==================== minigame_switch_match
Figure 1. Metal 1 (minigame_switch_match).
Bar = 20 microns. Supply wires on this layer in grey.
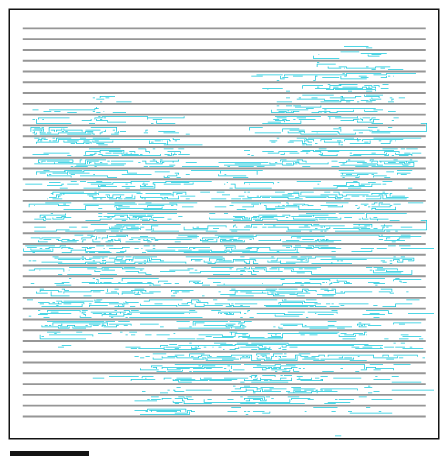

==> config.mk <==
export PLATFORM = sky130hd
export DESIGN_NAME = minigame_switch_match
export DESIGN_NICKNAME = d
export VERILOG_FILES = /design/src/rtl/minigame_switch_match.sv
export SDC_FILE = /design/constraint.sdc
export NUM_CORES = 1
export LEC_CHECK = 0
export CORE_MARGIN = 3
export CORE_UTILIZATION = 45
export CTS_CLUSTER_DIAMETER = 60
export DETAILED_ROUTE_END_ITERATION = 10
export PLACE_DENSITY = 0.75
export SYNTH_ARGS = -nofsm -noshare
export SYNTH_HDL_FRONTEND = slang
export SYNTH_SLANG_ARGS = --single-unit
==> constraint.sdc <==
create_clock -name MCLK -period 2.6 [get_ports MCLK]
set_input_delay 0.52 -clock MCLK [delete_from_list [all_inputs] [get_ports MCLK]]
set_output_delay 0.52 -clock MCLK [all_outputs]
set_load 0.01 [all_outputs]
==> src/rtl/minigame_switch_match.sv <==
// minigame_switch_match
//   Wake-up minigame run while the alarm logic holds `enable` high. Plays
//   NUM_ROUNDS rounds. Each round lights one pseudo-random LED. The player
//   scores the round by setting exactly the matching switch and holding it
//   for HOLD_TICKS cycles before ROUND_TICKS cycles run out. A blank gap of
//   GAP_TICKS cycles separates rounds.
//
// Ports
//   MCLK    in   board clock
//   RESET   in   synchronous active-high reset
//   enable  in   game runs while high; a rising edge starts a game
//   SPDT    in   [9:0] switches, bit i pairs with LED[i]
//   seed    in   [3:0] LFSR seed
//   done    out  high from game end until enable drops
//   score   out  [3:0] rounds won; valid while done=1
//   LED     out  [9:0] one-hot target, 0 outside a round
//
// Build option
//   MINIGAME_PENALTY_EN : any switch set outside the lit LED ends the round
//                         immediately as a miss.
module minigame_switch_match #(
  parameter int NUM_ROUNDS  = 4,
  parameter int ROUND_TICKS = 500_000_000,
  parameter int HOLD_TICKS  = 1_000_000,
  parameter int GAP_TICKS   = 50_000_000
) (
  input  logic       MCLK,
  input  logic       RESET,
  input  logic       enable,
  input  logic [9:0] SPDT,
  input  logic [3:0] seed,
  output logic       done,
  output logic [3:0] score,
  output logic [9:0] LED
);

  localparam logic [1:0] IDLE   = 2'd0;
  localparam logic [1:0] ROUND  = 2'd1;
  localparam logic [1:0] GAP    = 2'd2;
  localparam logic [1:0] FINISH = 2'd3;

  // One timer serves both the round and the gap, so size it for the longer.
  localparam int TMAX = (ROUND_TICKS > GAP_TICKS) ? ROUND_TICKS : GAP_TICKS;
  localparam int TW   = (TMAX > 1) ? $clog2(TMAX) : 1;
  localparam int HW   = (HOLD_TICKS > 1) ? $clog2(HOLD_TICKS) : 1;

  localparam logic [TW-1:0] ROUND_LAST = TW'(ROUND_TICKS - 1);
  localparam logic [TW-1:0] GAP_LAST   = TW'(GAP_TICKS - 1);
  localparam logic [HW-1:0] HOLD_LAST  = HW'(HOLD_TICKS - 1);
  localparam logic [3:0]    ROUNDS_N   = 4'(NUM_ROUNDS);
  localparam logic [3:0]    ROUNDS_END = 4'(NUM_ROUNDS - 1);

  logic [1:0]    state;
  logic          enable_d;
  logic [7:0]    lfsr;
  logic [3:0]    round_cnt;
  logic [TW-1:0] timer;
  logic [HW-1:0] hold;

  logic       match;
  logic       hit;
  logic       timeout;
  logic       penalty;
  logic [7:0] lfsr_next;

  // Fold the 4-bit LFSR slice onto 10 LEDs.
  function automatic logic [9:0] target_led(input logic [3:0] t);
    logic [3:0] idx;
    idx = (t >= 4'd10) ? t - 4'd10 : t;
    return 10'd1 << idx;
  endfunction

  assign match     = (SPDT == LED);
  assign hit       = match && (hold == HOLD_LAST);
  assign timeout   = (timer == ROUND_LAST);
  assign lfsr_next = {lfsr[6:0], lfsr[7] ^ lfsr[5] ^ lfsr[4] ^ lfsr[3]};

`ifdef MINIGAME_PENALTY_EN
  assign penalty = |(SPDT & ~LED);
`else
  assign penalty = 1'b0;
`endif

  always_ff @(posedge MCLK) begin
    if (RESET) begin
      state     <= IDLE;
      // Reset as if enable was already high: a game needs a genuine low->high.
      enable_d  <= 1'b1;
      lfsr      <= 8'h01;
      round_cnt <= '0;
      timer     <= '0;
      hold      <= '0;
      score     <= '0;
      done      <= 1'b0;
      LED       <= '0;
    end else begin
      enable_d <= enable;
      case (state)
        IDLE: begin
          if (enable && !enable_d) begin
            // {seed,~seed} always has set bits, so the LFSR never locks up.
            lfsr      <= {seed, ~seed};
            score     <= '0;
            round_cnt <= '0;
            timer     <= '0;
            hold      <= '0;
            LED       <= target_led(~seed);
            state     <= ROUND;
          end
        end

        ROUND: begin
          if (!enable) begin
            // Abort outranks any hit/miss landing on the same cycle.
            state <= IDLE;
            LED   <= '0;
            timer <= '0;
            hold  <= '0;
          end else if (hit || timeout || penalty) begin
            if (hit && (score != ROUNDS_N))
              score <= score + 1'b1;
            LED       <= '0;
            lfsr      <= lfsr_next;
            round_cnt <= round_cnt + 1'b1;
            timer     <= '0;
            hold      <= '0;
            if (round_cnt == ROUNDS_END) begin
              state <= FINISH;
              done  <= 1'b1;
            end else begin
              state <= GAP;
            end
          end else begin
            timer <= timer + 1'b1;
            hold  <= match ? hold + 1'b1 : '0;
          end
        end

        GAP: begin
          if (!enable) begin
            state <= IDLE;
            LED   <= '0;
            timer <= '0;
          end else if (timer == GAP_LAST) begin
            timer <= '0;
            LED   <= target_led(lfsr[3:0]);
            state <= ROUND;
          end else begin
            timer <= timer + 1'b1;
          end
        end

        FINISH: begin
          if (!enable) begin
            done  <= 1'b0;
            state <= IDLE;
          end
        end

        default: state <= IDLE;
      endcase
    end
  end

endmodule
==================== param_stack
--- config.mk ---
export PLATFORM = sky130hd
export DESIGN_NAME = param_stack
export DESIGN_NICKNAME = d
export VERILOG_FILES = /design/src/rtl/param_stack_pkg.sv /design/src/rtl/param_stack_mem.sv /design/src/rtl/param_stack.sv
export SDC_FILE = /design/constraint.sdc
export NUM_CORES = 2
export LEC_CHECK = 0
export ABC_AREA = 0
export CORE_MARGIN = 4
export CORE_UTILIZATION = 31
export CTS_CLUSTER_DIAMETER = 30
export DETAILED_ROUTE_END_ITERATION = 10
export HOLD_SLACK_MARGIN = 0.06
export PLACE_DENSITY = 0.48
export RECOVER_POWER = 100
export SYNTH_ARGS = -nofsm -noshare
export SYNTH_HDL_FRONTEND = slang
export SYNTH_SLANG_ARGS = --single-unit
--- constraint.sdc ---
create_clock -name clk -period 7.5 [get_ports clk]
set_input_delay 1.125 -clock clk [delete_from_list [all_inputs] [get_ports clk]]
set_output_delay 1.125 -clock clk [all_outputs]
set_load 0.02 [all_outputs]
--- src/rtl/param_stack_pkg.sv ---
// Shared types and helpers for the param_stack LIFO.
package param_stack_pkg;

    typedef enum logic [2:0] {
        OP_IDLE,
        OP_PUSH,
        OP_POP,
        OP_REPL,
        OP_TOP
    } op_e;

    // Occupancy must represent 0..DEPTH inclusive, hence DEPTH+1 states.
    function automatic int calc_cw(input int depth);
        return $clog2(depth + 1);
    endfunction

endpackage

--- src/rtl/param_stack_mem.sv ---
// Storage array for param_stack: synchronous write port plus registered read port.
// A read and a write to the same address on one edge return the old contents.
module param_stack_mem
    import param_stack_pkg::*;
#(
    parameter int WIDTH = 23,
    parameter int DEPTH = 128,
    parameter int AW    = $clog2(DEPTH)
) (
    input  logic             clk,
    input  logic             rst,
    input  logic             wr_en,
    input  logic [AW-1:0]    wr_addr,
    input  logic [WIDTH-1:0] wr_data,
    input  logic             rd_en,
    input  logic [AW-1:0]    rd_addr,
    output logic [WIDTH-1:0] rd_data
);

    logic [WIDTH-1:0] mem [DEPTH];
    logic [WIDTH-1:0] rd_data_q, rd_data_d;

    // NOTE: the array has no reset so it can map onto RAM; only the read register is reset.
    always_ff @(posedge clk) begin
        if (wr_en) begin
            mem[wr_addr] <= wr_data;
        end
    end

    // The read samples the pre-edge array, giving read-before-write on a replace.
    always_comb begin
        rd_data_d = rd_data_q;
        if (rd_en) begin
            rd_data_d = mem[rd_addr];
        end
    end

    always_ff @(posedge clk or posedge rst) begin
        if (rst) begin
            rd_data_q <= '0;
        end else begin
            rd_data_q <= rd_data_d;
        end
    end

    assign rd_data = rd_data_q;

endmodule

--- src/rtl/param_stack.sv ---
// Parametrised LIFO with status flags, error reporting and registered read data.
// Define PARAM_STACK_STICKY_ERR_EN for sticky overflow/underflow with an err_clr input.
module param_stack
    import param_stack_pkg::*;
#(
    parameter int WIDTH = 23,
    parameter int DEPTH = 128,
    parameter int CW    = calc_cw(DEPTH)
) (
    input  logic             clk,
    input  logic             rst,
`ifdef PARAM_STACK_STICKY_ERR_EN
    input  logic             err_clr,
`endif
    input  logic [WIDTH-1:0] in,
    input  logic             push,
    input  logic             pop,
    input  logic             top,
    output logic [WIDTH-1:0] out,
    output logic             out_valid,
    output logic [CW-1:0]    count,
    output logic             full,
    output logic             empty,
    output logic             overflow,
    output logic             underflow
);

    localparam int AW = $clog2(DEPTH);

    op_e           op;
    logic [CW-1:0] count_q, count_d;
    logic          full_q, full_d;
    logic          empty_q, empty_d;
    logic          out_valid_q, out_valid_d;
    logic          overflow_q, overflow_d;
    logic          underflow_q, underflow_d;
    logic          ovf_evt, udf_evt;
    logic          wr_en, rd_en;
    logic [AW-1:0] wr_addr, top_addr;

    // Wraps when empty, but is only used when the stack holds at least one entry.
    assign top_addr = AW'(count_q - CW'(1));

    always_comb begin
        unique case ({push, pop})
            2'b10:   op = OP_PUSH;
            2'b01:   op = OP_POP;
            2'b11:   op = OP_REPL;
            default: op = top ? OP_TOP : OP_IDLE;
        endcase
    end

    // NOTE: every output of this block gets a default first, so no path can infer a latch.
    always_comb begin
        count_d = count_q;
        wr_en   = 1'b0;
        wr_addr = AW'(count_q);
        rd_en   = 1'b0;
        ovf_evt = 1'b0;
        udf_evt = 1'b0;
        unique case (op)
            OP_PUSH: begin
                if (full_q) begin
                    ovf_evt = 1'b1;
                end else begin
                    wr_en   = 1'b1;
                    count_d = count_q + CW'(1);
                end
            end
            OP_POP: begin
                if (empty_q) begin
                    udf_evt = 1'b1;
                end else begin
                    rd_en   = 1'b1;
                    count_d = count_q - CW'(1);
                end
            end
            OP_REPL: begin
                wr_en = 1'b1;
                if (empty_q) begin
                    udf_evt = 1'b1;
                    count_d = CW'(1);
                end else begin
                    rd_en   = 1'b1;
                    wr_addr = top_addr;
                end
            end
            OP_TOP: begin
                if (empty_q) begin
                    udf_evt = 1'b1;
                end else begin
                    rd_en = 1'b1;
                end
            end
            default: ;
        endcase
    end

    always_comb begin
        full_d      = (count_d == CW'(DEPTH));
        empty_d     = (count_d == '0);
        out_valid_d = rd_en;
`ifdef PARAM_STACK_STICKY_ERR_EN
        // A new error event wins over a clear on the same edge.
        overflow_d  = ovf_evt | (overflow_q  & ~err_clr);
        underflow_d = udf_evt | (underflow_q & ~err_clr);
`else
        overflow_d  = ovf_evt;
        underflow_d = udf_evt;
`endif
    end

    // NOTE: sequential state uses non-blocking assignments so all flops update from pre-edge values.
    always_ff @(posedge clk or posedge rst) begin
        if (rst) begin
            count_q     <= '0;
            full_q      <= 1'b0;
            empty_q     <= 1'b1;
            out_valid_q <= 1'b0;
            overflow_q  <= 1'b0;
            underflow_q <= 1'b0;
        end else begin
            count_q     <= count_d;
            full_q      <= full_d;
            empty_q     <= empty_d;
            out_valid_q <= out_valid_d;
            overflow_q  <= overflow_d;
            underflow_q <= underflow_d;
        end
    end

    param_stack_mem #(
        .WIDTH (WIDTH),
        .DEPTH (DEPTH),
        .AW    (AW)
    ) u_mem (
        .clk     (clk),
        .rst     (rst),
        .wr_en   (wr_en),
        .wr_addr (wr_addr),
        .wr_data (in),
        .rd_en   (rd_en),
        .rd_addr (top_addr),
        .rd_data (out)
    );

    assign count     = count_q;
    assign full      = full_q;
    assign empty     = empty_q;
    assign out_valid = out_valid_q;
    assign overflow  = overflow_q;
    assign underflow = underflow_q;

endmodule

Figure 2. Signal wires on met3 (minigame_switch_match).
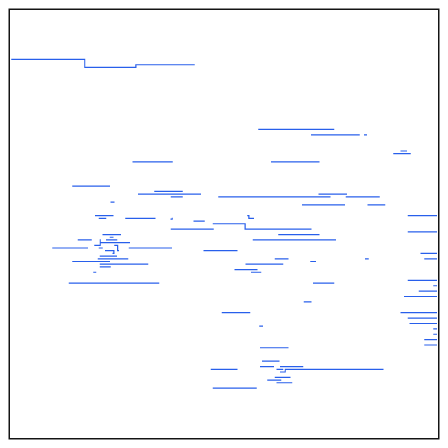
share of all routed wire: 4.9%
wire length on this layer: 581 microns
nets with wire on the layer: 62
main direction: horizontal
GRT met3 Usage: 3.94%
total via count in the routed design: 4560

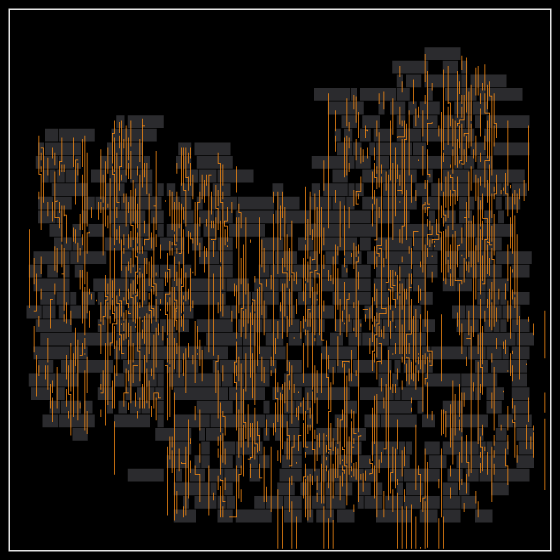
Figure 3: minigame_switch_match, metal 2.
longest straight run: 35.4 microns
nets with wire on the layer: 552
share of all routed wire: 48%
wire length on this layer: 5640 microns

About Figure 1:
longest straight run: 44.6 microns
wire length on this layer: 5390 microns
met1 track demand over resource: 27.4%
total wire length: 11800 microns

==> flow_metrics.rpt, minigame_switch_match <==
RUN METRICS
----------------------------------------------------
[Outcome]
  Outcome ........................ finished clean

[Placement]
  Worst slack after detailed placement ........................ -0.173 ns

[Setup path]
  Capture point of the critical path ........................ timer[19]
  CP delay by family, top ........................ simple AND/OR/NAND/NOR gates

[Synth]
  Post-synth EDFFs ........................ 0
  Yosys reg bits ........................ slightly below 80
  Net count of the mapped netlist ........................ about 600
  Number of instances in the synthesized netlist ........................ between 500 and 600
  AND-OR/OR-AND share of the synthesized area ........................ between 20% and 30%

[Clocking]
  H-tree depth reported by CTS ........................ 3
  Root buffer selected by CTS ........................ sky130_fd_sc_hd__clkbuf_8

[Detailed routing]
  Highest routing layer actually used ........................ met4
  Detailed-routed wire length on met2 ........................ about 5600 microns

[STA]
  Final period util ........................ a little over nine tenths
  Least setup slack across all paths after layout ........................ around 0.13 ns

[Pwr]
  Switching power of the nets ........................ 0.919 mW

[GRT]
  Met2 track utilization from global routing ........................ between 30% and 40%
  Largest net degree at the start of global routing ........................ just over 40

[Cells and area]
  Fraction of standard cell area that is sequential ........................ between 20% and 30%

----------------------------------------------------
minigame_switch_match: worst reg2reg max path, cell delays in order (launching register included):
cell	delay [ns]
sky130_fd_sc_hd__dfxtp_1	0.39
sky130_fd_sc_hd__or4b_4	0.55
sky130_fd_sc_hd__nor4_4	0.35
sky130_fd_sc_hd__and4_2	0.34
sky130_fd_sc_hd__o22ai_2	0.12
sky130_fd_sc_hd__buf_12	0.19
sky130_fd_sc_hd__and3_1	0.17
sky130_fd_sc_hd__a221o_1	0.26
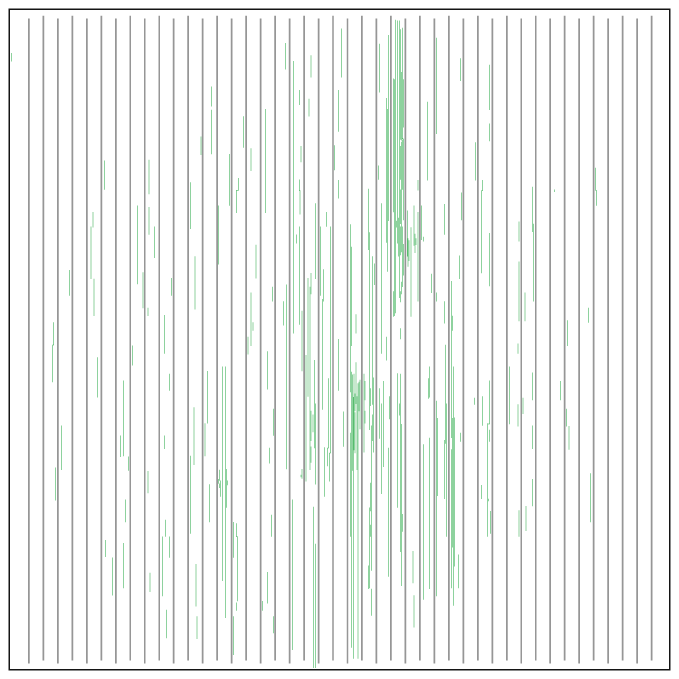
Figure 4: param_stack, M4 wires.
Supply wires on this layer in grey.
wire length on this layer: 14600 microns
main direction: vertical
longest straight run: 275 microns
nets with wire on the layer: 164

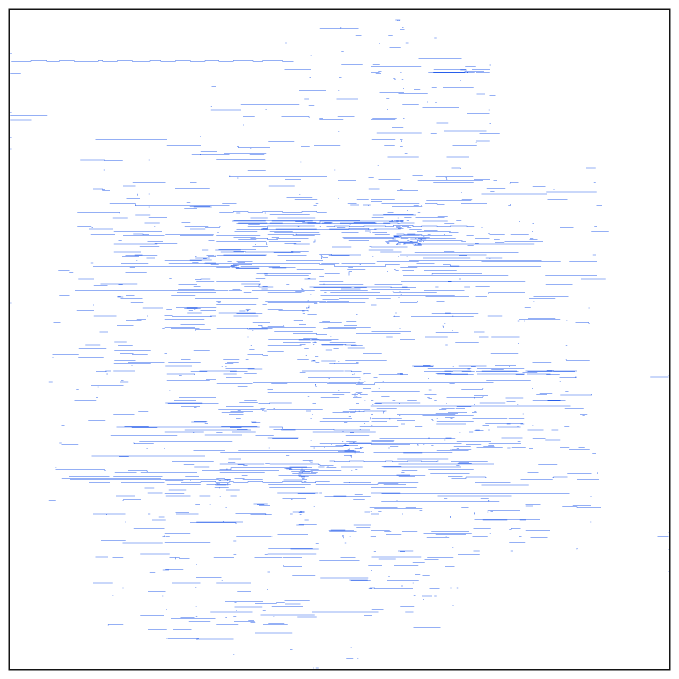
Figure 5: param_stack, signal wires on met3.
nets with wire on the layer: 579
wire length on this layer: 24.5 mm
share of all routed wire: 6.9%
longest straight run: 187 microns

==> flow_metrics.rpt, param_stack <==
RUN METRICS
----------------------------------------------------
[Clocking]
  Root buffer selected by CTS ........................ sky130_fd_sc_hd__clkbuf_16
  H-tree depth reported by CTS ........................ 6
  Clock tree from TritonCTS ........................ built

[Outcome]
  Violated checks ........................ max-capacitance violations, max-slew violations
  Outcome ........................ finished, violations left

[Synth]
  Average instance area after synthesis ........................ around 19 sq um
  AND-OR/OR-AND share of the synthesized area ........................ just under 3%
  Net count of the mapped netlist ........................ 5982

[GRT]
  Largest net degree at the start of global routing ........................ about 120

[STA]
  Number of slew-limit violations in the final report ........................ around 4900
  Setup TNS ........................ 0 ns
  Unrepaired setup endpoints after global routing ........................ false

[Placement]
  Routability cong. ........................ about 0.86

[Flow run]
  Number of violations of the max-capacitance limit ........................ roughly 140

[Cells and area]
  Layout multi-input combinational cell count ........................ between 2000 and 3000
  Layout clock buffer count ........................ between 600 and 700
  Final non-filler cell total ........................ roughly 12000
  Largest contributor to cell area by class ........................ flip-flops and latches

[Setup path]
  Crit path largest cell delay ........................ about 3.2 ns
  Required @ worst endpoint ........................ around 7.6 ns

[Worst hold path]
  Endpoint of the worst hold path ........................ u_mem.rd_data[5]
  Worst Hold Path Cells ........................ 2

----------------------------------------------------
param_stack: layer usage:
metal | up-vias | wire [microns] | share of wire, % | GRT usage (%)
li1 | 25500 | - | - | -
met1 | 32600 | 149000 | 42 | 24.9
met2 | 2387 | 164000 | 47 | 28.3
met3 | 635 | 24500 | 6.9 | 3.45
met4 | 2 | 14600 | 4.1 | 6.80
met5 | - | 13 | 0.0037 | 0
param_stack: state kept, by name (all words and copies together), names as in the netlist:
signal and cells:
count 8, overflow 1, u_mem.rd_data 23, out_valid 1, full 1, empty 1
underflow 1, u_mem.mem 2944

==================== cp0_exc_unit
Figure 6. M4 wires (cp0_exc_unit).
Supply wires on this layer in grey.
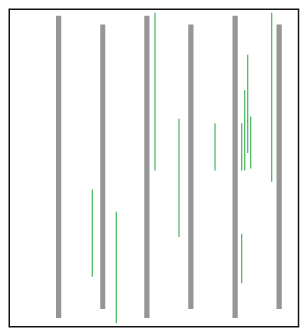

`config.mk`:
```
export PLATFORM = sky130hd
export DESIGN_NAME = cp0_exc_unit
export DESIGN_NICKNAME = d
export VERILOG_FILES = /design/src/rtl/cp0_exc_unit.sv
export SDC_FILE = /design/constraint.sdc
export NUM_CORES = 1
export LEC_CHECK = 0
export ABC_CLOCK_PERIOD_IN_PS = 3500
export CORE_ASPECT_RATIO = 1.1
export CORE_UTILIZATION = 43
export DETAILED_ROUTE_END_ITERATION = 8
export GPL_ROUTABILITY_DRIVEN = 0
export PLACE_DENSITY = 0.81
export SYNTH_ARGS = -nofsm -noshare
export SYNTH_HDL_FRONTEND = slang
export SYNTH_SLANG_ARGS = --single-unit
```
`constraint.sdc`:
```
create_clock -name clk -period 3.5 [get_ports clk]
set_clock_uncertainty 0.2 [all_clocks]
set_input_delay 0.7 -clock clk [delete_from_list [all_inputs] [get_ports clk]]
set_output_delay 0.7 -clock clk [all_outputs]
set_load 0.01 [all_outputs]
```
`src/rtl/cp0_exc_unit.sv`:
```
// Coprocessor-0 exception unit at the M stage: holds SR, Cause, EPC and PRId,
// raises Req for interrupts/exceptions, and serves mfc0, mtc0 and eret.
module cp0_exc_unit #(
    parameter logic [31:0] PRID_VALUE = 32'h0000_2022,
    parameter logic [31:0] HANDLER_PC = 32'h0000_4180
) (
    input  logic        clk,
    input  logic        reset,
    input  logic        en,
    input  logic [4:0]  cp0Add,
    input  logic [31:0] cp0In,
    input  logic [31:0] vpc,
    input  logic        delaySlotIn,
    input  logic [4:0]  excCodeIn,
    input  logic [5:0]  hwInt,
    input  logic        exlClr,
    output logic [31:0] cp0Out,
    output logic [31:0] epcOut,
    output logic        Req
);

    localparam logic [4:0] ADDR_SR    = 5'd12;
    localparam logic [4:0] ADDR_CAUSE = 5'd13;
    localparam logic [4:0] ADDR_EPC   = 5'd14;
    localparam logic [4:0] ADDR_PRID  = 5'd15;

    logic [5:0]  sr_im;
    logic        sr_exl;
    logic        sr_ie;
    logic        cause_bd;
    logic [5:0]  cause_ip;
    logic [4:0]  cause_exc;
    logic [31:0] epc;

    logic        int_req;
    logic        exc_req;
    logic [31:0] sr_word;
    logic [31:0] cause_word;

    assign int_req = (|(hwInt & sr_im)) & sr_ie & ~sr_exl;
    assign exc_req = (excCodeIn != 5'd0) & ~sr_exl;
    assign Req     = int_req | exc_req;

    assign sr_word    = {16'b0, sr_im, 8'b0, sr_exl, sr_ie};
    assign cause_word = {cause_bd, 15'b0, cause_ip, 3'b0, cause_exc, 2'b0};
    assign epcOut     = epc;

    always_ff @(posedge clk) begin
        if (!reset) begin
            sr_im     <= '0;
            sr_exl    <= 1'b0;
            sr_ie     <= 1'b0;
            cause_bd  <= 1'b0;
            cause_ip  <= '0;
            cause_exc <= '0;
            epc       <= '0;
        end else begin
            cause_ip <= hwInt;
            if (Req) begin
                sr_exl    <= 1'b1;
                cause_exc <= int_req ? 5'd0 : excCodeIn;
                cause_bd  <= delaySlotIn;
                epc       <= delaySlotIn ? vpc - 32'd4 : vpc;
            end else begin
                if (en && cp0Add == ADDR_SR) begin
                    sr_im  <= cp0In[15:10];
                    sr_exl <= cp0In[1];
                    sr_ie  <= cp0In[0];
                end
                if (en && cp0Add == ADDR_EPC)
                    epc <= cp0In;
                // eret wins over an mtc0 SR write landing on the same edge
                if (exlClr)
                    sr_exl <= 1'b0;
            end
        end
    end

    always_comb begin
        cp0Out = 32'd0;
        case (cp0Add)
            ADDR_SR:    cp0Out = sr_word;
            ADDR_CAUSE: cp0Out = cause_word;
            ADDR_EPC:   cp0Out = epc;
            ADDR_PRID:  cp0Out = PRID_VALUE;
            default:    cp0Out = 32'd0;
        endcase
    end

endmodule

```
==================== switch_debouncer
**config.mk**
```make
export PLATFORM = sky130hd
export DESIGN_NAME = switch_debouncer
export DESIGN_NICKNAME = d
export VERILOG_FILES = /design/src/rtl/switch_debouncer.sv
export SDC_FILE = /design/constraint.sdc
export NUM_CORES = 1
export LEC_CHECK = 0
export ABC_AREA = 1
export ABC_CLOCK_PERIOD_IN_PS = 2100
export CAP_MARGIN = 15
export CELL_PAD_IN_SITES_DETAIL_PLACEMENT = 0
export CELL_PAD_IN_SITES_GLOBAL_PLACEMENT = 1
export CORE_MARGIN = 3
export CORE_UTILIZATION = 44
export DETAILED_ROUTE_END_ITERATION = 8
export GPL_TIMING_DRIVEN = 0
export PLACE_DENSITY_LB_ADDON = 0.1
export SLEW_MARGIN = 20
export SYNTH_ARGS = -nofsm -noshare
export SYNTH_HDL_FRONTEND = slang
export SYNTH_SLANG_ARGS = --single-unit
```
**constraint.sdc**
```tcl
create_clock -name clk -period 2.1 [get_ports clk]
set_clock_uncertainty 0.15 [all_clocks]
set_input_delay 0.21 -clock clk [delete_from_list [all_inputs] [get_ports clk]]
set_output_delay 0.21 -clock clk [all_outputs]
set_load 0.05 [all_outputs]
```
**src/rtl/switch_debouncer.sv**
```systemverilog
// switch_debouncer: synchronizes a bouncing raw input and accepts a new level only after it holds for STABLE_CYCLES clocks
module switch_debouncer #(
  parameter int STABLE_CYCLES = 1000000,
  parameter int CNT_W = $clog2(STABLE_CYCLES + 1)
) (
  input  logic clk,
  input  logic rst,
  input  logic in,
  output logic db_level,
  output logic busy
);
  // Encoding chosen so bit 1 is the accepted level and bit 0 marks a qualification in progress
  localparam logic [1:0] ZERO  = 2'b00;
  localparam logic [1:0] WAIT1 = 2'b01;
  localparam logic [1:0] ONE   = 2'b10;
  localparam logic [1:0] WAIT0 = 2'b11;
  localparam logic [CNT_W-1:0] LOAD = CNT_W'(STABLE_CYCLES - 1);
  logic             r_s1;
  logic             r_s2;
  logic [1:0]       r_state;
  logic [1:0]       w_state_nxt;
  logic [CNT_W-1:0] r_cnt;
  logic [CNT_W-1:0] w_cnt_nxt;
  logic             w_cnt_zero;
  assign w_cnt_zero = r_cnt == '0;
  // Two-flop synchronizer; only r_s2 is ever seen by the FSM
  always_ff @(posedge clk or posedge rst) begin
    if (rst) begin
      r_s1 <= 1'b0;
      r_s2 <= 1'b0;
    end else begin
      r_s1 <= in;
      r_s2 <= r_s1;
    end
  end
  // Next state and counter; a revert of r_s2 beats an expiring counter, and the counter stops at zero
  always_comb begin
    w_state_nxt = ZERO;
    w_cnt_nxt   = r_cnt;
    case (r_state)
      ZERO: begin
        w_state_nxt = r_s2 ? WAIT1 : ZERO;
        w_cnt_nxt   = r_s2 ? LOAD : r_cnt;
      end
      WAIT1: begin
        w_state_nxt = !r_s2 ? ZERO : (w_cnt_zero ? ONE : WAIT1);
        w_cnt_nxt   = (r_s2 && !w_cnt_zero) ? r_cnt - 1'b1 : r_cnt;
      end
      ONE: begin
        w_state_nxt = !r_s2 ? WAIT0 : ONE;
        w_cnt_nxt   = !r_s2 ? LOAD : r_cnt;
      end
      WAIT0: begin
        w_state_nxt = r_s2 ? ONE : (w_cnt_zero ? ZERO : WAIT0);
        w_cnt_nxt   = (!r_s2 && !w_cnt_zero) ? r_cnt - 1'b1 : r_cnt;
      end
      default: w_state_nxt = ZERO;
    endcase
  end
  // State and counter registers; reset aborts any qualification straight to ZERO
  always_ff @(posedge clk or posedge rst) begin
    if (rst) begin
      r_state <= ZERO;
      r_cnt   <= '0;
    end else begin
      r_state <= w_state_nxt;
      r_cnt   <= w_cnt_nxt;
    end
  end
  assign db_level = r_state[1];
  assign busy     = r_state[0];
endmodule

```
Figure 7. Metal 2 (cp0_exc_unit).
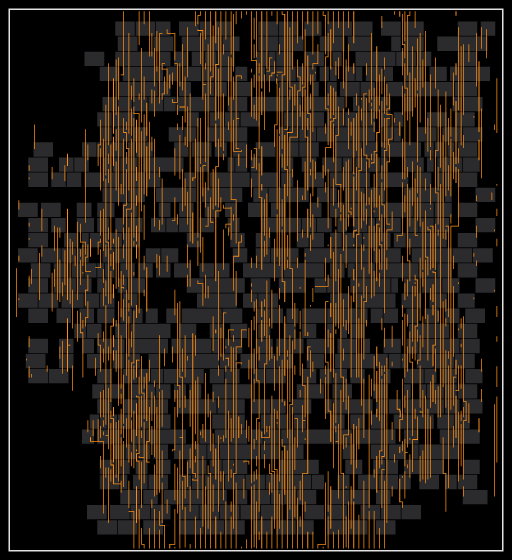
wire length on this layer: 6200 microns
nets with wire on the layer: 573
share of all routed wire: 49%

Notes on Figure 6 above:
share of all routed wire: 2.4%
main direction: vertical

==> flow_metrics.rpt, cp0_exc_unit <==
RUN METRICS
----------------------------------------------------
[GRT]
  Met1 track demand over resource ........................ between 30% and 40%

[Cells and area]
  Clk tree area frac ........................ between 1.5 and 2%
  Number of buffers other than clock buffers in the final layout ........................ 181
  Largest contributor to cell area by class ........................ logic gates
  Final non-filler cell total ........................ between 600 and 700

[Setup path]
  Endpoint type of the worst setup path ........................ output port
  Depth of the most critical reg-to-reg path ........................ 5
  CP delay by family, top ........................ buffers and inverters
  Cell Chain, Critical Path ........................ clkdlybuf4s50_1 > nor4bb_4 > buf_4 > buf_12 > and3_1 > clkdlybuf4s50_1
  Worst-path cell with the longest stage delay ........................ sky130_fd_sc_hd__clkdlybuf4s50_1

[Detailed routing]
  DRC violations left ........................ 0
  Metal1 wirelength ........................ between 5000 and 6000 microns

[Outcome]
  Outcome ........................ finished clean

[STA]
  Minimum clock period after layout ........................ 3.43 ns
  Hold slack final ........................ approximately 0.29 ns
  Highest clock frequency the design can meet ........................ slightly below 300 MHz

[Pwr]
  Gate power share ........................ a little under a third
  Switching Fraction ........................ between 20% and 30%

[Synth]
  Yosys cell count ........................ about 440
  Most common library cells after synthesis ........................ sky130_fd_sc_hd__dfxtp_1, sky130_fd_sc_hd__and3_1, sky130_fd_sc_hd__clkbuf_1
  Post-synth EDFFs ........................ 0

[Clocking]
  Clock tree from TritonCTS ........................ built

[Floorplan]
  Overall die width ........................ roughly 90 microns
  Core Footprint ........................ approximately 0.008 sq mm

----------------------------------------------------
==> cp0_exc_unit: cell families (layout without fill, tap and decap cells) <==
| family | count (synthesis) | after routing | synth area share (%) |
|---|---|---|---|
| and+or+nand+nor | 183 | 183 | 31.9 |
| AOI/OAI and AO/OA | 132 | 132 | 26.7 |
| buffers and inverters | 54 | 196 | 5.86 |
| DFF | 52 | 52 | 29.4 |
| xor gates and xnor gates | 14 | 14 | 3.46 |
| muxes | 8 | 8 | 2.26 |
| adders and majority gates | 1 | 1 | 0.353 |
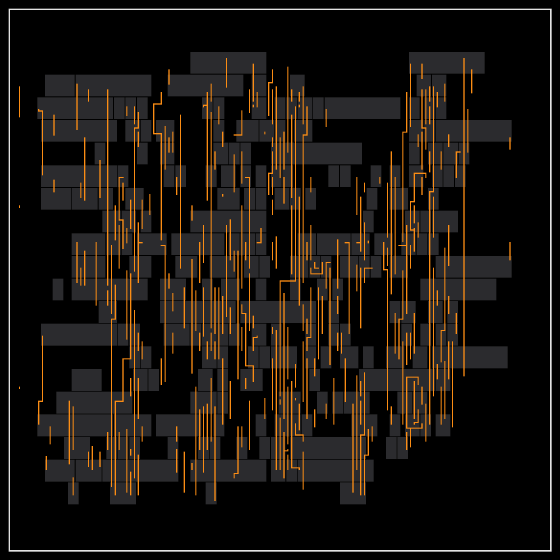
Figure 8: switch_debouncer, metal 2.
share of all routed wire: 45%
wire length on this layer: 1510 microns
longest straight run: 38.1 microns
total wire length: 3320 microns
total via count in the routed design: 1318

==> flow_metrics.rpt, switch_debouncer <==
RUN METRICS
----------------------------------------------------
[Cells and area]
  Layout filler cell count ........................ 338
  Clk tree area frac ........................ under 10%
  Final layout net count ........................ ~230
  Final non-filler cell total ........................ roughly 260
  Flip-flop count of the largest register after layout ........................ 20
  Largest contributor to cell area by class ........................ logic gates

[Setup path]
  Worst-path cell with the longest stage delay ........................ sky130_fd_sc_hd__clkdlybuf4s50_1
  Levels on crit path ........................ 1
  Critical Path Fanout Max ........................ 3
  Depth of the most critical reg-to-reg path ........................ 9

[Detailed routing]
  Iteration tally of the first detailed-router pass ........................ 4

[Placement]
  Dpl hpwl ........................ between 2000 and 3000 microns

[STA]
  Setup-failing EPs final ........................ 0
  Highest clock frequency the design can meet ........................ ~530 MHz

[Synth]
  Largest cells by area after synthesis ........................ sky130_fd_sc_hd__dfrtp_1, sky130_fd_sc_hd__nand2_1, sky130_fd_sc_hd__nand3_1
  Simple-gate share of the synthesized area ........................ between 30% and 40%
  Largest area contributor in the synthesized netlist ........................ sky130_fd_sc_hd__dfrtp_1

[Worst hold path]
  Worst min-delay path startpoint ........................ in

[GRT]
  Global router's overall resource usage ........................ a little under a fifth

[Pwr]
  Comb group ........................ roughly 0.19 mW
  Gate power share ........................ 17.9%

[Outcome]
  Outcome ........................ finished clean

[Floorplan]
  # IOs ........................ 5

----------------------------------------------------
switch_debouncer: per-stage QoR:
step           power, mW  cell area [sq um]  util [%]
6_report            1.05               1680      52.7
4_1_cts             1.05               1670      52.6
3_5_place_dp       0.711               1620      50.9
5_1_grt             1.11               1680      52.7
3_3_place_gp       0.706               1620      50.9
2_1_floorplan      0.666               1520         -
switch_debouncer: how the worst max path moves through the flow:
| stage | endpoint |
|---|---|
| global placement | r_cnt[18] |
| CTS | r_cnt[18] |
| floorplan | r_cnt[16] |
| global route | r_cnt[18] |
| finish | db_level |
| detailed placement | r_cnt[18] |

==> gallery <==
Metal 1.
Bar = 20 microns. Supply wires on this layer in grey.
image #1
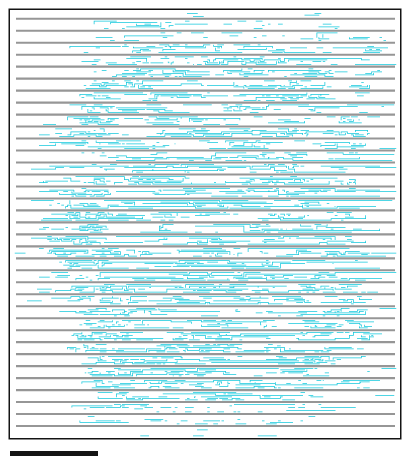
image #2
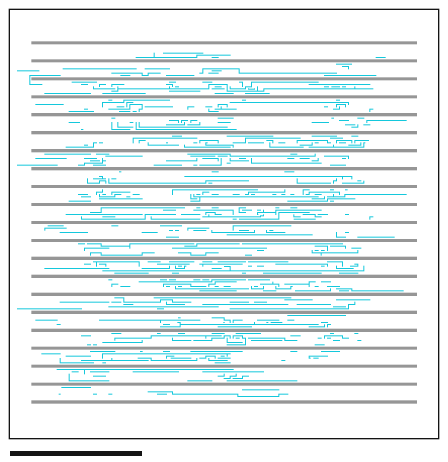
Of these, largest die: image #1
cp0_exc_unit is image #1.
switch_debouncer is image #2.

Key to image #1:
longest straight run: 37.3 microns
main direction: horizontal
share of all routed wire: 42%
nets with wire on the layer: 603
wire length on this layer: 5370 microns


==================== spdif_audio_decoder
--- config.mk ---
export PLATFORM = sky130hd
export DESIGN_NAME = spdif_audio_decoder
export DESIGN_NICKNAME = d
export VERILOG_FILES = /design/src/rtl/spdif_audio_decoder.sv
export SDC_FILE = /design/constraint.sdc
export NUM_CORES = 1
export LEC_CHECK = 0
export ABC_AREA = 1
export ABC_CLOCK_PERIOD_IN_PS = 2500
export CORE_AREA = 2 2 79 81
export CTS_CLUSTER_DIAMETER = 150
export CTS_CLUSTER_SIZE = 28
export DETAILED_ROUTE_END_ITERATION = 10
export DIE_AREA = 0 0 81 83
export PLACE_DENSITY = 0.88
export SYNTH_ARGS = -nofsm -noshare
export SYNTH_HDL_FRONTEND = slang
export SYNTH_SLANG_ARGS = --single-unit
--- constraint.sdc ---
create_clock -name clk -period 2.5 [get_ports clk]
set_input_delay 0.5 -clock clk [delete_from_list [all_inputs] [get_ports clk]]
set_output_delay 0.5 -clock clk [all_outputs]
set_load 0.01 [all_outputs]
--- src/rtl/spdif_audio_decoder.sv ---
// S/PDIF biphase-mark receiver: run-length framing to a valid/ready sample stream.
// Define SPDIF_DECODER_PARITY_CHECK_EN to drop subframes that fail even parity.
module spdif_audio_decoder #(
    parameter int audio_width     = 16,
    parameter int clocks_per_cell = 4
) (
    input  logic                   clk,
    input  logic                   reset,
    input  logic                   spdif,
    output logic                   o_valid,
    input  logic                   o_ready,
    output logic [audio_width-1:0] o_audio,
    output logic                   o_is_left,
    output logic                   o_block_start,
    output logic                   o_locked,
    output logic                   o_overrun,
    output logic                   o_parity_error
);
    localparam int SAT = 8 * clocks_per_cell;
    localparam int RW  = $clog2(SAT + 1);
    localparam logic [RW-1:0] RUN_SAT = RW'(SAT);
    localparam logic [RW+1:0] T_G = (RW+2)'(clocks_per_cell);
    localparam logic [RW+1:0] T_1 = (RW+2)'(3 * clocks_per_cell);
    localparam logic [RW+1:0] T_2 = (RW+2)'(5 * clocks_per_cell);
    localparam logic [RW+1:0] T_3 = (RW+2)'(7 * clocks_per_cell);

    typedef enum logic [1:0] {HUNT, PREAMBLE, DATA} state_t;
    typedef enum logic [1:0] {RUN_BAD, RUN_1, RUN_2, RUN_3} run_t;

    logic          r_s1, r_s2, r_s3;
    logic [RW-1:0] r_run;
    logic          w_edge, w_sat;
    logic [RW+1:0] w_len2;
    run_t          w_cls;

    state_t      r_state, w_state_n;
    logic [1:0]  r_pcnt, w_pcnt_n;
    run_t        r_p1, r_p2, w_p1_n, w_p2_n;
    logic [4:0]  r_slot, w_slot_n;
    logic        r_half, w_half_n;
    logic [23:0] r_shift, w_shift_n;
    logic        r_left, w_left_n;
    logic        r_blk, w_blk_n;
    logic        r_locked, r_done;
    logic        w_err, w_ok, w_bit, w_start, w_done;
    logic        w_pbad, w_deliver;

    assign w_edge   = r_s2 ^ r_s3;
    assign w_sat    = (r_run == RUN_SAT) && !w_edge;
    // Twice the run length, so the half-UI thresholds stay integral
    assign w_len2   = {1'b0, r_run, 1'b0} + (RW+2)'(2);
    assign o_locked = r_locked;

    always_comb begin
        w_cls = RUN_BAD;
        if (w_len2 >= T_G) begin
            if (w_len2 < T_1)      w_cls = RUN_1;
            else if (w_len2 < T_2) w_cls = RUN_2;
            else if (w_len2 < T_3) w_cls = RUN_3;
        end
    end

    always_ff @(posedge clk or posedge reset) begin
        if (reset) begin
            r_s1  <= 1'b0;
            r_s2  <= 1'b0;
            r_s3  <= 1'b0;
            r_run <= '0;
        end else begin
            r_s1 <= spdif;
            r_s2 <= r_s1;
            r_s3 <= r_s2;
            if (w_edge)               r_run <= '0;
            else if (r_run != RUN_SAT) r_run <= r_run + 1'b1;
        end
    end

    always_ff @(posedge clk or posedge reset) begin
        if (reset) begin
            r_state  <= HUNT;
            r_pcnt   <= 2'd0;
            r_p1     <= RUN_BAD;
            r_p2     <= RUN_BAD;
            r_slot   <= 5'd0;
            r_half   <= 1'b0;
            r_shift  <= '0;
            r_left   <= 1'b0;
            r_blk    <= 1'b0;
            r_locked <= 1'b0;
            r_done   <= 1'b0;
        end else begin
            r_state <= w_state_n;
            r_pcnt  <= w_pcnt_n;
            r_p1    <= w_p1_n;
            r_p2    <= w_p2_n;
            r_slot  <= w_slot_n;
            r_half  <= w_half_n;
            r_shift <= w_shift_n;
            r_left  <= w_left_n;
            r_blk   <= w_blk_n;
            r_done  <= w_done;
            if (w_err)       r_locked <= 1'b0;
            else if (w_done) r_locked <= 1'b1;
        end
    end

    always_comb begin
        w_state_n = r_state;
        w_pcnt_n  = r_pcnt;
        w_p1_n    = r_p1;
        w_p2_n    = r_p2;
        w_slot_n  = r_slot;
        w_half_n  = r_half;
        w_shift_n = r_shift;
        w_left_n  = r_left;
        w_blk_n   = r_blk;
        w_err     = w_sat;
        w_ok      = 1'b0;
        w_bit     = 1'b0;
        w_start   = 1'b0;
        w_done    = 1'b0;
        if (w_edge && w_cls == RUN_BAD) begin
            w_err = 1'b1;
        end else if (w_edge) begin
            case (r_state)
                HUNT: begin
                    if (w_cls == RUN_3) begin
                        w_state_n = PREAMBLE;
                        w_pcnt_n  = 2'd1;
                    end
                end
                PREAMBLE: begin
                    w_pcnt_n = r_pcnt + 2'd1;
                    case (r_pcnt)
                        2'd0: w_err = (w_cls != RUN_3);
                        2'd1: w_p1_n = w_cls;
                        2'd2: w_p2_n = w_cls;
                        default: begin
                            w_start   = 1'b1;
                            w_state_n = DATA;
                            w_slot_n  = 5'd4;
                            w_half_n  = 1'b0;
                            // Runs 2..4 after the leading 3UI: B, M, W
                            case ({r_p1, r_p2, w_cls})
                                {RUN_1, RUN_1, RUN_3}: begin
                                    w_left_n = 1'b1;
                                    w_blk_n  = 1'b1;
                                end
                                {RUN_3, RUN_1, RUN_1}: begin
                                    w_left_n = 1'b1;
                                    w_blk_n  = 1'b0;
                                end
                                {RUN_2, RUN_1, RUN_2}: begin
                                    w_left_n = 1'b0;
                                    w_blk_n  = 1'b0;
                                end
                                default: begin
                                    w_start = 1'b0;
                                    w_err   = 1'b1;
                                end
                            endcase
                        end
                    endcase
                end
                DATA: begin
                    if (w_cls == RUN_1 && !r_half) begin
                        w_half_n = 1'b1;
                    end else if (w_cls == RUN_1) begin
                        w_ok  = 1'b1;
                        w_bit = 1'b1;
                    end else if (w_cls == RUN_2 && !r_half) begin
                        w_ok = 1'b1;
                    end else begin
                        w_err = 1'b1;
                    end
                    if (w_ok) begin
                        w_half_n = 1'b0;
                        if (r_slot <= 5'd27)
                            w_shift_n[r_slot - 5'd4] = w_bit;
                        if (r_slot == 5'd31) begin
                            w_done    = 1'b1;
                            w_state_n = PREAMBLE;
                            w_pcnt_n  = 2'd0;
                        end else begin
                            w_slot_n = r_slot + 5'd1;
                        end
                    end
                end
                default: w_err = 1'b1;
            endcase
        end
        if (w_err) begin
            w_state_n = HUNT;
            w_pcnt_n  = 2'd0;
            w_half_n  = 1'b0;
        end
    end

`ifdef SPDIF_DECODER_PARITY_CHECK_EN
    logic r_par, r_pbad;

    always_ff @(posedge clk or posedge reset) begin
        if (reset) begin
            r_par  <= 1'b0;
            r_pbad <= 1'b0;
        end else begin
            r_pbad <= w_done & (r_par ^ w_bit);
            if (w_start)   r_par <= 1'b0;
            else if (w_ok) r_par <= r_par ^ w_bit;
        end
    end

    assign w_pbad         = r_pbad;
    assign o_parity_error = r_pbad;
`else
    assign w_pbad         = 1'b0;
    assign o_parity_error = 1'b0;
`endif

    assign w_deliver = r_done & ~w_pbad;

    always_ff @(posedge clk or posedge reset) begin
        if (reset) begin
            o_valid       <= 1'b0;
            o_audio       <= '0;
            o_is_left     <= 1'b0;
            o_block_start <= 1'b0;
            o_overrun     <= 1'b0;
        end else begin
            o_overrun <= w_deliver & o_valid & ~o_ready;
            if (w_deliver && (!o_valid || o_ready)) begin
                o_valid       <= 1'b1;
                o_audio       <= r_shift[23 -: audio_width];
                o_is_left     <= r_left;
                o_block_start <= r_blk;
            end else if (o_valid && o_ready) begin
                o_valid <= 1'b0;
            end
        end
    end
endmodule

==================== plab4_net_router_input_terminal_ctrl_wh_flat
`src/rtl/plab4_net_router_input_terminal_ctrl_wh_if.sv`:
```
// plab4_net_router_input_terminal_ctrl_wh_if: flit, credit and arbitration signals of the terminal input controller
interface plab4_net_router_input_terminal_ctrl_wh_if #(
   parameter int p_num_routers    = 8,
   parameter int p_num_free_nbits = 2,
   parameter int p_len_nbits      = 4,
   parameter int p_cnt_nbits      = 16
);
   localparam int c_dest_nbits = $clog2(p_num_routers);
   logic [c_dest_nbits-1:0]     dest;
   logic [p_len_nbits-1:0]      len;
   logic                        in_val;
   logic                        in_rdy;
   logic [p_num_free_nbits-1:0] num_free_prev;
   logic [p_num_free_nbits-1:0] num_free_next;
   logic [2:0]                  reqs;
   logic [2:0]                  grants;
   logic                        locked;
   logic [p_cnt_nbits-1:0]      pkt_count;
   modport master (
      output dest, len, in_val, num_free_prev, num_free_next, grants,
      input  in_rdy, reqs, locked, pkt_count
   );
   modport slave (
      input  dest, len, in_val, num_free_prev, num_free_next, grants,
      output in_rdy, reqs, locked, pkt_count
   );
endinterface

```
`src/rtl/plab4_net_router_input_terminal_ctrl_wh.sv`:
```
// plab4_net_router_input_terminal_ctrl_wh: wormhole terminal input controller with greedy ring routing,
// bubble flow control on head flits and an output lock held until the tail flit leaves.
module plab4_net_router_input_terminal_ctrl_wh #(
   parameter int p_router_id      = 0,
   parameter int p_num_routers    = 8,
   parameter int p_num_free_nbits = 2,
   parameter int p_bubble         = 2,
   parameter int p_len_nbits      = 4,
   parameter int p_cnt_nbits      = 16
) (
   input logic clk,
   input logic reset,
   plab4_net_router_input_terminal_ctrl_wh_if.slave bus
);
   localparam int c_dest_nbits = $clog2(p_num_routers);
   localparam logic [c_dest_nbits:0] c_n    = (c_dest_nbits+1)'(p_num_routers);
   localparam logic [c_dest_nbits:0] c_id   = (c_dest_nbits+1)'(p_router_id);
   localparam logic [c_dest_nbits:0] c_half = (c_dest_nbits+1)'(p_num_routers / 2);

   typedef enum logic {IDLE, BODY} state_t;

   state_t                 r_state;
   logic [2:0]             r_route;
   logic [p_len_nbits-1:0] r_rem;
   logic                   r_locked;
   logic [p_cnt_nbits-1:0] r_cnt;

   logic [c_dest_nbits:0] w_sum;
   logic [c_dest_nbits:0] w_d;
   logic [2:0]            w_route;
   logic [2:0]            w_port;
   logic [2:0]            w_reqs;
   logic [31:0]           w_need;
   logic                  w_ok;
   logic                  w_xfer;

   // Head flits need the full bubble on a ring port; body flits only need one slot.
   always_comb begin
      w_sum   = {1'b0, bus.dest} + c_n - c_id;
      w_d     = (w_sum >= c_n) ? w_sum - c_n : w_sum;
      w_route = (w_d == '0) ? 3'b010 : (w_d <= c_half) ? 3'b100 : 3'b001;
      w_port  = (r_state == IDLE) ? w_route : r_route;
      w_need  = (r_state == IDLE) ? 32'(p_bubble) : 32'd1;
      w_ok    = w_port[1]
              | (w_port[0] & (32'(bus.num_free_prev) >= w_need))
              | (w_port[2] & (32'(bus.num_free_next) >= w_need));
      w_reqs  = (reset && bus.in_val && w_ok) ? w_port : 3'b000;
      w_xfer  = |(w_reqs & bus.grants);
   end

   assign bus.reqs      = w_reqs;
   assign bus.in_rdy    = w_xfer;
   assign bus.locked    = r_locked;
   assign bus.pkt_count = r_cnt;

   always_ff @(posedge clk) begin
      if (!reset) begin
         r_state  <= IDLE;
         r_route  <= 3'b000;
         r_rem    <= '0;
         r_locked <= 1'b0;
         r_cnt    <= '0;
      end else if (w_xfer) begin
         if (r_state == IDLE) begin
            if (bus.len == '0) begin
               r_cnt <= r_cnt + p_cnt_nbits'(1);
            end else begin
               r_state  <= BODY;
               r_route  <= w_route;
               r_rem    <= bus.len;
               r_locked <= 1'b1;
            end
         end else begin
            r_rem <= r_rem - p_len_nbits'(1);
            if (r_rem == p_len_nbits'(1)) begin
               r_state  <= IDLE;
               r_locked <= 1'b0;
               r_cnt    <= r_cnt + p_cnt_nbits'(1);
            end
         end
      end
   end
endmodule
```
`src/flat_wrapper.sv`:
```
// flat-port wrapper written by rule: the top's interface ports become plain ports
module plab4_net_router_input_terminal_ctrl_wh_flat 
#(
   parameter int p_router_id      = 0,
   parameter int p_num_routers    = 8,
   parameter int p_num_free_nbits = 2,
   parameter int p_bubble         = 2,
   parameter int p_len_nbits      = 4,
   parameter int p_cnt_nbits      = 16
)
  (clk, reset, bus_dest, bus_len, bus_in_val, bus_num_free_prev, bus_num_free_next, bus_grants, bus_in_rdy, bus_reqs, bus_locked, bus_pkt_count);
  plab4_net_router_input_terminal_ctrl_wh_if #(.p_num_routers(p_num_routers), .p_num_free_nbits(p_num_free_nbits), .p_len_nbits(p_len_nbits), .p_cnt_nbits(p_cnt_nbits)) bus_i ();
  input logic clk;
  input logic reset;
  input wire logic [$bits(bus_i.dest)-1:0] bus_dest;
  input wire logic [$bits(bus_i.len)-1:0] bus_len;
  input wire logic [$bits(bus_i.in_val)-1:0] bus_in_val;
  input wire logic [$bits(bus_i.num_free_prev)-1:0] bus_num_free_prev;
  input wire logic [$bits(bus_i.num_free_next)-1:0] bus_num_free_next;
  input wire logic [$bits(bus_i.grants)-1:0] bus_grants;
  output wire logic [$bits(bus_i.in_rdy)-1:0] bus_in_rdy;
  output wire logic [$bits(bus_i.reqs)-1:0] bus_reqs;
  output wire logic [$bits(bus_i.locked)-1:0] bus_locked;
  output wire logic [$bits(bus_i.pkt_count)-1:0] bus_pkt_count;
  assign bus_i.dest = bus_dest;
  assign bus_i.len = bus_len;
  assign bus_i.in_val = bus_in_val;
  assign bus_i.num_free_prev = bus_num_free_prev;
  assign bus_i.num_free_next = bus_num_free_next;
  assign bus_i.grants = bus_grants;
  assign bus_in_rdy = bus_i.in_rdy;
  assign bus_reqs = bus_i.reqs;
  assign bus_locked = bus_i.locked;
  assign bus_pkt_count = bus_i.pkt_count;
  plab4_net_router_input_terminal_ctrl_wh #(.p_router_id(p_router_id), .p_num_routers(p_num_routers), .p_num_free_nbits(p_num_free_nbits), .p_bubble(p_bubble), .p_len_nbits(p_len_nbits), .p_cnt_nbits(p_cnt_nbits)) u_core (.clk(clk), .reset(reset), .bus(bus_i));
endmodule
```
`config.mk`:
```
export PLATFORM = sky130hd
export DESIGN_NAME = plab4_net_router_input_terminal_ctrl_wh_flat
export DESIGN_NICKNAME = d
export VERILOG_FILES = /design/src/rtl/plab4_net_router_input_terminal_ctrl_wh_if.sv /design/src/rtl/plab4_net_router_input_terminal_ctrl_wh.sv /design/src/flat_wrapper.sv
export SDC_FILE = /design/constraint.sdc
export NUM_CORES = 1
export LEC_CHECK = 0
export ABC_AREA = 0
export CORE_MARGIN = 2
export CORE_UTILIZATION = 25
export CTS_CLUSTER_DIAMETER = 50
export CTS_CLUSTER_SIZE = 8
export DETAILED_ROUTE_END_ITERATION = 8
export DONT_BUFFER_PORTS = 1
export GPL_TIMING_DRIVEN = 0
export SYNTH_ARGS = -nofsm -noshare
export SYNTH_HDL_FRONTEND = slang
export SYNTH_SLANG_ARGS = --single-unit
```
`constraint.sdc`:
```
create_clock -name clk -period 3.49 [get_ports clk]
set_input_delay 0.5235 -clock clk [delete_from_list [all_inputs] [get_ports clk]]
set_output_delay 0.5235 -clock clk [all_outputs]
set_load 0.01 [all_outputs]
```
==================== hsi_s_rx_frame_ctrl
$ cat src/rtl/hsi_s_rx_frame_ctrl.sv
// hsi_s_rx_frame_ctrl: parses flag/length/payload/CRC receive frames, buffers the payload and holds it for a consumer.
module hsi_s_rx_frame_ctrl #(
  parameter int MAX_LEN = 16,
  parameter int TIMEOUT = 1023
) (
  input  logic       clk,
  input  logic       rst,
  input  logic       clk_en,
  input  logic [7:0] d,
  input  logic       d_rdy,
  input  logic       frame_end,
  input  logic [5:0] rx_errs,
  output logic       frm_valid,
  output logic [7:0] frm_flag,
  output logic [7:0] frm_len,
  input  logic       frm_ack,
  input  logic       rd_en,
  output logic [7:0] rd_data,
  output logic       rd_empty,
  output logic       err_strb,
  output logic [2:0] err_code,
  output logic       busy
);
  localparam int AW = $clog2(MAX_LEN + 1);
  localparam int TW = $clog2(TIMEOUT + 1);
  typedef enum logic [2:0] {IDLE, LEN, PAYLOAD, CRC, END, HOLD, DROP} state_t;
  state_t state, nxt;
  logic [7:0] mem [2**AW];
  logic [7:0] wr_ptr, rd_ptr;
  logic [TW-1:0] tcnt;
  logic crc_cnt, ovr, ovr_n, err_set, flag_we, len_we, wr_we, counting;
  logic [2:0] code;
  assign counting = state inside {LEN, PAYLOAD, CRC, END, DROP};
  assign frm_valid = state == HOLD;
  assign busy = state != IDLE;
  assign rd_empty = state != HOLD || rd_ptr == frm_len;
  assign rd_data = mem[rd_ptr[AW-1:0]];
  // The byte is applied first; frame_end then acts on the state the byte produced.
  always_comb begin
    nxt = state;
    ovr_n = ovr;
    err_set = 1'b0;
    code = 3'd0;
    flag_we = 1'b0;
    len_we = 1'b0;
    wr_we = 1'b0;
    if (d_rdy)
      case (state)
        IDLE: begin flag_we = 1'b1; nxt = LEN; end
        LEN: begin
          len_we = 1'b1;
          nxt = (d == 8'd0) ? CRC : (d <= 8'(MAX_LEN)) ? PAYLOAD : DROP;
          if (d > 8'(MAX_LEN)) begin err_set = 1'b1; code = 3'd3; end
        end
        PAYLOAD: begin wr_we = 1'b1; if (wr_ptr + 8'd1 == frm_len) nxt = CRC; end
        CRC: if (crc_cnt) nxt = END;
        END: begin err_set = 1'b1; code = 3'd2; nxt = DROP; end
        HOLD: if (!ovr) begin err_set = 1'b1; code = 3'd6; ovr_n = 1'b1; end
        default: ;
      endcase
    if (frame_end)
      case (nxt)
        LEN, PAYLOAD, CRC: begin err_set = 1'b1; code = 3'd1; nxt = IDLE; end
        END: if (rx_errs == 6'd0) nxt = HOLD; else begin err_set = 1'b1; code = 3'd4; nxt = IDLE; end
        HOLD: ovr_n = 1'b0;
        DROP: nxt = IDLE;
        default: ;
      endcase
    else if (!d_rdy && counting && clk_en && tcnt == TW'(TIMEOUT - 1)) begin
      err_set = 1'b1;
      code = 3'd5;
      nxt = IDLE;
    end
    // An ack mid-overrun still has to swallow the rest of the overrunning frame.
    if (state == HOLD && frm_ack) begin
      nxt = ovr_n ? DROP : IDLE;
      ovr_n = 1'b0;
    end
  end
  always_ff @(posedge clk or posedge rst)
    if (rst) begin
      state <= IDLE;
      frm_flag <= 8'd0;
      frm_len <= 8'd0;
      wr_ptr <= 8'd0;
      rd_ptr <= 8'd0;
      tcnt <= '0;
      crc_cnt <= 1'b0;
      ovr <= 1'b0;
      err_strb <= 1'b0;
      err_code <= 3'd0;
    end else begin
      state <= nxt;
      ovr <= ovr_n;
      err_strb <= err_set;
      if (err_set) err_code <= code;
      if (flag_we) frm_flag <= d;
      if (len_we) frm_len <= d;
      wr_ptr <= (err_set || nxt == IDLE || nxt == DROP) ? 8'd0 : wr_ptr + {7'd0, wr_we};
      rd_ptr <= (state != HOLD || frm_ack) ? 8'd0 : rd_ptr + {7'd0, rd_en && !rd_empty};
      tcnt <= (d_rdy || !counting) ? '0 : tcnt + TW'(clk_en);
      crc_cnt <= state == CRC && (crc_cnt ^ d_rdy);
    end
  always_ff @(posedge clk)
    if (wr_we) mem[wr_ptr[AW-1:0]] <= d;
endmodule

$ cat config.mk
export PLATFORM = sky130hd
export DESIGN_NAME = hsi_s_rx_frame_ctrl
export DESIGN_NICKNAME = d
export VERILOG_FILES = /design/src/rtl/hsi_s_rx_frame_ctrl.sv
export SDC_FILE = /design/constraint.sdc
export NUM_CORES = 1
export LEC_CHECK = 0
export ABC_AREA = 1
export CORE_AREA = 2 2 233 235
export DETAILED_ROUTE_END_ITERATION = 10
export DIE_AREA = 0 0 235 237
export PLACE_DENSITY = 0.37
export SYNTH_ARGS = -nofsm -noshare
export SYNTH_HDL_FRONTEND = slang
export SYNTH_SLANG_ARGS = --single-unit
$ cat constraint.sdc
create_clock -name clk -period 5.2 [get_ports clk]
set_clock_uncertainty 0.1 [all_clocks]
set_input_delay 0.78 -clock clk [delete_from_list [all_inputs] [get_ports clk]]
set_output_delay 0.78 -clock clk [all_outputs]
set_load 0.03 [all_outputs]
==================== daq_frame_tx
[src/rtl/daq_frame_tx.sv]
// daq_frame_tx -- DAQ frame transmitter feeding a serializer link.
//
// Frames a 16-bit payload stream as HDR | payload... | CRC_HI | CRC_LO | TRL.
// The external CRC-32 generator is driven through crc_init/crc_calc/crc_dv/crc_d.
// Its 16-bit crc_in output is inserted as the two CRC words. crc_in shows
// the high half after the last calc and the low half after one shift strobe.
//
// Ports:
//   clk, reset                  clock, asynchronous active-high reset
//   s_data/s_valid/s_last/s_ready   payload stream in (valid/ready)
//   crc_d/crc_calc/crc_init/crc_dv  strobes to the CRC generator
//   crc_in                      generator output, updates 1 clk after crc_dv
//   m_data/m_k/m_valid/m_ready  link word out; m_k=1 marks HDR/TRL control words
//   frame_err                   sticky: a frame was truncated at MAX_WORDS
//
// Configuration macro DAQ_LEN_TRAILER_EN: when defined, the trailer carries
// {4'hE, payload count} instead of TRL_WORD.
module daq_frame_tx #(
  parameter logic [15:0] HDR_WORD  = 16'hB0C5,
  parameter logic [15:0] TRL_WORD  = 16'hE0F5,
  parameter int unsigned MAX_WORDS = 1024,
  parameter int unsigned CNT_W     = 11
) (
  input  logic        clk,
  input  logic        reset,
  input  logic [15:0] s_data,
  input  logic        s_valid,
  input  logic        s_last,
  output logic        s_ready,
  output logic [15:0] crc_d,
  output logic        crc_calc,
  output logic        crc_init,
  output logic        crc_dv,
  input  logic [15:0] crc_in,
  output logic [15:0] m_data,
  output logic        m_k,
  output logic        m_valid,
  input  logic        m_ready,
  output logic        frame_err
);

  typedef enum logic [2:0] {IDLE, HDR, DATA, CRC_HI, CRC_LO, TRL} state_t;

  state_t             state_q;
  logic [CNT_W-1:0]   cnt_q;
  logic [15:0]        m_data_q;
  logic               m_k_q;
  logic               m_valid_q;
  logic               crc_init_q;
  logic               frame_err_q;

  logic               adv;
  logic               accept;
  logic               at_max;
  logic [15:0]        trl_word;

  // The output register can take a new word when empty or being drained.
  assign adv    = ~m_valid_q | m_ready;
  assign accept = (state_q == DATA) & s_valid & adv;
  assign at_max = (cnt_q == CNT_W'(MAX_WORDS - 1));

`ifdef DAQ_LEN_TRAILER_EN
  // Control nibble is the one shared with the fixed trailer (4'hE).
  assign trl_word = {TRL_WORD[15:12], 12'(cnt_q)};
`else
  assign trl_word = TRL_WORD;
`endif

  // Generator strobes are combinational so they land on the same edge that
  // loads the corresponding word into the output register.
  always_comb begin
    s_ready  = (state_q == DATA) & adv;
    crc_calc = accept;
    crc_dv   = accept | ((state_q == CRC_HI) & adv);
    crc_d    = accept ? s_data : '0;
  end

  always_ff @(posedge clk or posedge reset) begin
    if (reset) begin
      state_q     <= IDLE;
      cnt_q       <= '0;
      m_data_q    <= '0;
      m_k_q       <= 1'b0;
      m_valid_q   <= 1'b0;
      crc_init_q  <= 1'b0;
      frame_err_q <= 1'b0;
    end else begin
      crc_init_q <= 1'b0;
      // Any load below overrides this clear.
      if (m_ready) m_valid_q <= 1'b0;
      case (state_q)
        IDLE: begin
          if (s_valid && adv) begin
            crc_init_q <= 1'b1;
            state_q    <= HDR;
          end
        end
        HDR: begin
          if (adv) begin
            m_data_q  <= HDR_WORD;
            m_k_q     <= 1'b1;
            m_valid_q <= 1'b1;
            state_q   <= DATA;
          end
        end
        DATA: begin
          if (accept) begin
            m_data_q  <= s_data;
            m_k_q     <= 1'b0;
            m_valid_q <= 1'b1;
            cnt_q     <= cnt_q + CNT_W'(1);
            if (s_last || at_max) begin
              state_q <= CRC_HI;
              if (!s_last) frame_err_q <= 1'b1;
            end
          end
        end
        CRC_HI: begin
          if (adv) begin
            m_data_q  <= crc_in;
            m_k_q     <= 1'b0;
            m_valid_q <= 1'b1;
            state_q   <= CRC_LO;
          end
        end
        CRC_LO: begin
          if (adv) begin
            m_data_q  <= crc_in;
            m_k_q     <= 1'b0;
            m_valid_q <= 1'b1;
            state_q   <= TRL;
          end
        end
        TRL: begin
          if (adv) begin
            m_data_q  <= trl_word;
            m_k_q     <= 1'b1;
            m_valid_q <= 1'b1;
            cnt_q     <= '0;
            state_q   <= IDLE;
          end
        end
        default: state_q <= IDLE;
      endcase
    end
  end

  assign m_data    = m_data_q;
  assign m_k       = m_k_q;
  assign m_valid   = m_valid_q;
  assign crc_init  = crc_init_q;
  assign frame_err = frame_err_q;

endmodule
[config.mk]
export PLATFORM = sky130hd
export DESIGN_NAME = daq_frame_tx
export DESIGN_NICKNAME = d
export VERILOG_FILES = /design/src/rtl/daq_frame_tx.sv
export SDC_FILE = /design/constraint.sdc
export NUM_CORES = 1
export LEC_CHECK = 0
export CAP_MARGIN = 0
export CORE_MARGIN = 2
export CORE_UTILIZATION = 40
export DETAILED_ROUTE_END_ITERATION = 12
export PLACE_DENSITY = 0.82
export SYNTH_ARGS = -nofsm -noshare
export SYNTH_HDL_FRONTEND = slang
export SYNTH_SLANG_ARGS = --single-unit
[constraint.sdc]
create_clock -name clk -period 2.2 [get_ports clk]
set_clock_uncertainty 0.05 [all_clocks]
set_input_delay 0.22 -clock clk [delete_from_list [all_inputs] [get_ports clk]]
set_output_delay 0.22 -clock clk [all_outputs]
set_load 0.05 [all_outputs]
Figure 9. M4 wires (hsi_s_rx_frame_ctrl).
Supply wires on this layer in grey.
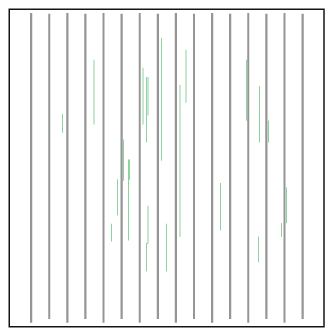
main direction: vertical
wire length on this layer: 852 microns
share of all routed wire: 2.0%
longest straight run: 114 microns
total wire length: 42200 microns
total via count in the routed design: 9204

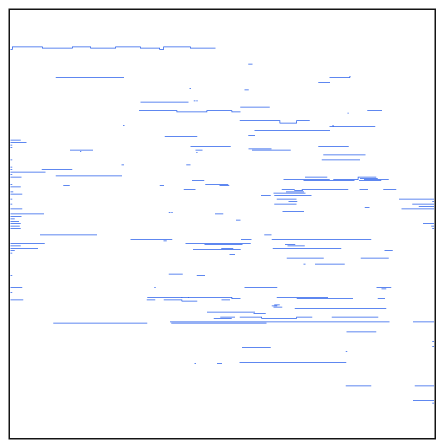
Figure 10: hsi_s_rx_frame_ctrl, signal wires on met3.
share of all routed wire: 5.2%
wire length on this layer: 2200 microns
main direction: horizontal

==> flow_metrics.rpt, hsi_s_rx_frame_ctrl <==
RUN METRICS
----------------------------------------------------
[Synth]
  Share of synthesized area occupied by flip-flops and latches ........................ 68.1%
  Yosys reg bits ........................ slightly above 300
  Largest area contributor in the synthesized netlist ........................ sky130_fd_sc_hd__edfxtp_1

[Cells and area]
  Clk tree area frac ........................ slightly below 8%
  Largest contributor to cell area by class ........................ flip-flops and latches
  Final non-filler cell total ........................ around 2000

[Pwr]
  Power per unit of standard cell area ........................ 407 mW/mm^2
  Top power consumer group ........................ sequential cells
  Total internal power ........................ ~4.7 mW
  Switching power of the nets ........................ 1.71 mW

[Setup path]
  Crit path largest cell delay ........................ between 0.6 and 0.7 ns
  Worst-path cell with the longest stage delay ........................ sky130_fd_sc_hd__clkdlybuf4s50_1
  Worst setup path start ........................ rd_ptr[0]

[Placement]
  Worst slack after detailed placement ........................ roughly 1.1 ns
  Dpl hpwl ........................ 27800 microns

[Floorplan]
  Overall die width ........................ between 200 and 250 microns
  Floorplan core density ........................ about a quarter

[Detailed routing]
  Starting DRC count in detailed routing ........................ between 700 and 800

[GRT]
  Largest net degree at the start of global routing ........................ 68

[STA]
  Setup-failing EPs final ........................ 0
  Highest clock frequency the design can meet ........................ roughly 210 MHz
  Final period util ........................ 90.6%

[Outcome]
  Outcome ........................ finished clean

[Worst hold path]
  Worst hold path class ........................ flip-flop to flip-flop
  Endpoint of the worst hold path ........................ err_code[0]

[Flow run]
  Number of violations of the max-capacitance limit ........................ 0

----------------------------------------------------
## hsi_s_rx_frame_ctrl: routing by layer
layer | vias up | global-route usage (%) | share of wire [%]
li1 | 4296 | - | -
met1 | 4612 | 21.0 | 47
met2 | 242 | 23.9 | 46
met3 | 54 | 3.17 | 5.2
met4 | 0 | 3.91 | 2.0
met5 | - | 0 | 0
## hsi_s_rx_frame_ctrl: worst min-delay path, cell delays in order (launching register included)
cell and delay [ns]:
sky130_fd_sc_hd__dfrtp_1 0.35, sky130_fd_sc_hd__nand2_1 0.05, sky130_fd_sc_hd__nand2_1 0.05
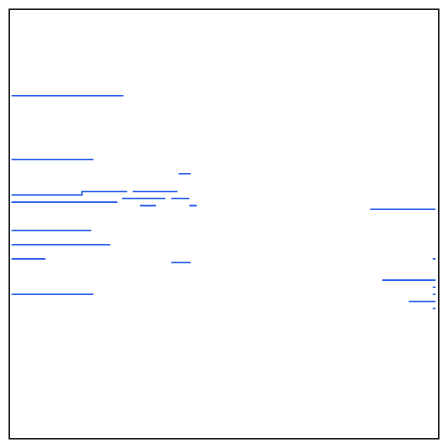
Figure 11: plab4_net_router_input_terminal_ctrl_wh_flat, signal wires on met3.
share of all routed wire: 5.6%
nets with wire on the layer: 18
main direction: horizontal
longest straight run: 21.2 microns
total wire length: 3430 microns
GRT met3 Usage: 2.75%

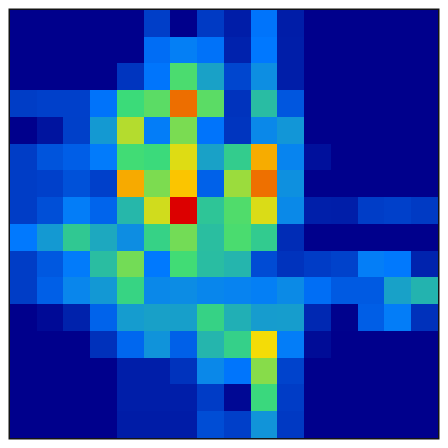
Figure 12: plab4_net_router_input_terminal_ctrl_wh_flat, wire density map.
16 x 16 tiles, from dark blue (low) to red (high), scaled to the fullest tile. Values are wire area over tile area, all layers added.
densest ninth of the die: centre
tiles over half the peak: 9.4%
fullest tile: 0.44

==> flow_metrics.rpt, plab4_net_router_input_terminal_ctrl_wh_flat <==
RUN METRICS
----------------------------------------------------
[Setup path]
  Worst-path cell with the longest stage delay ........................ sky130_fd_sc_hd__a32oi_4
  Required @ worst endpoint ........................ 2.97 ns
  Most common cell on crit path ........................ sky130_fd_sc_hd__inv_1
  CP delay by family, top ........................ simple AND/OR/NAND/NOR gates
  Levels on crit path ........................ 9

[Detailed routing]
  DRC violations left ........................ 0
  Routed wirelength normalized by instance count ........................ around 13 microns

[STA]
  Final Hold Violation Tally ........................ 0
  Setup-failing EPs final ........................ 0
  Slew @ Worst Pin ........................ between 0.5 and 0.6 ns
  Number of slew-limit violations in the final report ........................ 0

[Synth]
  Yosys cell count ........................ around 180
  Post-synth EDFFs ........................ 0

[Pwr]
  Total internal power ........................ between 0.4 and 0.5 mW
  Power per unit of standard cell area ........................ between 300 and 400 mW/mm^2
  Clock group share of total power ........................ about 30%

[Cells and area]
  Clk tree area frac ........................ under 10%
  Area Growth Syn to Fin ........................ 9.12%

[Clocking]
  Root buffer selected by CTS ........................ sky130_fd_sc_hd__clkbuf_8

[Placement]
  Input/output buffers ........................ 0

[GRT]
  Overflow left after global routing ........................ 0
  Wire length of the first global-routing pass ........................ a little under 6000 microns

[Outcome]
  Outcome ........................ finished clean

[Floorplan]
  Number of core rows ........................ 28
  Overall die width ........................ ~82 microns
  Floorplan core density ........................ roughly a quarter

[Worst hold path]
  Worst hold path class ........................ input port to flip-flop

----------------------------------------------------
## plab4_net_router_input_terminal_ctrl_wh_flat: metal layers
layer / global-route usage (%) / routed length (microns) / vias to the layer above
li1: - / - / 646
met1: 13.0 / 1510 / 574
met2: 19.4 / 1690 / 26
met3: 2.75 / 191 / 5
met4: 3.00 / 36 / 0
met5: 0 / 0 / -
## plab4_net_router_input_terminal_ctrl_wh_flat: flip-flops by register name, summed over array words and instances, names as in the netlist
signal,count
u_core.bus.locked,1
u_core.bus.pkt_count,16
u_core.r_rem,4
u_core.r_route,3
u_core.r_state,1
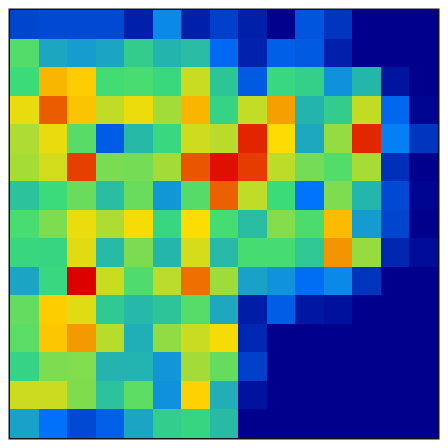
Figure 13: daq_frame_tx, wire density map.
15 x 15 tiles, from dark blue (low) to red (high), scaled to the fullest tile. Values are wire area over tile area, all layers added.
fullest tile: 0.39
tiles over half the peak: 39%
nearly empty tiles: 19%
mean over tiles: 0.15
total via count in the routed design: 1825
global router's overall resource usage: 20.8%
total wire length: 5160 microns

==> flow_metrics.rpt, daq_frame_tx <==
RUN METRICS
----------------------------------------------------
[Setup path]
  Depth of the most critical reg-to-reg path ........................ 5
  Launching element type of the critical path ........................ flip-flop
  Endpoint type of the worst setup path ........................ output port
  Crit path arrival time ........................ 1.80 ns
  Endpoint of the worst register-to-register path ........................ cnt_q[10]
  Levels on crit path ........................ 5

[Pwr]
  Gate power share ........................ 60.6%
  Top power consumer group ........................ combinational cells

[Floorplan]
  Die area ........................ around 0.0056 sq mm
  Number of core rows ........................ 25
  Overall die width ........................ about 75 microns

[Synth]
  Share of synthesized area occupied by flip-flops and latches ........................ a little over two fifths

[Clocking]
  Number of buffers inserted by post-CTS setup repair ........................ 0

[Outcome]
  Outcome ........................ finished clean

[Cells and area]
  Final non-filler cell total ........................ approximately 340
  Clk tree area frac ........................ under 10%
  Summed area of non-filler cells in the final layout ........................ 0.00298 sq mm
  Layout clock buffer count ........................ 6

[Placement]
  Input/output buffers ........................ 75

[GRT]
  Met2 track utilization from global routing ........................ approximately a third
  Vias in the first global route ........................ around 1900

[Detailed routing]
  Number of vias per cell after detailed routing ........................ about 5.3

----------------------------------------------------
## daq_frame_tx: worst register-to-register path: cells and delay by family (launching register included)
kind	cells	cell delay [ns]
fa+ha+maj	1	0.21
flops	1	0.42
simple gates	3	0.96
compound gates	1	0.14
## daq_frame_tx: cells by family (layout without fill, tap and decap cells)
| family | Yosys count | after routing |
|---|---|---|
| multiplexers | 34 | 34 |
| buffers and inverters | 15 | 95 |
| adder cells (fa/ha/maj) | 1 | 1 |
| AND/OR/NAND/NOR | 64 | 64 |
| XOR/XNOR | 1 | 1 |
| AND-OR/OR-AND | 46 | 46 |
| flip-flops | 34 | 34 |
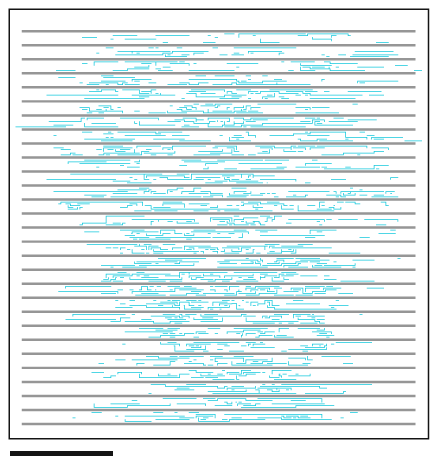
Figure 14: spdif_audio_decoder, metal 1.
Bar = 20 microns. Supply wires on this layer in grey.
longest straight run: 18.9 microns
main direction: horizontal
share of all routed wire: 39%
nets with wire on the layer: 384
wire length on this layer: 3210 microns

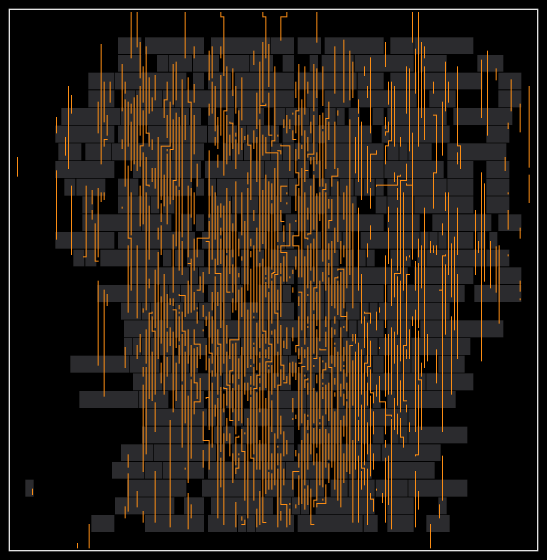
Figure 15: spdif_audio_decoder, metal 2.
wire length on this layer: 4060 microns
longest straight run: 28.9 microns
main direction: vertical
share of all routed wire: 49%

==> flow_metrics.rpt, spdif_audio_decoder <==
RUN METRICS
----------------------------------------------------
[GRT]
  Wire length of the first global-routing pass ........................ between 10000 and 15000 microns

[STA]
  Setup-failing EPs final ........................ 7
  Least setup slack across all paths after layout ........................ -0.0389 ns
  Minimum clock period after layout ........................ between 2 and 3 ns
  Final period util ........................ 102%
  Final Hold Violation Tally ........................ 0

[Synth]
  Average instance area after synthesis ........................ about 9.1 sq um
  Number of instances in the synthesized netlist ........................ roughly 360
  Share of async-settable or async-resettable flops after synthesis ........................ 100%

[Detailed routing]
  Starting DRC count in detailed routing ........................ 315

[Setup path]
  Depth of the most critical reg-to-reg path ........................ 16
  Crit path arrival time ........................ between 2 and 3 ns
  RR Startpoint ........................ r_run[0]
  Cell Chain, Critical Path ........................ buf_6 > nand3_4 > nor2_4 > nand2_2 > nand2_4 > nand3_2 > nor2_2 > nand2_4 > a21oi_2 > nand2_1 > nor2_1 > nand2_1 > inv_4 > nand3_1 > nand2_1 > o21ai_1

[Flow run]
  OpenROAD warning count ........................ roughly 40

[Pwr]
  IR Drop Worst-Case VDD ........................ 0.450 mV
  Top power consumer group ........................ combinational cells
  Comb group ........................ about 1.2 mW

[Cells and area]
  Final non-filler cell total ........................ just under 500
  Register cell area after layout ........................ around 0.0016 sq mm
  Most frequently placed logic cells in the final layout ........................ sky130_fd_sc_hd__dfrtp_1, sky130_fd_sc_hd__nand2_1, sky130_fd_sc_hd__inv_1
  Multi-input combinational area share ........................ around 41%

[Floorplan]
  Overall die width ........................ approximately 81 microns

[Outcome]
  Violated checks ........................ negative setup slack
  Outcome ........................ finished, violations left

----------------------------------------------------
==> spdif_audio_decoder: flip-flops by register name, indices dropped and copies added (netlist names), 2 cells and up <==
register and cells:
r_p1 2, r_shift 16, r_pcnt 2, r_run 6
r_p2 2, r_slot 5, r_state 2, o_audio 16
==> spdif_audio_decoder: critical path: cells and delay by family (launching register included) <==
family | cells | cell delay (ns)
buffers and inverters | 2 | 0.28
DFF | 1 | 0.42
AOI/OAI and AO/OA | 2 | 0.27
and+or+nand+nor | 12 | 1.47

==================== vec_replay_sched
$ cat config.mk
export PLATFORM = sky130hd
export DESIGN_NAME = vec_replay_sched
export DESIGN_NICKNAME = d
export VERILOG_FILES = /design/src/rtl/vec_replay_sched.sv
export SDC_FILE = /design/constraint.sdc
export NUM_CORES = 1
export LEC_CHECK = 0
export ABC_CLOCK_PERIOD_IN_PS = 4800
export CAP_MARGIN = 20
export CORE_UTILIZATION = 51
export DETAILED_ROUTE_END_ITERATION = 8
export HOLD_SLACK_MARGIN = 0.05
export PLACE_DENSITY = 0.72
export SETUP_SLACK_MARGIN = 0.3
export SYNTH_ARGS = -nofsm -noshare
export SYNTH_HDL_FRONTEND = slang
export SYNTH_SLANG_ARGS = --single-unit
$ cat constraint.sdc
create_clock -name clk_in -period 4.8 [get_ports clk_in]
set_clock_uncertainty 0.1 [all_clocks]
set_input_delay 0.48 -clock clk_in [delete_from_list [all_inputs] [get_ports clk_in]]
set_output_delay 0.48 -clock clk_in [all_outputs]
set_load 0.005 [all_outputs]
$ cat src/rtl/vec_replay_sched.sv
// -----------------------------------------------------------------------------
// vec_replay_sched
//
// Read-side scheduler for a vector FIFO that supports replay. A producer writes
// vectors in BytesPerWrite chunks (accepted in any state, so vectors can be
// prefetched before a job starts). A job reads num_vectors vectors, each one
// num_repeats times, in BytesPerRead beats. Between passes of the same vector
// the FIFO read pointer is rewound with a one-cycle fifo_wrap_rd. A vector is
// released from storage only after the final beat of its final pass.
//
// Ports
//   clk_in        rising-edge clock
//   rst_in        synchronous active-high reset (also resets the FIFO)
//   start         begin a job (sampled only when idle)
//   num_vectors   vectors in the job, latched on an accepted start
//   num_repeats   passes per vector, latched on an accepted start (0 -> 1)
//   abort         cancel the job from any state, flush the FIFO
//   in_valid      producer offers one write of BytesPerWrite bytes
//   in_ready      storage has room for another vector
//   fifo_wr_en    FIFO write enable (in_valid & in_ready)
//   out_ready     consumer accepts a read beat
//   fifo_rd_en    FIFO read enable; also the valid qualifier of FIFO rd_data
//   fifo_wrap_rd  FIFO rewind to the start of the current vector
//   fifo_flush    one-cycle FIFO flush on abort
//   last_beat     marks the final beat of a pass (with fifo_rd_en)
//   busy          controller is not idle
//   done          one-cycle pulse at job completion
//
// Depth*VecElements is expected to be a power of two so the FIFO pointers wrap
// naturally; BytesPerWrite and BytesPerRead must divide VecElements.
// -----------------------------------------------------------------------------
module vec_replay_sched #(
    parameter int VecElements   = 8,
    parameter int BytesPerWrite = 4,
    parameter int BytesPerRead  = 2,
    parameter int Depth         = 4
) (
    input  logic        clk_in,
    input  logic        rst_in,
    input  logic        start,
    input  logic [15:0] num_vectors,
    input  logic [15:0] num_repeats,
    input  logic        abort,
    input  logic        in_valid,
    output logic        in_ready,
    output logic        fifo_wr_en,
    input  logic        out_ready,
    output logic        fifo_rd_en,
    output logic        fifo_wrap_rd,
    output logic        fifo_flush,
    output logic        last_beat,
    output logic        busy,
    output logic        done
);

    localparam int R  = VecElements / BytesPerRead;   // beats per pass
    localparam int W  = VecElements / BytesPerWrite;  // writes per vector
    localparam int BW = (R > 1) ? $clog2(R) : 1;
    localparam int WW = (W > 1) ? $clog2(W) : 1;
    localparam int CW = $clog2(Depth + 1);

    localparam logic [BW-1:0] BEAT_LAST = BW'(R - 1);
    localparam logic [WW-1:0] WR_LAST   = WW'(W - 1);
    localparam logic [CW-1:0] DEPTH_C   = CW'(Depth);

    typedef enum logic [2:0] {
        S_IDLE,
        S_WAIT,
        S_READ,
        S_WRAP,
        S_DONE
    } state_t;

    state_t        state_q, state_d;
    logic [BW-1:0] beat_q, beat_d;
    logic [15:0]   pass_q, pass_d;
    logic [15:0]   vec_idx_q, vec_idx_d;
    logic [15:0]   nvec_q, nvec_d;
    logic [15:0]   reps_q, reps_d;
    logic [WW-1:0] wr_cnt_q, wr_cnt_d;
    logic [CW-1:0] vec_count_q, vec_count_d;

    logic vec_avail;
    logic more_passes;
    logic vec_written;
    logic vec_consumed;

    // in_ready is forced high during reset: the FIFO is held in reset too, so
    // the write is harmless and the producer never sees a stale full flag.
    assign in_ready   = rst_in | (vec_count_q < DEPTH_C);
    assign fifo_wr_en = in_valid & in_ready;

    assign vec_avail    = (vec_count_q != '0);
    // reps_q is at least 1 whenever a beat can issue, so the subtraction
    // cannot underflow where this is used.
    assign more_passes  = (pass_q < (reps_q - 16'd1));
    assign vec_written  = fifo_wr_en & (wr_cnt_q == WR_LAST);
    assign vec_consumed = last_beat & ~more_passes;

    // -------------------------------------------------------------------------
    // State and counter registers
    // -------------------------------------------------------------------------
    always_ff @(posedge clk_in) begin
        if (rst_in) begin
            state_q     <= S_IDLE;
            beat_q      <= '0;
            pass_q      <= '0;
            vec_idx_q   <= '0;
            nvec_q      <= '0;
            reps_q      <= '0;
            wr_cnt_q    <= '0;
            vec_count_q <= '0;
        end else begin
            state_q     <= state_d;
            beat_q      <= beat_d;
            pass_q      <= pass_d;
            vec_idx_q   <= vec_idx_d;
            nvec_q      <= nvec_d;
            reps_q      <= reps_d;
            wr_cnt_q    <= wr_cnt_d;
            vec_count_q <= vec_count_d;
        end
    end

    // -------------------------------------------------------------------------
    // Next-state and job counters
    // -------------------------------------------------------------------------
    always_comb begin
        state_d   = state_q;
        beat_d    = beat_q;
        pass_d    = pass_q;
        vec_idx_d = vec_idx_q;
        nvec_d    = nvec_q;
        reps_d    = reps_q;

        if (abort) begin
            state_d   = S_IDLE;
            beat_d    = '0;
            pass_d    = '0;
            vec_idx_d = '0;
            nvec_d    = '0;
            reps_d    = '0;
        end else begin
            case (state_q)
                S_IDLE: begin
                    if (start) begin
                        nvec_d    = num_vectors;
                        reps_d    = (num_repeats == 16'd0) ? 16'd1 : num_repeats;
                        beat_d    = '0;
                        pass_d    = '0;
                        vec_idx_d = '0;
                        state_d   = (num_vectors == 16'd0) ? S_DONE : S_WAIT;
                    end
                end
                S_WAIT: begin
                    if (vec_avail) begin
                        state_d = S_READ;
                    end
                end
                S_READ: begin
                    if (fifo_rd_en) begin
                        if (beat_q == BEAT_LAST) begin
                            beat_d = '0;
                            if (more_passes) begin
                                pass_d  = pass_q + 16'd1;
                                state_d = S_WRAP;
                            end else begin
                                pass_d    = '0;
                                vec_idx_d = vec_idx_q + 16'd1;
                                state_d   = ((vec_idx_q + 16'd1) == nvec_q) ? S_DONE : S_WAIT;
                            end
                        end else begin
                            beat_d = beat_q + 1'b1;
                        end
                    end
                end
                S_WRAP: begin
                    beat_d  = '0;
                    state_d = S_READ;
                end
                S_DONE: begin
                    state_d = S_IDLE;
                end
                default: begin
                    state_d = S_IDLE;
                end
            endcase
        end
    end

    // -------------------------------------------------------------------------
    // Write-side accounting: partial-vector write count and stored vectors
    // -------------------------------------------------------------------------
    always_comb begin
        wr_cnt_d    = wr_cnt_q;
        vec_count_d = vec_count_q;

        if (abort) begin
            wr_cnt_d    = '0;
            vec_count_d = '0;
        end else begin
            if (fifo_wr_en) begin
                wr_cnt_d = (wr_cnt_q == WR_LAST) ? '0 : wr_cnt_q + 1'b1;
            end
            // A vector arriving in the same cycle one is released nets to zero.
            case ({vec_written, vec_consumed})
                2'b10:   vec_count_d = vec_count_q + 1'b1;
                2'b01:   vec_count_d = vec_count_q - 1'b1;
                default: vec_count_d = vec_count_q;
            endcase
        end
    end

    // -------------------------------------------------------------------------
    // Outputs: abort and reset suppress every read-side strobe that cycle
    // -------------------------------------------------------------------------
    always_comb begin
        fifo_rd_en   = 1'b0;
        fifo_wrap_rd = 1'b0;
        last_beat    = 1'b0;
        done         = 1'b0;
        busy         = 1'b0;
        fifo_flush   = 1'b0;

        if (!rst_in && !abort) begin
            case (state_q)
                S_READ: begin
                    fifo_rd_en = out_ready & vec_avail;
                    last_beat  = out_ready & vec_avail & (beat_q == BEAT_LAST);
                end
                S_WRAP:  fifo_wrap_rd = 1'b1;
                S_DONE:  done = 1'b1;
                default: ;
            endcase
        end

        busy       = !rst_in && (state_q != S_IDLE);
        fifo_flush = !rst_in && abort;
    end

endmodule

==================== mult_seq_nxn
===== config.mk =====
export PLATFORM = sky130hd
export DESIGN_NAME = mult_seq_nxn
export DESIGN_NICKNAME = d
export VERILOG_FILES = /design/src/rtl/mult_seq_nxn.sv
export SDC_FILE = /design/constraint.sdc
export NUM_CORES = 1
export LEC_CHECK = 0
export CAP_MARGIN = 40
export CORE_ASPECT_RATIO = 1.5
export CORE_UTILIZATION = 62
export CTS_CLUSTER_SIZE = 30
export DETAILED_ROUTE_END_ITERATION = 8
export GPL_ROUTABILITY_DRIVEN = 0
export PLACE_DENSITY = 0.82
export SLEW_MARGIN = 20
export SYNTH_ARGS = -nofsm -noshare
export SYNTH_HDL_FRONTEND = slang
export SYNTH_SLANG_ARGS = --single-unit

===== constraint.sdc =====
create_clock -name clk -period 9.1 [get_ports clk]
set_input_delay 2.73 -clock clk [delete_from_list [all_inputs] [get_ports clk]]
set_output_delay 2.73 -clock clk [all_outputs]
set_load 0.01 [all_outputs]

===== src/rtl/mult_seq_nxn.sv =====
// Sequential radix-2 shift-and-add NxN multiplier with start/done handshake.
// Operands are captured on start; signed mode multiplies magnitudes and fixes the sign at the end.
module mult_seq_nxn #(
  parameter int unsigned N = 32
) (
  input  logic           clk,
  input  logic           rst,
  input  logic           start,
  input  logic           is_signed,
  input  logic [N-1:0]   mplier,
  input  logic [N-1:0]   mcand,
  output logic           busy,
  output logic           done,
  output logic [2*N-1:0] product
);

  localparam int unsigned W2 = 2 * N;
  localparam int unsigned CW = (N > 1) ? $clog2(N) : 1;

  typedef enum logic [1:0] {
    S_IDLE = 2'd0,
    S_RUN  = 2'd1,
    S_SIGN = 2'd2,
    S_DONE = 2'd3
  } state_e;

  state_e        state_q, state_d;
  logic [N-1:0]  mplier_q, mplier_d;
  logic [N-1:0]  mcand_q, mcand_d;
  logic [W2-1:0] acc_q, acc_d;
  logic [W2-1:0] product_q, product_d;
  logic [CW-1:0] cnt_q, cnt_d;
  logic          neg_q, neg_d;
  logic          busy_q, busy_d;
  logic          done_q, done_d;
  logic          last_c;
  logic [W2-1:0] addend_c;

  // The most negative value maps to 2^(N-1), which still fits in N unsigned bits.
  function automatic logic [N-1:0] mag_f(input logic sgn, input logic [N-1:0] v);
    return (sgn && v[N-1]) ? (~v + N'(1)) : v;
  endfunction

  assign last_c   = (cnt_q == CW'(N - 1));
  assign addend_c = {{N{1'b0}}, mcand_q} << cnt_q;

  // State register
  always_ff @(posedge clk) begin
    if (rst) begin
      state_q <= S_IDLE;
    end else begin
      state_q <= state_d;
    end
  end

  // Next-state logic
  always_comb begin
    state_d = state_q;
    case (state_q)
      S_IDLE:  if (start) state_d = S_RUN;
      S_RUN:   if (last_c) state_d = S_SIGN;
      S_SIGN:  state_d = S_DONE;
      S_DONE:  state_d = S_IDLE;
      default: state_d = S_IDLE;
    endcase
  end

  // Datapath and output next values
  always_comb begin
    mplier_d  = mplier_q;
    mcand_d   = mcand_q;
    acc_d     = acc_q;
    cnt_d     = cnt_q;
    neg_d     = neg_q;
    product_d = product_q;
    busy_d    = (state_d != S_IDLE);
    done_d    = (state_d == S_DONE);
    case (state_q)
      S_IDLE: begin
        if (start) begin
          mplier_d = mag_f(is_signed, mplier);
          mcand_d  = mag_f(is_signed, mcand);
          neg_d    = is_signed & (mplier[N-1] ^ mcand[N-1]);
          acc_d    = '0;
          cnt_d    = '0;
        end
      end
      S_RUN: begin
        if (mplier_q[0]) acc_d = acc_q + addend_c;
        mplier_d = mplier_q >> 1;
        cnt_d    = cnt_q + CW'(1);
      end
      S_SIGN: begin
        // Product is published on the edge that enters DONE.
        acc_d     = neg_q ? (~acc_q + W2'(1)) : acc_q;
        product_d = acc_d;
      end
      default: ;
    endcase
  end

  // Datapath registers
  always_ff @(posedge clk) begin
    if (rst) begin
      mplier_q  <= '0;
      mcand_q   <= '0;
      acc_q     <= '0;
      cnt_q     <= '0;
      neg_q     <= 1'b0;
      product_q <= '0;
      busy_q    <= 1'b0;
      done_q    <= 1'b0;
    end else begin
      mplier_q  <= mplier_d;
      mcand_q   <= mcand_d;
      acc_q     <= acc_d;
      cnt_q     <= cnt_d;
      neg_q     <= neg_d;
      product_q <= product_d;
      busy_q    <= busy_d;
      done_q    <= done_d;
    end
  end

  assign busy    = busy_q;
  assign done    = done_q;
  assign product = product_q;

endmodule

==================== nfc_apb_if
[src/rtl/nfc_apb_if.sv]
// nfc_apb_if: APB register front-end for a NAND flash controller with TX/RX byte FIFOs.
// Optional feature: define NFC_IRQ_EN to enable CTRL bit1 irq_en and a registered IRQ = done & irq_en.
module nfc_apb_if #(
    parameter int FIFO_DEPTH = 8
) (
    input  logic        P_clk,
    input  logic        P_nrst,
    input  logic        P_sel,
    input  logic        P_enable,
    input  logic        P_write,
    input  logic [7:0]  P_addr,
    input  logic [31:0] P_wdata,
    output logic [31:0] P_rdata,
    output logic        P_ready,
    output logic        P_slverr,
    output logic [7:0]  C_Cmd,
    output logic [7:0]  C_Addr,
    output logic [7:0]  C_Length,
    output logic [7:0]  C_RdData,
    output logic        C_CmdVld,
    output logic        C_AddrVld,
    output logic        C_Start,
    input  logic [7:0]  C_Status,
    input  logic [7:0]  C_WrData,
    input  logic        C_TxPop,
    input  logic        C_RxPush,
    input  logic        C_Done,
    output logic        IRQ
);
    localparam int AW = $clog2(FIFO_DEPTH);
    localparam logic [AW:0] FULL = (AW+1)'(FIFO_DEPTH);

    logic acc, wr, rd;
    logic a_cmd, a_addr, a_len, a_ctrl, a_stat, a_tx, a_rx, a_bad;
    logic [7:0] cmd_q, addr_q, len_q;
    logic cmd_vld_q, addr_vld_q, start_q, busy_q, done_q, ovf_q;
    logic busy_d, done_d, ovf_d;
    logic start_req, start_ok;
    logic [7:0] tx_mem [FIFO_DEPTH];
    logic [7:0] rx_mem [FIFO_DEPTH];
    logic [AW-1:0] tx_wp_q, tx_rp_q, rx_wp_q, rx_rp_q;
    logic [AW:0] tx_cnt_q, rx_cnt_q;
    logic tx_full, tx_empty, rx_full, rx_empty, tx_push, tx_pop, rx_push, rx_pop;
    logic [31:0] status, rdata_c;
    logic unused_wdata;

    assign acc    = P_sel & P_enable;
    assign wr     = acc & P_write;
    assign rd     = acc & ~P_write;
    assign a_cmd  = P_addr == 8'h00;
    assign a_addr = P_addr == 8'h04;
    assign a_len  = P_addr == 8'h08;
    assign a_ctrl = P_addr == 8'h0C;
    assign a_stat = P_addr == 8'h10;
    assign a_tx   = P_addr == 8'h14;
    assign a_rx   = P_addr == 8'h18;
    assign a_bad  = ~(a_cmd | a_addr | a_len | a_ctrl | a_stat | a_tx | a_rx);

    assign tx_full  = tx_cnt_q == FULL;
    assign tx_empty = tx_cnt_q == '0;
    assign rx_full  = rx_cnt_q == FULL;
    assign rx_empty = rx_cnt_q == '0;
    // A full TX FIFO rejects the push even if the flash side pops in the same cycle.
    assign tx_push  = wr & a_tx & ~tx_full;
    assign tx_pop   = C_TxPop & ~tx_empty;
    assign rx_push  = C_RxPush & ~rx_full;
    assign rx_pop   = rd & a_rx & ~rx_empty;

    // C_Done beats a coincident START so the controller never restarts on its own completion.
    assign start_req = wr & a_ctrl & P_wdata[0];
    assign start_ok  = start_req & ~busy_q & ~C_Done;
    assign busy_d    = C_Done ? 1'b0 : (start_ok ? 1'b1 : busy_q);
    assign done_d    = C_Done | (done_q & ~(wr & a_stat & P_wdata[5]));
    assign ovf_d     = (C_RxPush & rx_full) | (ovf_q & ~(wr & a_stat & P_wdata[6]));

    assign status  = {16'h0, C_Status, 1'b0, ovf_q, done_q, rx_empty, rx_full, tx_empty, tx_full, busy_q};
    assign rdata_c = a_len ? {24'h0, len_q} :
                     a_stat ? status :
                     (a_rx & ~rx_empty) ? {24'h0, rx_mem[rx_rp_q]} : 32'h0;

    assign P_rdata   = (P_nrst & rd) ? rdata_c : 32'h0;
    assign P_slverr  = P_nrst & acc & (a_bad | (start_req & (busy_q | C_Done)) |
                                       (wr & a_tx & tx_full) | (rd & a_rx & rx_empty));
    assign P_ready   = P_nrst;
    assign C_RdData  = (P_nrst & ~tx_empty) ? tx_mem[tx_rp_q] : 8'h0;
    assign C_Cmd     = cmd_q;
    assign C_Addr    = addr_q;
    assign C_Length  = len_q;
    assign C_CmdVld  = cmd_vld_q;
    assign C_AddrVld = addr_vld_q;
    assign C_Start   = start_q;
    assign unused_wdata = ^P_wdata[31:8];

    // FIFO storage needs no reset: occupancy counters define what is valid.
    always_ff @(posedge P_clk) begin
        if (tx_push) tx_mem[tx_wp_q] <= P_wdata[7:0];
        if (rx_push) rx_mem[rx_wp_q] <= C_WrData;
    end

    // Register file, strobes, status flags and FIFO pointers.
    always_ff @(posedge P_clk or negedge P_nrst) begin
        if (!P_nrst) begin
            cmd_q      <= '0;
            addr_q     <= '0;
            len_q      <= '0;
            cmd_vld_q  <= 1'b0;
            addr_vld_q <= 1'b0;
            start_q    <= 1'b0;
            busy_q     <= 1'b0;
            done_q     <= 1'b0;
            ovf_q      <= 1'b0;
            tx_wp_q    <= '0;
            tx_rp_q    <= '0;
            tx_cnt_q   <= '0;
            rx_wp_q    <= '0;
            rx_rp_q    <= '0;
            rx_cnt_q   <= '0;
        end else begin
            if (wr & a_cmd) cmd_q <= P_wdata[7:0];
            if (wr & a_addr) addr_q <= P_wdata[7:0];
            if (wr & a_len) len_q <= P_wdata[7:0];
            cmd_vld_q  <= wr & a_cmd;
            addr_vld_q <= wr & a_addr;
            start_q    <= start_ok;
            busy_q     <= busy_d;
            done_q     <= done_d;
            ovf_q      <= ovf_d;
            tx_wp_q    <= tx_wp_q + AW'(tx_push);
            tx_rp_q    <= tx_rp_q + AW'(tx_pop);
            tx_cnt_q   <= tx_cnt_q + (AW+1)'(tx_push) - (AW+1)'(tx_pop);
            rx_wp_q    <= rx_wp_q + AW'(rx_push);
            rx_rp_q    <= rx_rp_q + AW'(rx_pop);
            rx_cnt_q   <= rx_cnt_q + (AW+1)'(rx_push) - (AW+1)'(rx_pop);
        end
    end

`ifdef NFC_IRQ_EN
    logic irq_en_q, irq_en_d, irq_q;
    assign irq_en_d = irq_en_q | (wr & a_ctrl & P_wdata[1]);
    assign IRQ      = irq_q;

    // Sticky interrupt enable and registered interrupt output tracking next-state done.
    always_ff @(posedge P_clk or negedge P_nrst) begin
        if (!P_nrst) begin
            irq_en_q <= 1'b0;
            irq_q    <= 1'b0;
        end else begin
            irq_en_q <= irq_en_d;
            irq_q    <= done_d & irq_en_d;
        end
    end
`else
    assign IRQ = 1'b0;
`endif
endmodule

[config.mk]
export PLATFORM = sky130hd
export DESIGN_NAME = nfc_apb_if
export DESIGN_NICKNAME = d
export VERILOG_FILES = /design/src/rtl/nfc_apb_if.sv
export SDC_FILE = /design/constraint.sdc
export NUM_CORES = 1
export LEC_CHECK = 0
export CORE_MARGIN = 2
export CORE_UTILIZATION = 48
export DETAILED_ROUTE_END_ITERATION = 10
export PLACE_DENSITY = 0.89
export SKIP_LAST_GASP = 1
export SLEW_MARGIN = 25
export SYNTH_ARGS = -nofsm -noshare
export SYNTH_HDL_FRONTEND = slang
export SYNTH_SLANG_ARGS = --single-unit
[constraint.sdc]
create_clock -name P_clk -period 2.25 [get_ports P_clk]
set_clock_uncertainty 0.1 [all_clocks]
set_input_delay 0.45 -clock P_clk [delete_from_list [all_inputs] [get_ports P_clk]]
set_output_delay 0.45 -clock P_clk [all_outputs]
set_load 0.02 [all_outputs]
Figure 16. M4 wires (mult_seq_nxn).
Supply wires on this layer in grey.
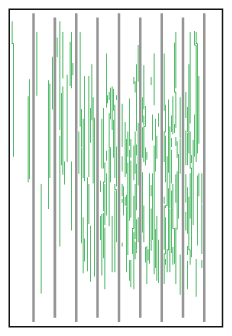
nets with wire on the layer: 152
main direction: vertical
longest straight run: 101 microns

==> flow_metrics.rpt, mult_seq_nxn <==
RUN METRICS
----------------------------------------------------
[Outcome]
  Outcome ........................ finished clean

[Cells and area]
  Non-clock inverters ........................ 37
  Clk tree area frac ........................ about 3.5%
  Final layout net count ........................ roughly 2400
  Layout filler cell count ........................ 2098

[Flow run]
  Number of violations of the max-capacitance limit ........................ 0

[Pwr]
  Total internal power ........................ 1.63 mW
  Share of total power in sequential cells ........................ just under 40%
  Top power consumer group ........................ sequential cells

[Setup path]
  Most common cell on crit path ........................ sky130_fd_sc_hd__a21oi_1
  Worst setup path start ........................ cnt_q[1]
  Critical path type ........................ flip-flop to flip-flop
  RR Startpoint ........................ cnt_q[1]
  Crit path largest cell delay ........................ 0.71 ns
  CP delay by family, top ........................ AND-OR/OR-AND gates

[Worst hold path]
  Worst hold path class ........................ flip-flop to flip-flop
  Worst Hold Path Cells ........................ 2

[Floorplan]
  # IOs ........................ between 100 and 150
  Inserted tap cell count ........................ roughly 330
  Core Footprint ........................ between 0.02 and 0.03 sq mm

[Synth]
  Yosys cell count ........................ approximately 2200
  Top cell type by instance count after synthesis ........................ sky130_fd_sc_hd__nand2_1

[Detailed routing]
  Number of vias per cell after detailed routing ........................ 6.68
  Sum of met3 wire segment lengths after detailed routing ........................ between 5000 and 6000 microns

[Placement]
  Dpl hpwl ........................ roughly 40000 microns

[Clocking]
  Clock tree from TritonCTS ........................ built
  Root buffer selected by CTS ........................ sky130_fd_sc_hd__clkbuf_16

[GRT]
  Global router's overall resource usage ........................ between 40 and 50%

[STA]
  Least setup slack across all paths after layout ........................ around 3.1 ns

----------------------------------------------------
mult_seq_nxn: cell families (layout without fill, tap and decap cells):
| family | count (synthesis) | after routing | share of synthesized area (%) |
|---|---|---|---|
| simple gates | 816 | 816 | 22.5 |
| xor+xnor | 164 | 164 | 8.79 |
| mux | 111 | 111 | 8.14 |
| flops | 202 | 202 | 24.7 |
| compound gates | 681 | 681 | 26.0 |
| fa+ha+maj | 73 | 73 | 5.64 |
| other cells | 0 | 1 | 0 |
| buf+inv | 185 | 235 | 4.26 |
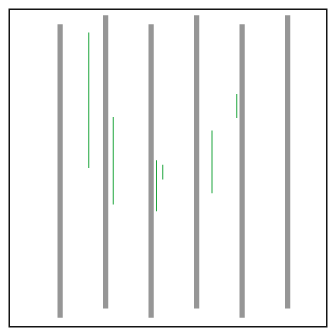
Figure 17: vec_replay_sched, M4 wires.
Supply wires on this layer in grey.
nets with wire on the layer: 5
share of all routed wire: 1.1%
main direction: vertical
wire length on this layer: 110 microns
longest straight run: 40.1 microns

==> flow_metrics.rpt, vec_replay_sched <==
RUN METRICS
----------------------------------------------------
[Synth]
  Most common library cells after synthesis ........................ sky130_fd_sc_hd__nand2_1, sky130_fd_sc_hd__dfxtp_1, sky130_fd_sc_hd__a21oi_1
  Xor+xnor area frac ........................ between 10% and 20%
  AND-OR/OR-AND share of the synthesized area ........................ between 15 and 20%
  Synthesis area per yosys ........................ between 0.004 and 0.005 sq mm
  Number of warnings printed during yosys synthesis ........................ 0
  Adder and majority gate portion of the synthesized area ........................ 6.23%
  Cell area after synthesis ........................ around 0.0043 sq mm

[Placement]
  Worst slack after detailed placement ........................ around 0.79 ns
  Input/output buffers ........................ between 40 and 50

[Cells and area]
  Final non-filler cell total ........................ about 700
  Final layout net count ........................ 650
  Layout clock buffer count ........................ 10
  Non-clock inverters ........................ 19

[Clocking]
  Number of buffers inserted by post-CTS setup repair ........................ 0
  H-tree depth reported by CTS ........................ 3
  Number of CTS-inserted buffers ........................ 9

[STA]
  Worst slew margin relative to its limit ........................ a little under a third
  Highest clock frequency the design can meet ........................ around 250 MHz
  Minimum clock period after layout ........................ a little over 4 ns
  Unrepaired setup endpoints after global routing ........................ false

[Setup path]
  Critical Path Fanout Max ........................ 26
  R2R setup slack ........................ around 0.77 ns

[Floorplan]
  Overall die width ........................ 94.3 microns

[Outcome]
  Outcome ........................ finished clean

[Pwr]
  Total power ........................ around 1.3 mW
  IR Drop Worst-Case VDD ........................ ~0.17 mV

----------------------------------------------------
[vec_replay_sched: routing by layer]
layer,global-route usage (%),vias to the layer above,wire length [microns],part of all wire [%]
li1,-,2039,-,-
met1,37.1,1863,5220,51
met2,34.8,115,4290,42
met3,3.72,15,556,5.5
met4,7.69,0,110,1.1
met5,0,-,0,0
[vec_replay_sched: flip-flops by register name, indices dropped and copies added, names as in the netlist]
signal / count
state_q: 3
vec_idx_q: 16
pass_q: 16
vec_count_q: 3
reps_q: 16
beat_q: 2
nvec_q: 16
wr_cnt_q: 1
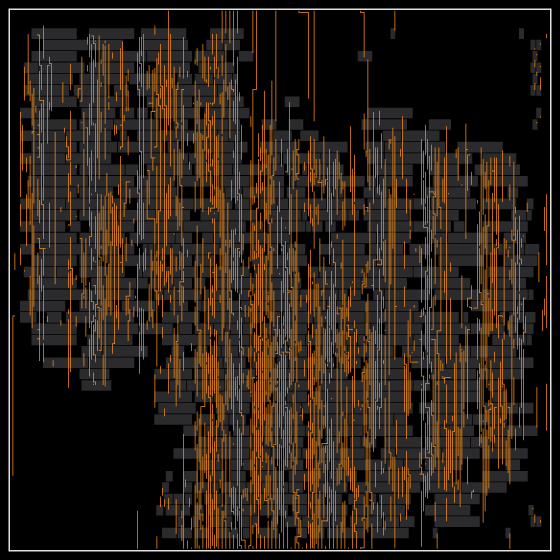
Figure 18: nfc_apb_if, metal 2.
longest straight run: 56.8 microns
wire length on this layer: 10100 microns
main direction: vertical
nets with wire on the layer: 651
share of all routed wire: 54%

==> flow_metrics.rpt, nfc_apb_if <==
RUN METRICS
----------------------------------------------------
[Outcome]
  Outcome ........................ finished, violations left
  Violated checks ........................ negative setup slack

[Cells and area]
  Summed area of non-filler cells in the final layout ........................ approximately 0.010 sq mm
  Register cell area after layout ........................ approximately 0.0051 sq mm
  Fraction of final layout cells with drive strength greater than 1 ........................ approximately two fifths

[Setup path]
  R2R setup slack ........................ -0.27 ns
  Critical path type ........................ flip-flop to output port

[Clocking]
  Cts repair resizes ........................ between 150 and 200
  Number of CTS-inserted buffers ........................ 17

[STA]
  Setup-failing EPs final ........................ 20
  Least setup slack across all paths after layout ........................ -0.398 ns
  Slew @ Worst Pin ........................ between 0.8 and 0.9 ns

[Synth]
  Synthesis area per yosys ........................ 0.00755 sq mm
  Adder and majority gate portion of the synthesized area ........................ ~3.8%

[Floorplan]
  # IOs ........................ 134
  Number of core rows ........................ approximately 45

[Detailed routing]
  Detailed-routed wire length on met2 ........................ 10100 microns
  Sum of met3 wire segment lengths after detailed routing ........................ 1010 microns
  Highest routing layer actually used ........................ met4

[Flow run]
  Number of violations of the max-capacitance limit ........................ 0

[Placement]
  Routability cong. ........................ 0.803

[Pwr]
  Clock net power ........................ 2.92 mW
  Power per unit of standard cell area ........................ ~940 mW/mm^2

[GRT]
  Met1 track demand over resource ........................ between 20% and 30%

----------------------------------------------------
nfc_apb_if: per-stage QoR:
step | instances | utilization (%) | setup TNS [ns] | worst slack, ns | hold slack, ns
after global routing | 837 | 65.5 | -7.09 | -0.452 | 0.259
after detailed placement | 793 | 60.1 | -53.79 | -1.01 | 0.382
after floorplan | 456 | - | -1.02 | -0.115 | 0.0544
after global placement | 793 | 60.1 | -45.46 | -0.981 | 0.361
final | 837 | 65.5 | -5.71 | -0.398 | 0.220
after CTS | 841 | 65.5 | -5.97 | -0.381 | 0.230

## Gallery

Metal 1.
panel A
Bar = 50 microns. Supply wires on this layer in grey.
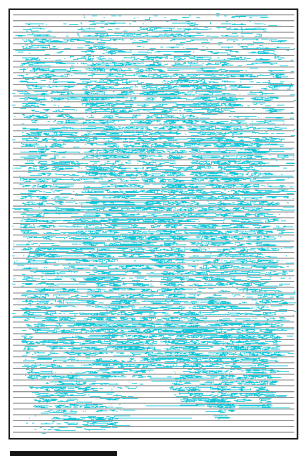
panel B
Bar = 50 microns. Supply wires on this layer in grey.
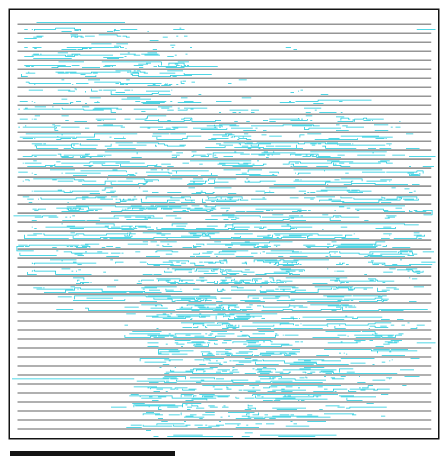
panel C
Bar = 20 microns. Supply wires on this layer in grey.
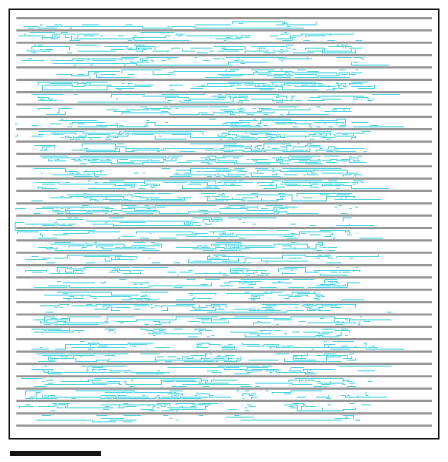
panel A: mult_seq_nxn
panel C: vec_replay_sched
panel B: nfc_apb_if


==================== multibyte_add_seq
Figure 19. Metal 1 (multibyte_add_seq).
Bar = 20 microns. Supply wires on this layer in grey.
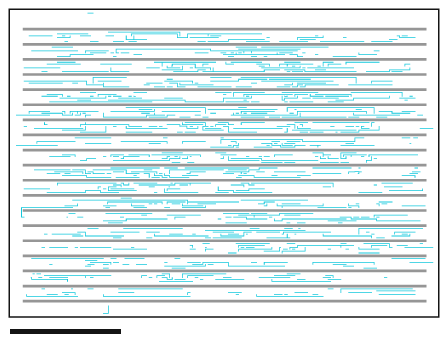
Figure 20. Metal 2 (multibyte_add_seq).
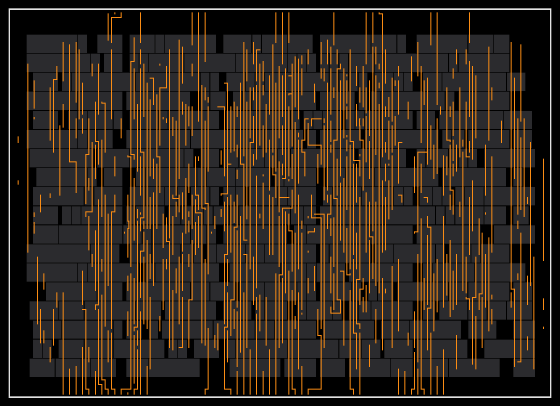
## config.mk

```make
export PLATFORM = sky130hd
export DESIGN_NAME = multibyte_add_seq
export DESIGN_NICKNAME = d
export VERILOG_FILES = /design/src/rtl/jam_alu_pkg.sv /design/src/rtl/byte_out_stage.sv /design/src/rtl/multibyte_add_seq.sv
export SDC_FILE = /design/constraint.sdc
export NUM_CORES = 1
export LEC_CHECK = 0
export ABC_AREA = 1
export CORE_ASPECT_RATIO = 0.7
export CORE_MARGIN = 2
export CORE_UTILIZATION = 41
export CTS_CLUSTER_DIAMETER = 150
export DETAILED_ROUTE_END_ITERATION = 8
export PLACE_DENSITY_LB_ADDON = 0.05
export SYNTH_ARGS = -nofsm -noshare
export SYNTH_HDL_FRONTEND = slang
export SYNTH_SLANG_ARGS = --single-unit
```

## constraint.sdc

```tcl
create_clock -name clk -period 1.8 [get_ports clk]
set_clock_uncertainty 0.2 [all_clocks]
set_input_delay 0.54 -clock clk [delete_from_list [all_inputs] [get_ports clk]]
set_output_delay 0.54 -clock clk [all_outputs]
set_load 0.05 [all_outputs]
```

## src/rtl/jam_alu_pkg.sv

```systemverilog
// Shared encodings for the multi-byte ALU sequencer: opcodes, adder carry
// selects and sequencer states.
package jam_alu_pkg;

    typedef enum logic [1:0] {
        OP_ADD = 2'b00,
        OP_ADC = 2'b01,
        OP_SUB = 2'b10,
        OP_SBC = 2'b11
    } opE;

    // Carry select is {CarrySelectB, CarrySelectA} on the adder.
    typedef enum logic [1:0] {
        CSEL_ZERO = 2'b00,
        CSEL_ONE  = 2'b01,
        CSEL_FLAG = 2'b10
    } cselE;

    typedef enum logic [1:0] {
        S_IDLE  = 2'b00,
        S_RUN   = 2'b01,
        S_FLUSH = 2'b10
    } stateE;

    // SUB and SBC feed the inverted RHS to the adder.
    function automatic logic isSubtract(input opE o);
        return o[1];
    endfunction

endpackage

```

## src/rtl/byte_out_stage.sv

```systemverilog
// One-entry valid/ready register holding the most recent result byte.
module byte_out_stage (
    input  logic       clk,
    input  logic       rst_n,
    input  logic       load,
    input  logic       clear,
    input  logic [7:0] loadData,
    input  logic       out_ready,
    output logic       out_valid,
    output logic [7:0] out_data
);

    // Load wins over drain; clear (abort) wins over both. Data only changes on load.
    always_ff @(posedge clk or negedge rst_n) begin
        if (!rst_n) begin
            out_valid <= 1'b0;
            out_data  <= 8'h00;
        end else if (clear) begin
            out_valid <= 1'b0;
        end else if (load) begin
            out_valid <= 1'b1;
            out_data  <= loadData;
        end else if (out_ready) begin
            out_valid <= 1'b0;
        end
    end

endmodule

```

## src/rtl/multibyte_add_seq.sv

```systemverilog
// Byte-serial sequencer for the 8-bit ALU adder: ADD/ADC/SUB/SBC over
// 1..MAX_BYTES bytes, LSB first, carry chained between bytes.
// Optional feature: define MULTIBYTE_OVF_EN to add the ovf_out port.
module multibyte_add_seq
    import jam_alu_pkg::*;
#(
    parameter int unsigned MAX_BYTES = 4,
    localparam int unsigned CW = $clog2(MAX_BYTES) + 1
) (
    input  logic          clk,
    input  logic          rst_n,
    input  logic          start,
    input  logic [1:0]    op,
    input  logic [CW-1:0] byte_count,
    input  logic          flag_c_in,
    input  logic          abort,
    input  logic          in_valid,
    input  logic [7:0]    in_lhs,
    input  logic [7:0]    in_rhs,
    output logic          in_ready,
    output logic [7:0]    adder_lhs,
    output logic [7:0]    adder_rhs,
    output logic          adder_carry_flag,
    output logic          carry_sel_a,
    output logic          carry_sel_b,
    input  logic [7:0]    adder_out,
    input  logic          adder_carry_out,
    output logic          out_valid,
    output logic [7:0]    out_data,
    input  logic          out_ready,
    output logic          busy,
    output logic          done,
    output logic          carry_out,
    output logic          zero_out,
`ifdef MULTIBYTE_OVF_EN
    output logic          ovf_out,
`endif
    output logic          err
);

    stateE         state;
    opE            opReg;
    logic [CW-1:0] countReg;
    logic [CW-1:0] byteIdx;
    logic          chainCarry;
    logic          runZero;
    cselE          cselC;
    logic          accept;
    logic          firstByte;
    logic          lastByte;
    logic          countLegal;

    assign firstByte  = (byteIdx == '0);
    assign lastByte   = (byteIdx == CW'(countReg - CW'(1)));
    assign countLegal = (byte_count != '0) && (byte_count <= CW'(MAX_BYTES));
    assign in_ready   = (state == S_RUN) && (!out_valid || out_ready);
    assign accept     = in_valid && in_ready && !abort;

    // Adder operand and carry-in steering; quiet (all zero) outside RUN.
    always_comb begin
        cselC            = CSEL_ZERO;
        adder_carry_flag = 1'b0;
        adder_lhs        = 8'h00;
        adder_rhs        = 8'h00;
        if (state == S_RUN) begin
            adder_lhs = in_lhs;
            adder_rhs = isSubtract(opReg) ? ~in_rhs : in_rhs;
            if (firstByte) begin
                case (opReg)
                    OP_ADD:  cselC = CSEL_ZERO;
                    OP_SUB:  cselC = CSEL_ONE;
                    default: begin
                        cselC            = CSEL_FLAG;
                        adder_carry_flag = flag_c_in;
                    end
                endcase
            end else begin
                cselC            = CSEL_FLAG;
                adder_carry_flag = chainCarry;
            end
        end
    end

    assign carry_sel_a = cselC[0];
    assign carry_sel_b = cselC[1];

    // Sequencer FSM with registered status, flags and pulses.
    always_ff @(posedge clk or negedge rst_n) begin
        if (!rst_n) begin
            state      <= S_IDLE;
            opReg      <= OP_ADD;
            countReg   <= '0;
            byteIdx    <= '0;
            chainCarry <= 1'b0;
            runZero    <= 1'b0;
            busy       <= 1'b0;
            done       <= 1'b0;
            err        <= 1'b0;
            carry_out  <= 1'b0;
            zero_out   <= 1'b0;
`ifdef MULTIBYTE_OVF_EN
            ovf_out    <= 1'b0;
`endif
        end else begin
            done <= 1'b0;
            err  <= 1'b0;
            case (state)
                S_IDLE: begin
                    if (start) begin
                        if (countLegal) begin
                            opReg      <= opE'(op);
                            countReg   <= byte_count;
                            byteIdx    <= '0;
                            chainCarry <= 1'b0;
                            runZero    <= 1'b1;
                            busy       <= 1'b1;
                            state      <= S_RUN;
                        end else begin
                            err <= 1'b1;
                        end
                    end
                end
                S_RUN: begin
                    if (abort) begin
                        busy  <= 1'b0;
                        state <= S_IDLE;
                    end else if (accept) begin
                        chainCarry <= adder_carry_out;
                        runZero    <= runZero && (adder_out == 8'h00);
                        byteIdx    <= CW'(byteIdx + CW'(1));
                        if (lastByte) begin
                            carry_out <= adder_carry_out;
                            zero_out  <= runZero && (adder_out == 8'h00);
`ifdef MULTIBYTE_OVF_EN
                            ovf_out   <= (adder_lhs[7] == adder_rhs[7]) &&
                                         (adder_out[7] != adder_lhs[7]);
`endif
                            state     <= S_FLUSH;
                        end
                    end
                end
                S_FLUSH: begin
                    if (abort) begin
                        busy  <= 1'b0;
                        state <= S_IDLE;
                    end else if (out_valid && out_ready) begin
                        done  <= 1'b1;
                        busy  <= 1'b0;
                        state <= S_IDLE;
                    end
                end
                default: begin
                    busy  <= 1'b0;
                    state <= S_IDLE;
                end
            endcase
        end
    end

    byte_out_stage uOutStage (
        .clk       (clk),
        .rst_n     (rst_n),
        .load      (accept),
        .clear     (abort && (state != S_IDLE)),
        .loadData  (adder_out),
        .out_ready (out_ready),
        .out_valid (out_valid),
        .out_data  (out_data)
    );

endmodule
```

==> flow_metrics.rpt <==
RUN METRICS
----------------------------------------------------
[Outcome]
  Outcome ........................ finished, violations left
  Violated checks ........................ negative setup slack

[Worst hold path]
  Endpoint of the worst hold path ........................ chainCarry

[Clocking]
  Number of buffers inserted by post-CTS setup repair ........................ 4

[Synth]
  Largest area contributor in the synthesized netlist ........................ sky130_fd_sc_hd__dfrtp_1
  Net count of the mapped netlist ........................ 252
  Main flop type ........................ sky130_fd_sc_hd__dfrtp_1
  Average instance area after synthesis ........................ between 7 and 8 sq um
  Synth logic family ........................ simple AND/OR/NAND/NOR gates
  Simple-gate share of the synthesized area ........................ a little over a third
  Number of warnings printed during yosys synthesis ........................ 0

[Cells and area]
  Antenna cells ........................ 0
  Final Util ........................ between 90% and 100%

[GRT]
  Wire length of the first global-routing pass ........................ 8400 microns

[Setup path]
  Depth of the most critical reg-to-reg path ........................ 9
  Capture point of the critical path ........................ adder_carry_flag

[STA]
  Minimum clock period after layout ........................ between 2 and 2.5 ns
  Setup-failing EPs final ........................ 23
  Worst slew margin relative to its limit ........................ ~79%
  Setup TNS ........................ -7.62 ns
  Least setup slack across all paths after layout ........................ -0.402 ns

[Pwr]
  Power per unit of standard cell area ........................ about 1800 mW/mm^2
  Total power ........................ around 6 mW

[Placement]
  Dpl hpwl ........................ around 3800 microns
  DP Area ........................ 0.00300 sq mm
  Input/output buffers ........................ approximately 70

[Floorplan]
  # IOs ........................ ~71

----------------------------------------------------
## Picture notes: Figure 19
nets with wire on the layer: 315
longest straight run: 20.7 microns
share of all routed wire: 38%
wire length on this layer: 2380 microns
met1 track demand over resource: 33.1%
total via count in the routed design: 1856
total wire length: 6200 microns

## Picture notes: Figure 20
nets with wire on the layer: 327
longest straight run: 35.2 microns
main direction: vertical

report_power, final:
part	internal [mW]	switching (mW)	total (mW)
clock	0.151	0.194	0.345
combinational	2.10	2.59	4.69
sequential	0.805	0.249	1.05
final cells by class:
type                       count  area [sq um]  area share [%]
clock buffer                   3          41.3            1.25
inverter                      33           149            4.52
multi-input combinational    149          1010            30.7
sequential                    26           651            19.8
tap                           50          62.6            1.90
timing repair buffer         104          1370            41.6
timing repair inverter         1          8.76           0.266
layer usage:
layer | track usage (%) | share of wire, %
met5 | 0 | 0
met4 | 6.55 | 2.0
met3 | 4.87 | 6.1
met2 | 47.8 | 54
met1 | 33.1 | 38


==> gallery <==
M4 wires.
Supply wires on this layer in grey.
Plate I
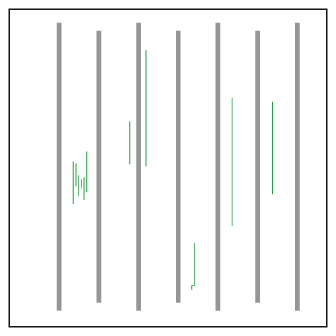
Plate II
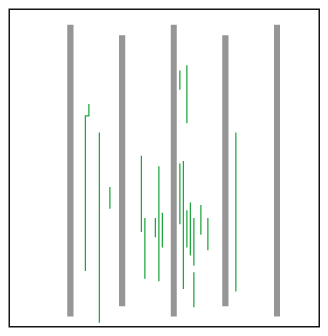
Plate III
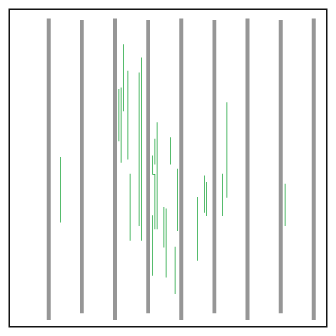
Plate II comes from spdif_audio_decoder.
Plate III comes from nfc_apb_if.
Plate I comes from minigame_switch_match.


## Gallery

Signal wires on met3.
shot_01.png
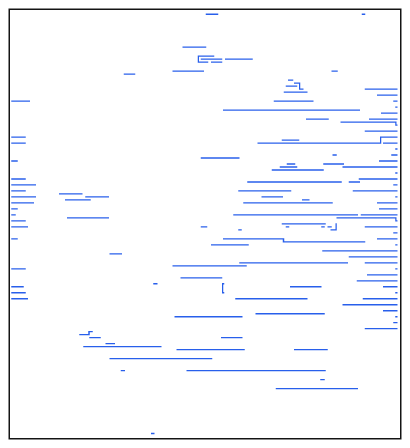
shot_02.png
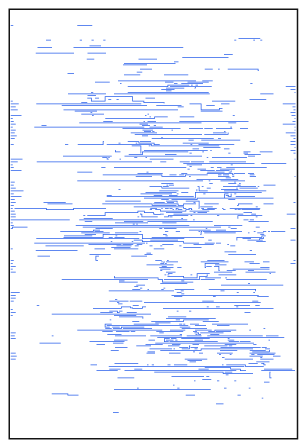
shot_03.png
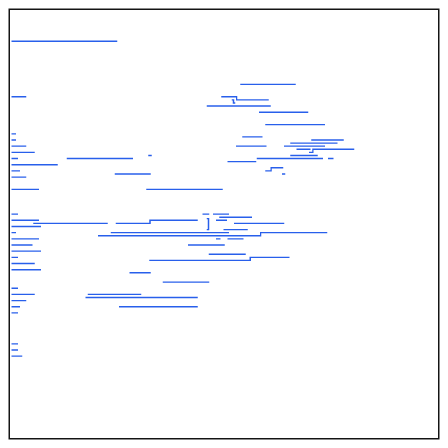
shot_04.png
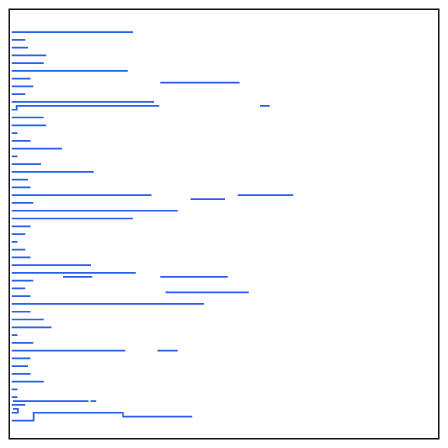
shot_05.png
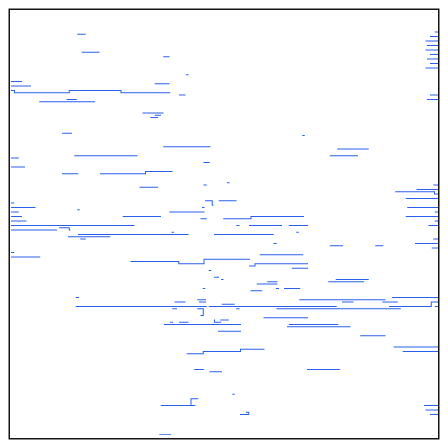
shot_06.png
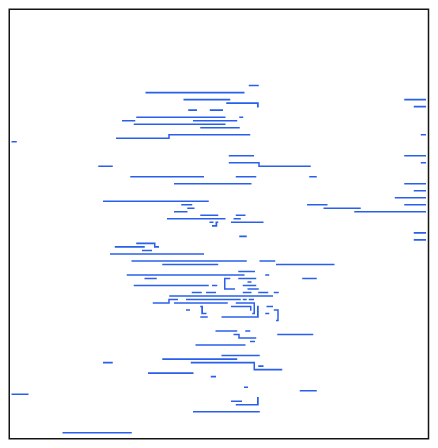
shot_05.png is nfc_apb_if.
shot_06.png is spdif_audio_decoder.
shot_01.png is cp0_exc_unit.
shot_02.png is mult_seq_nxn.
shot_04.png is daq_frame_tx.
shot_03.png is vec_replay_sched.

Power figures rest on the tool's default switching activity, not on a simulated workload.
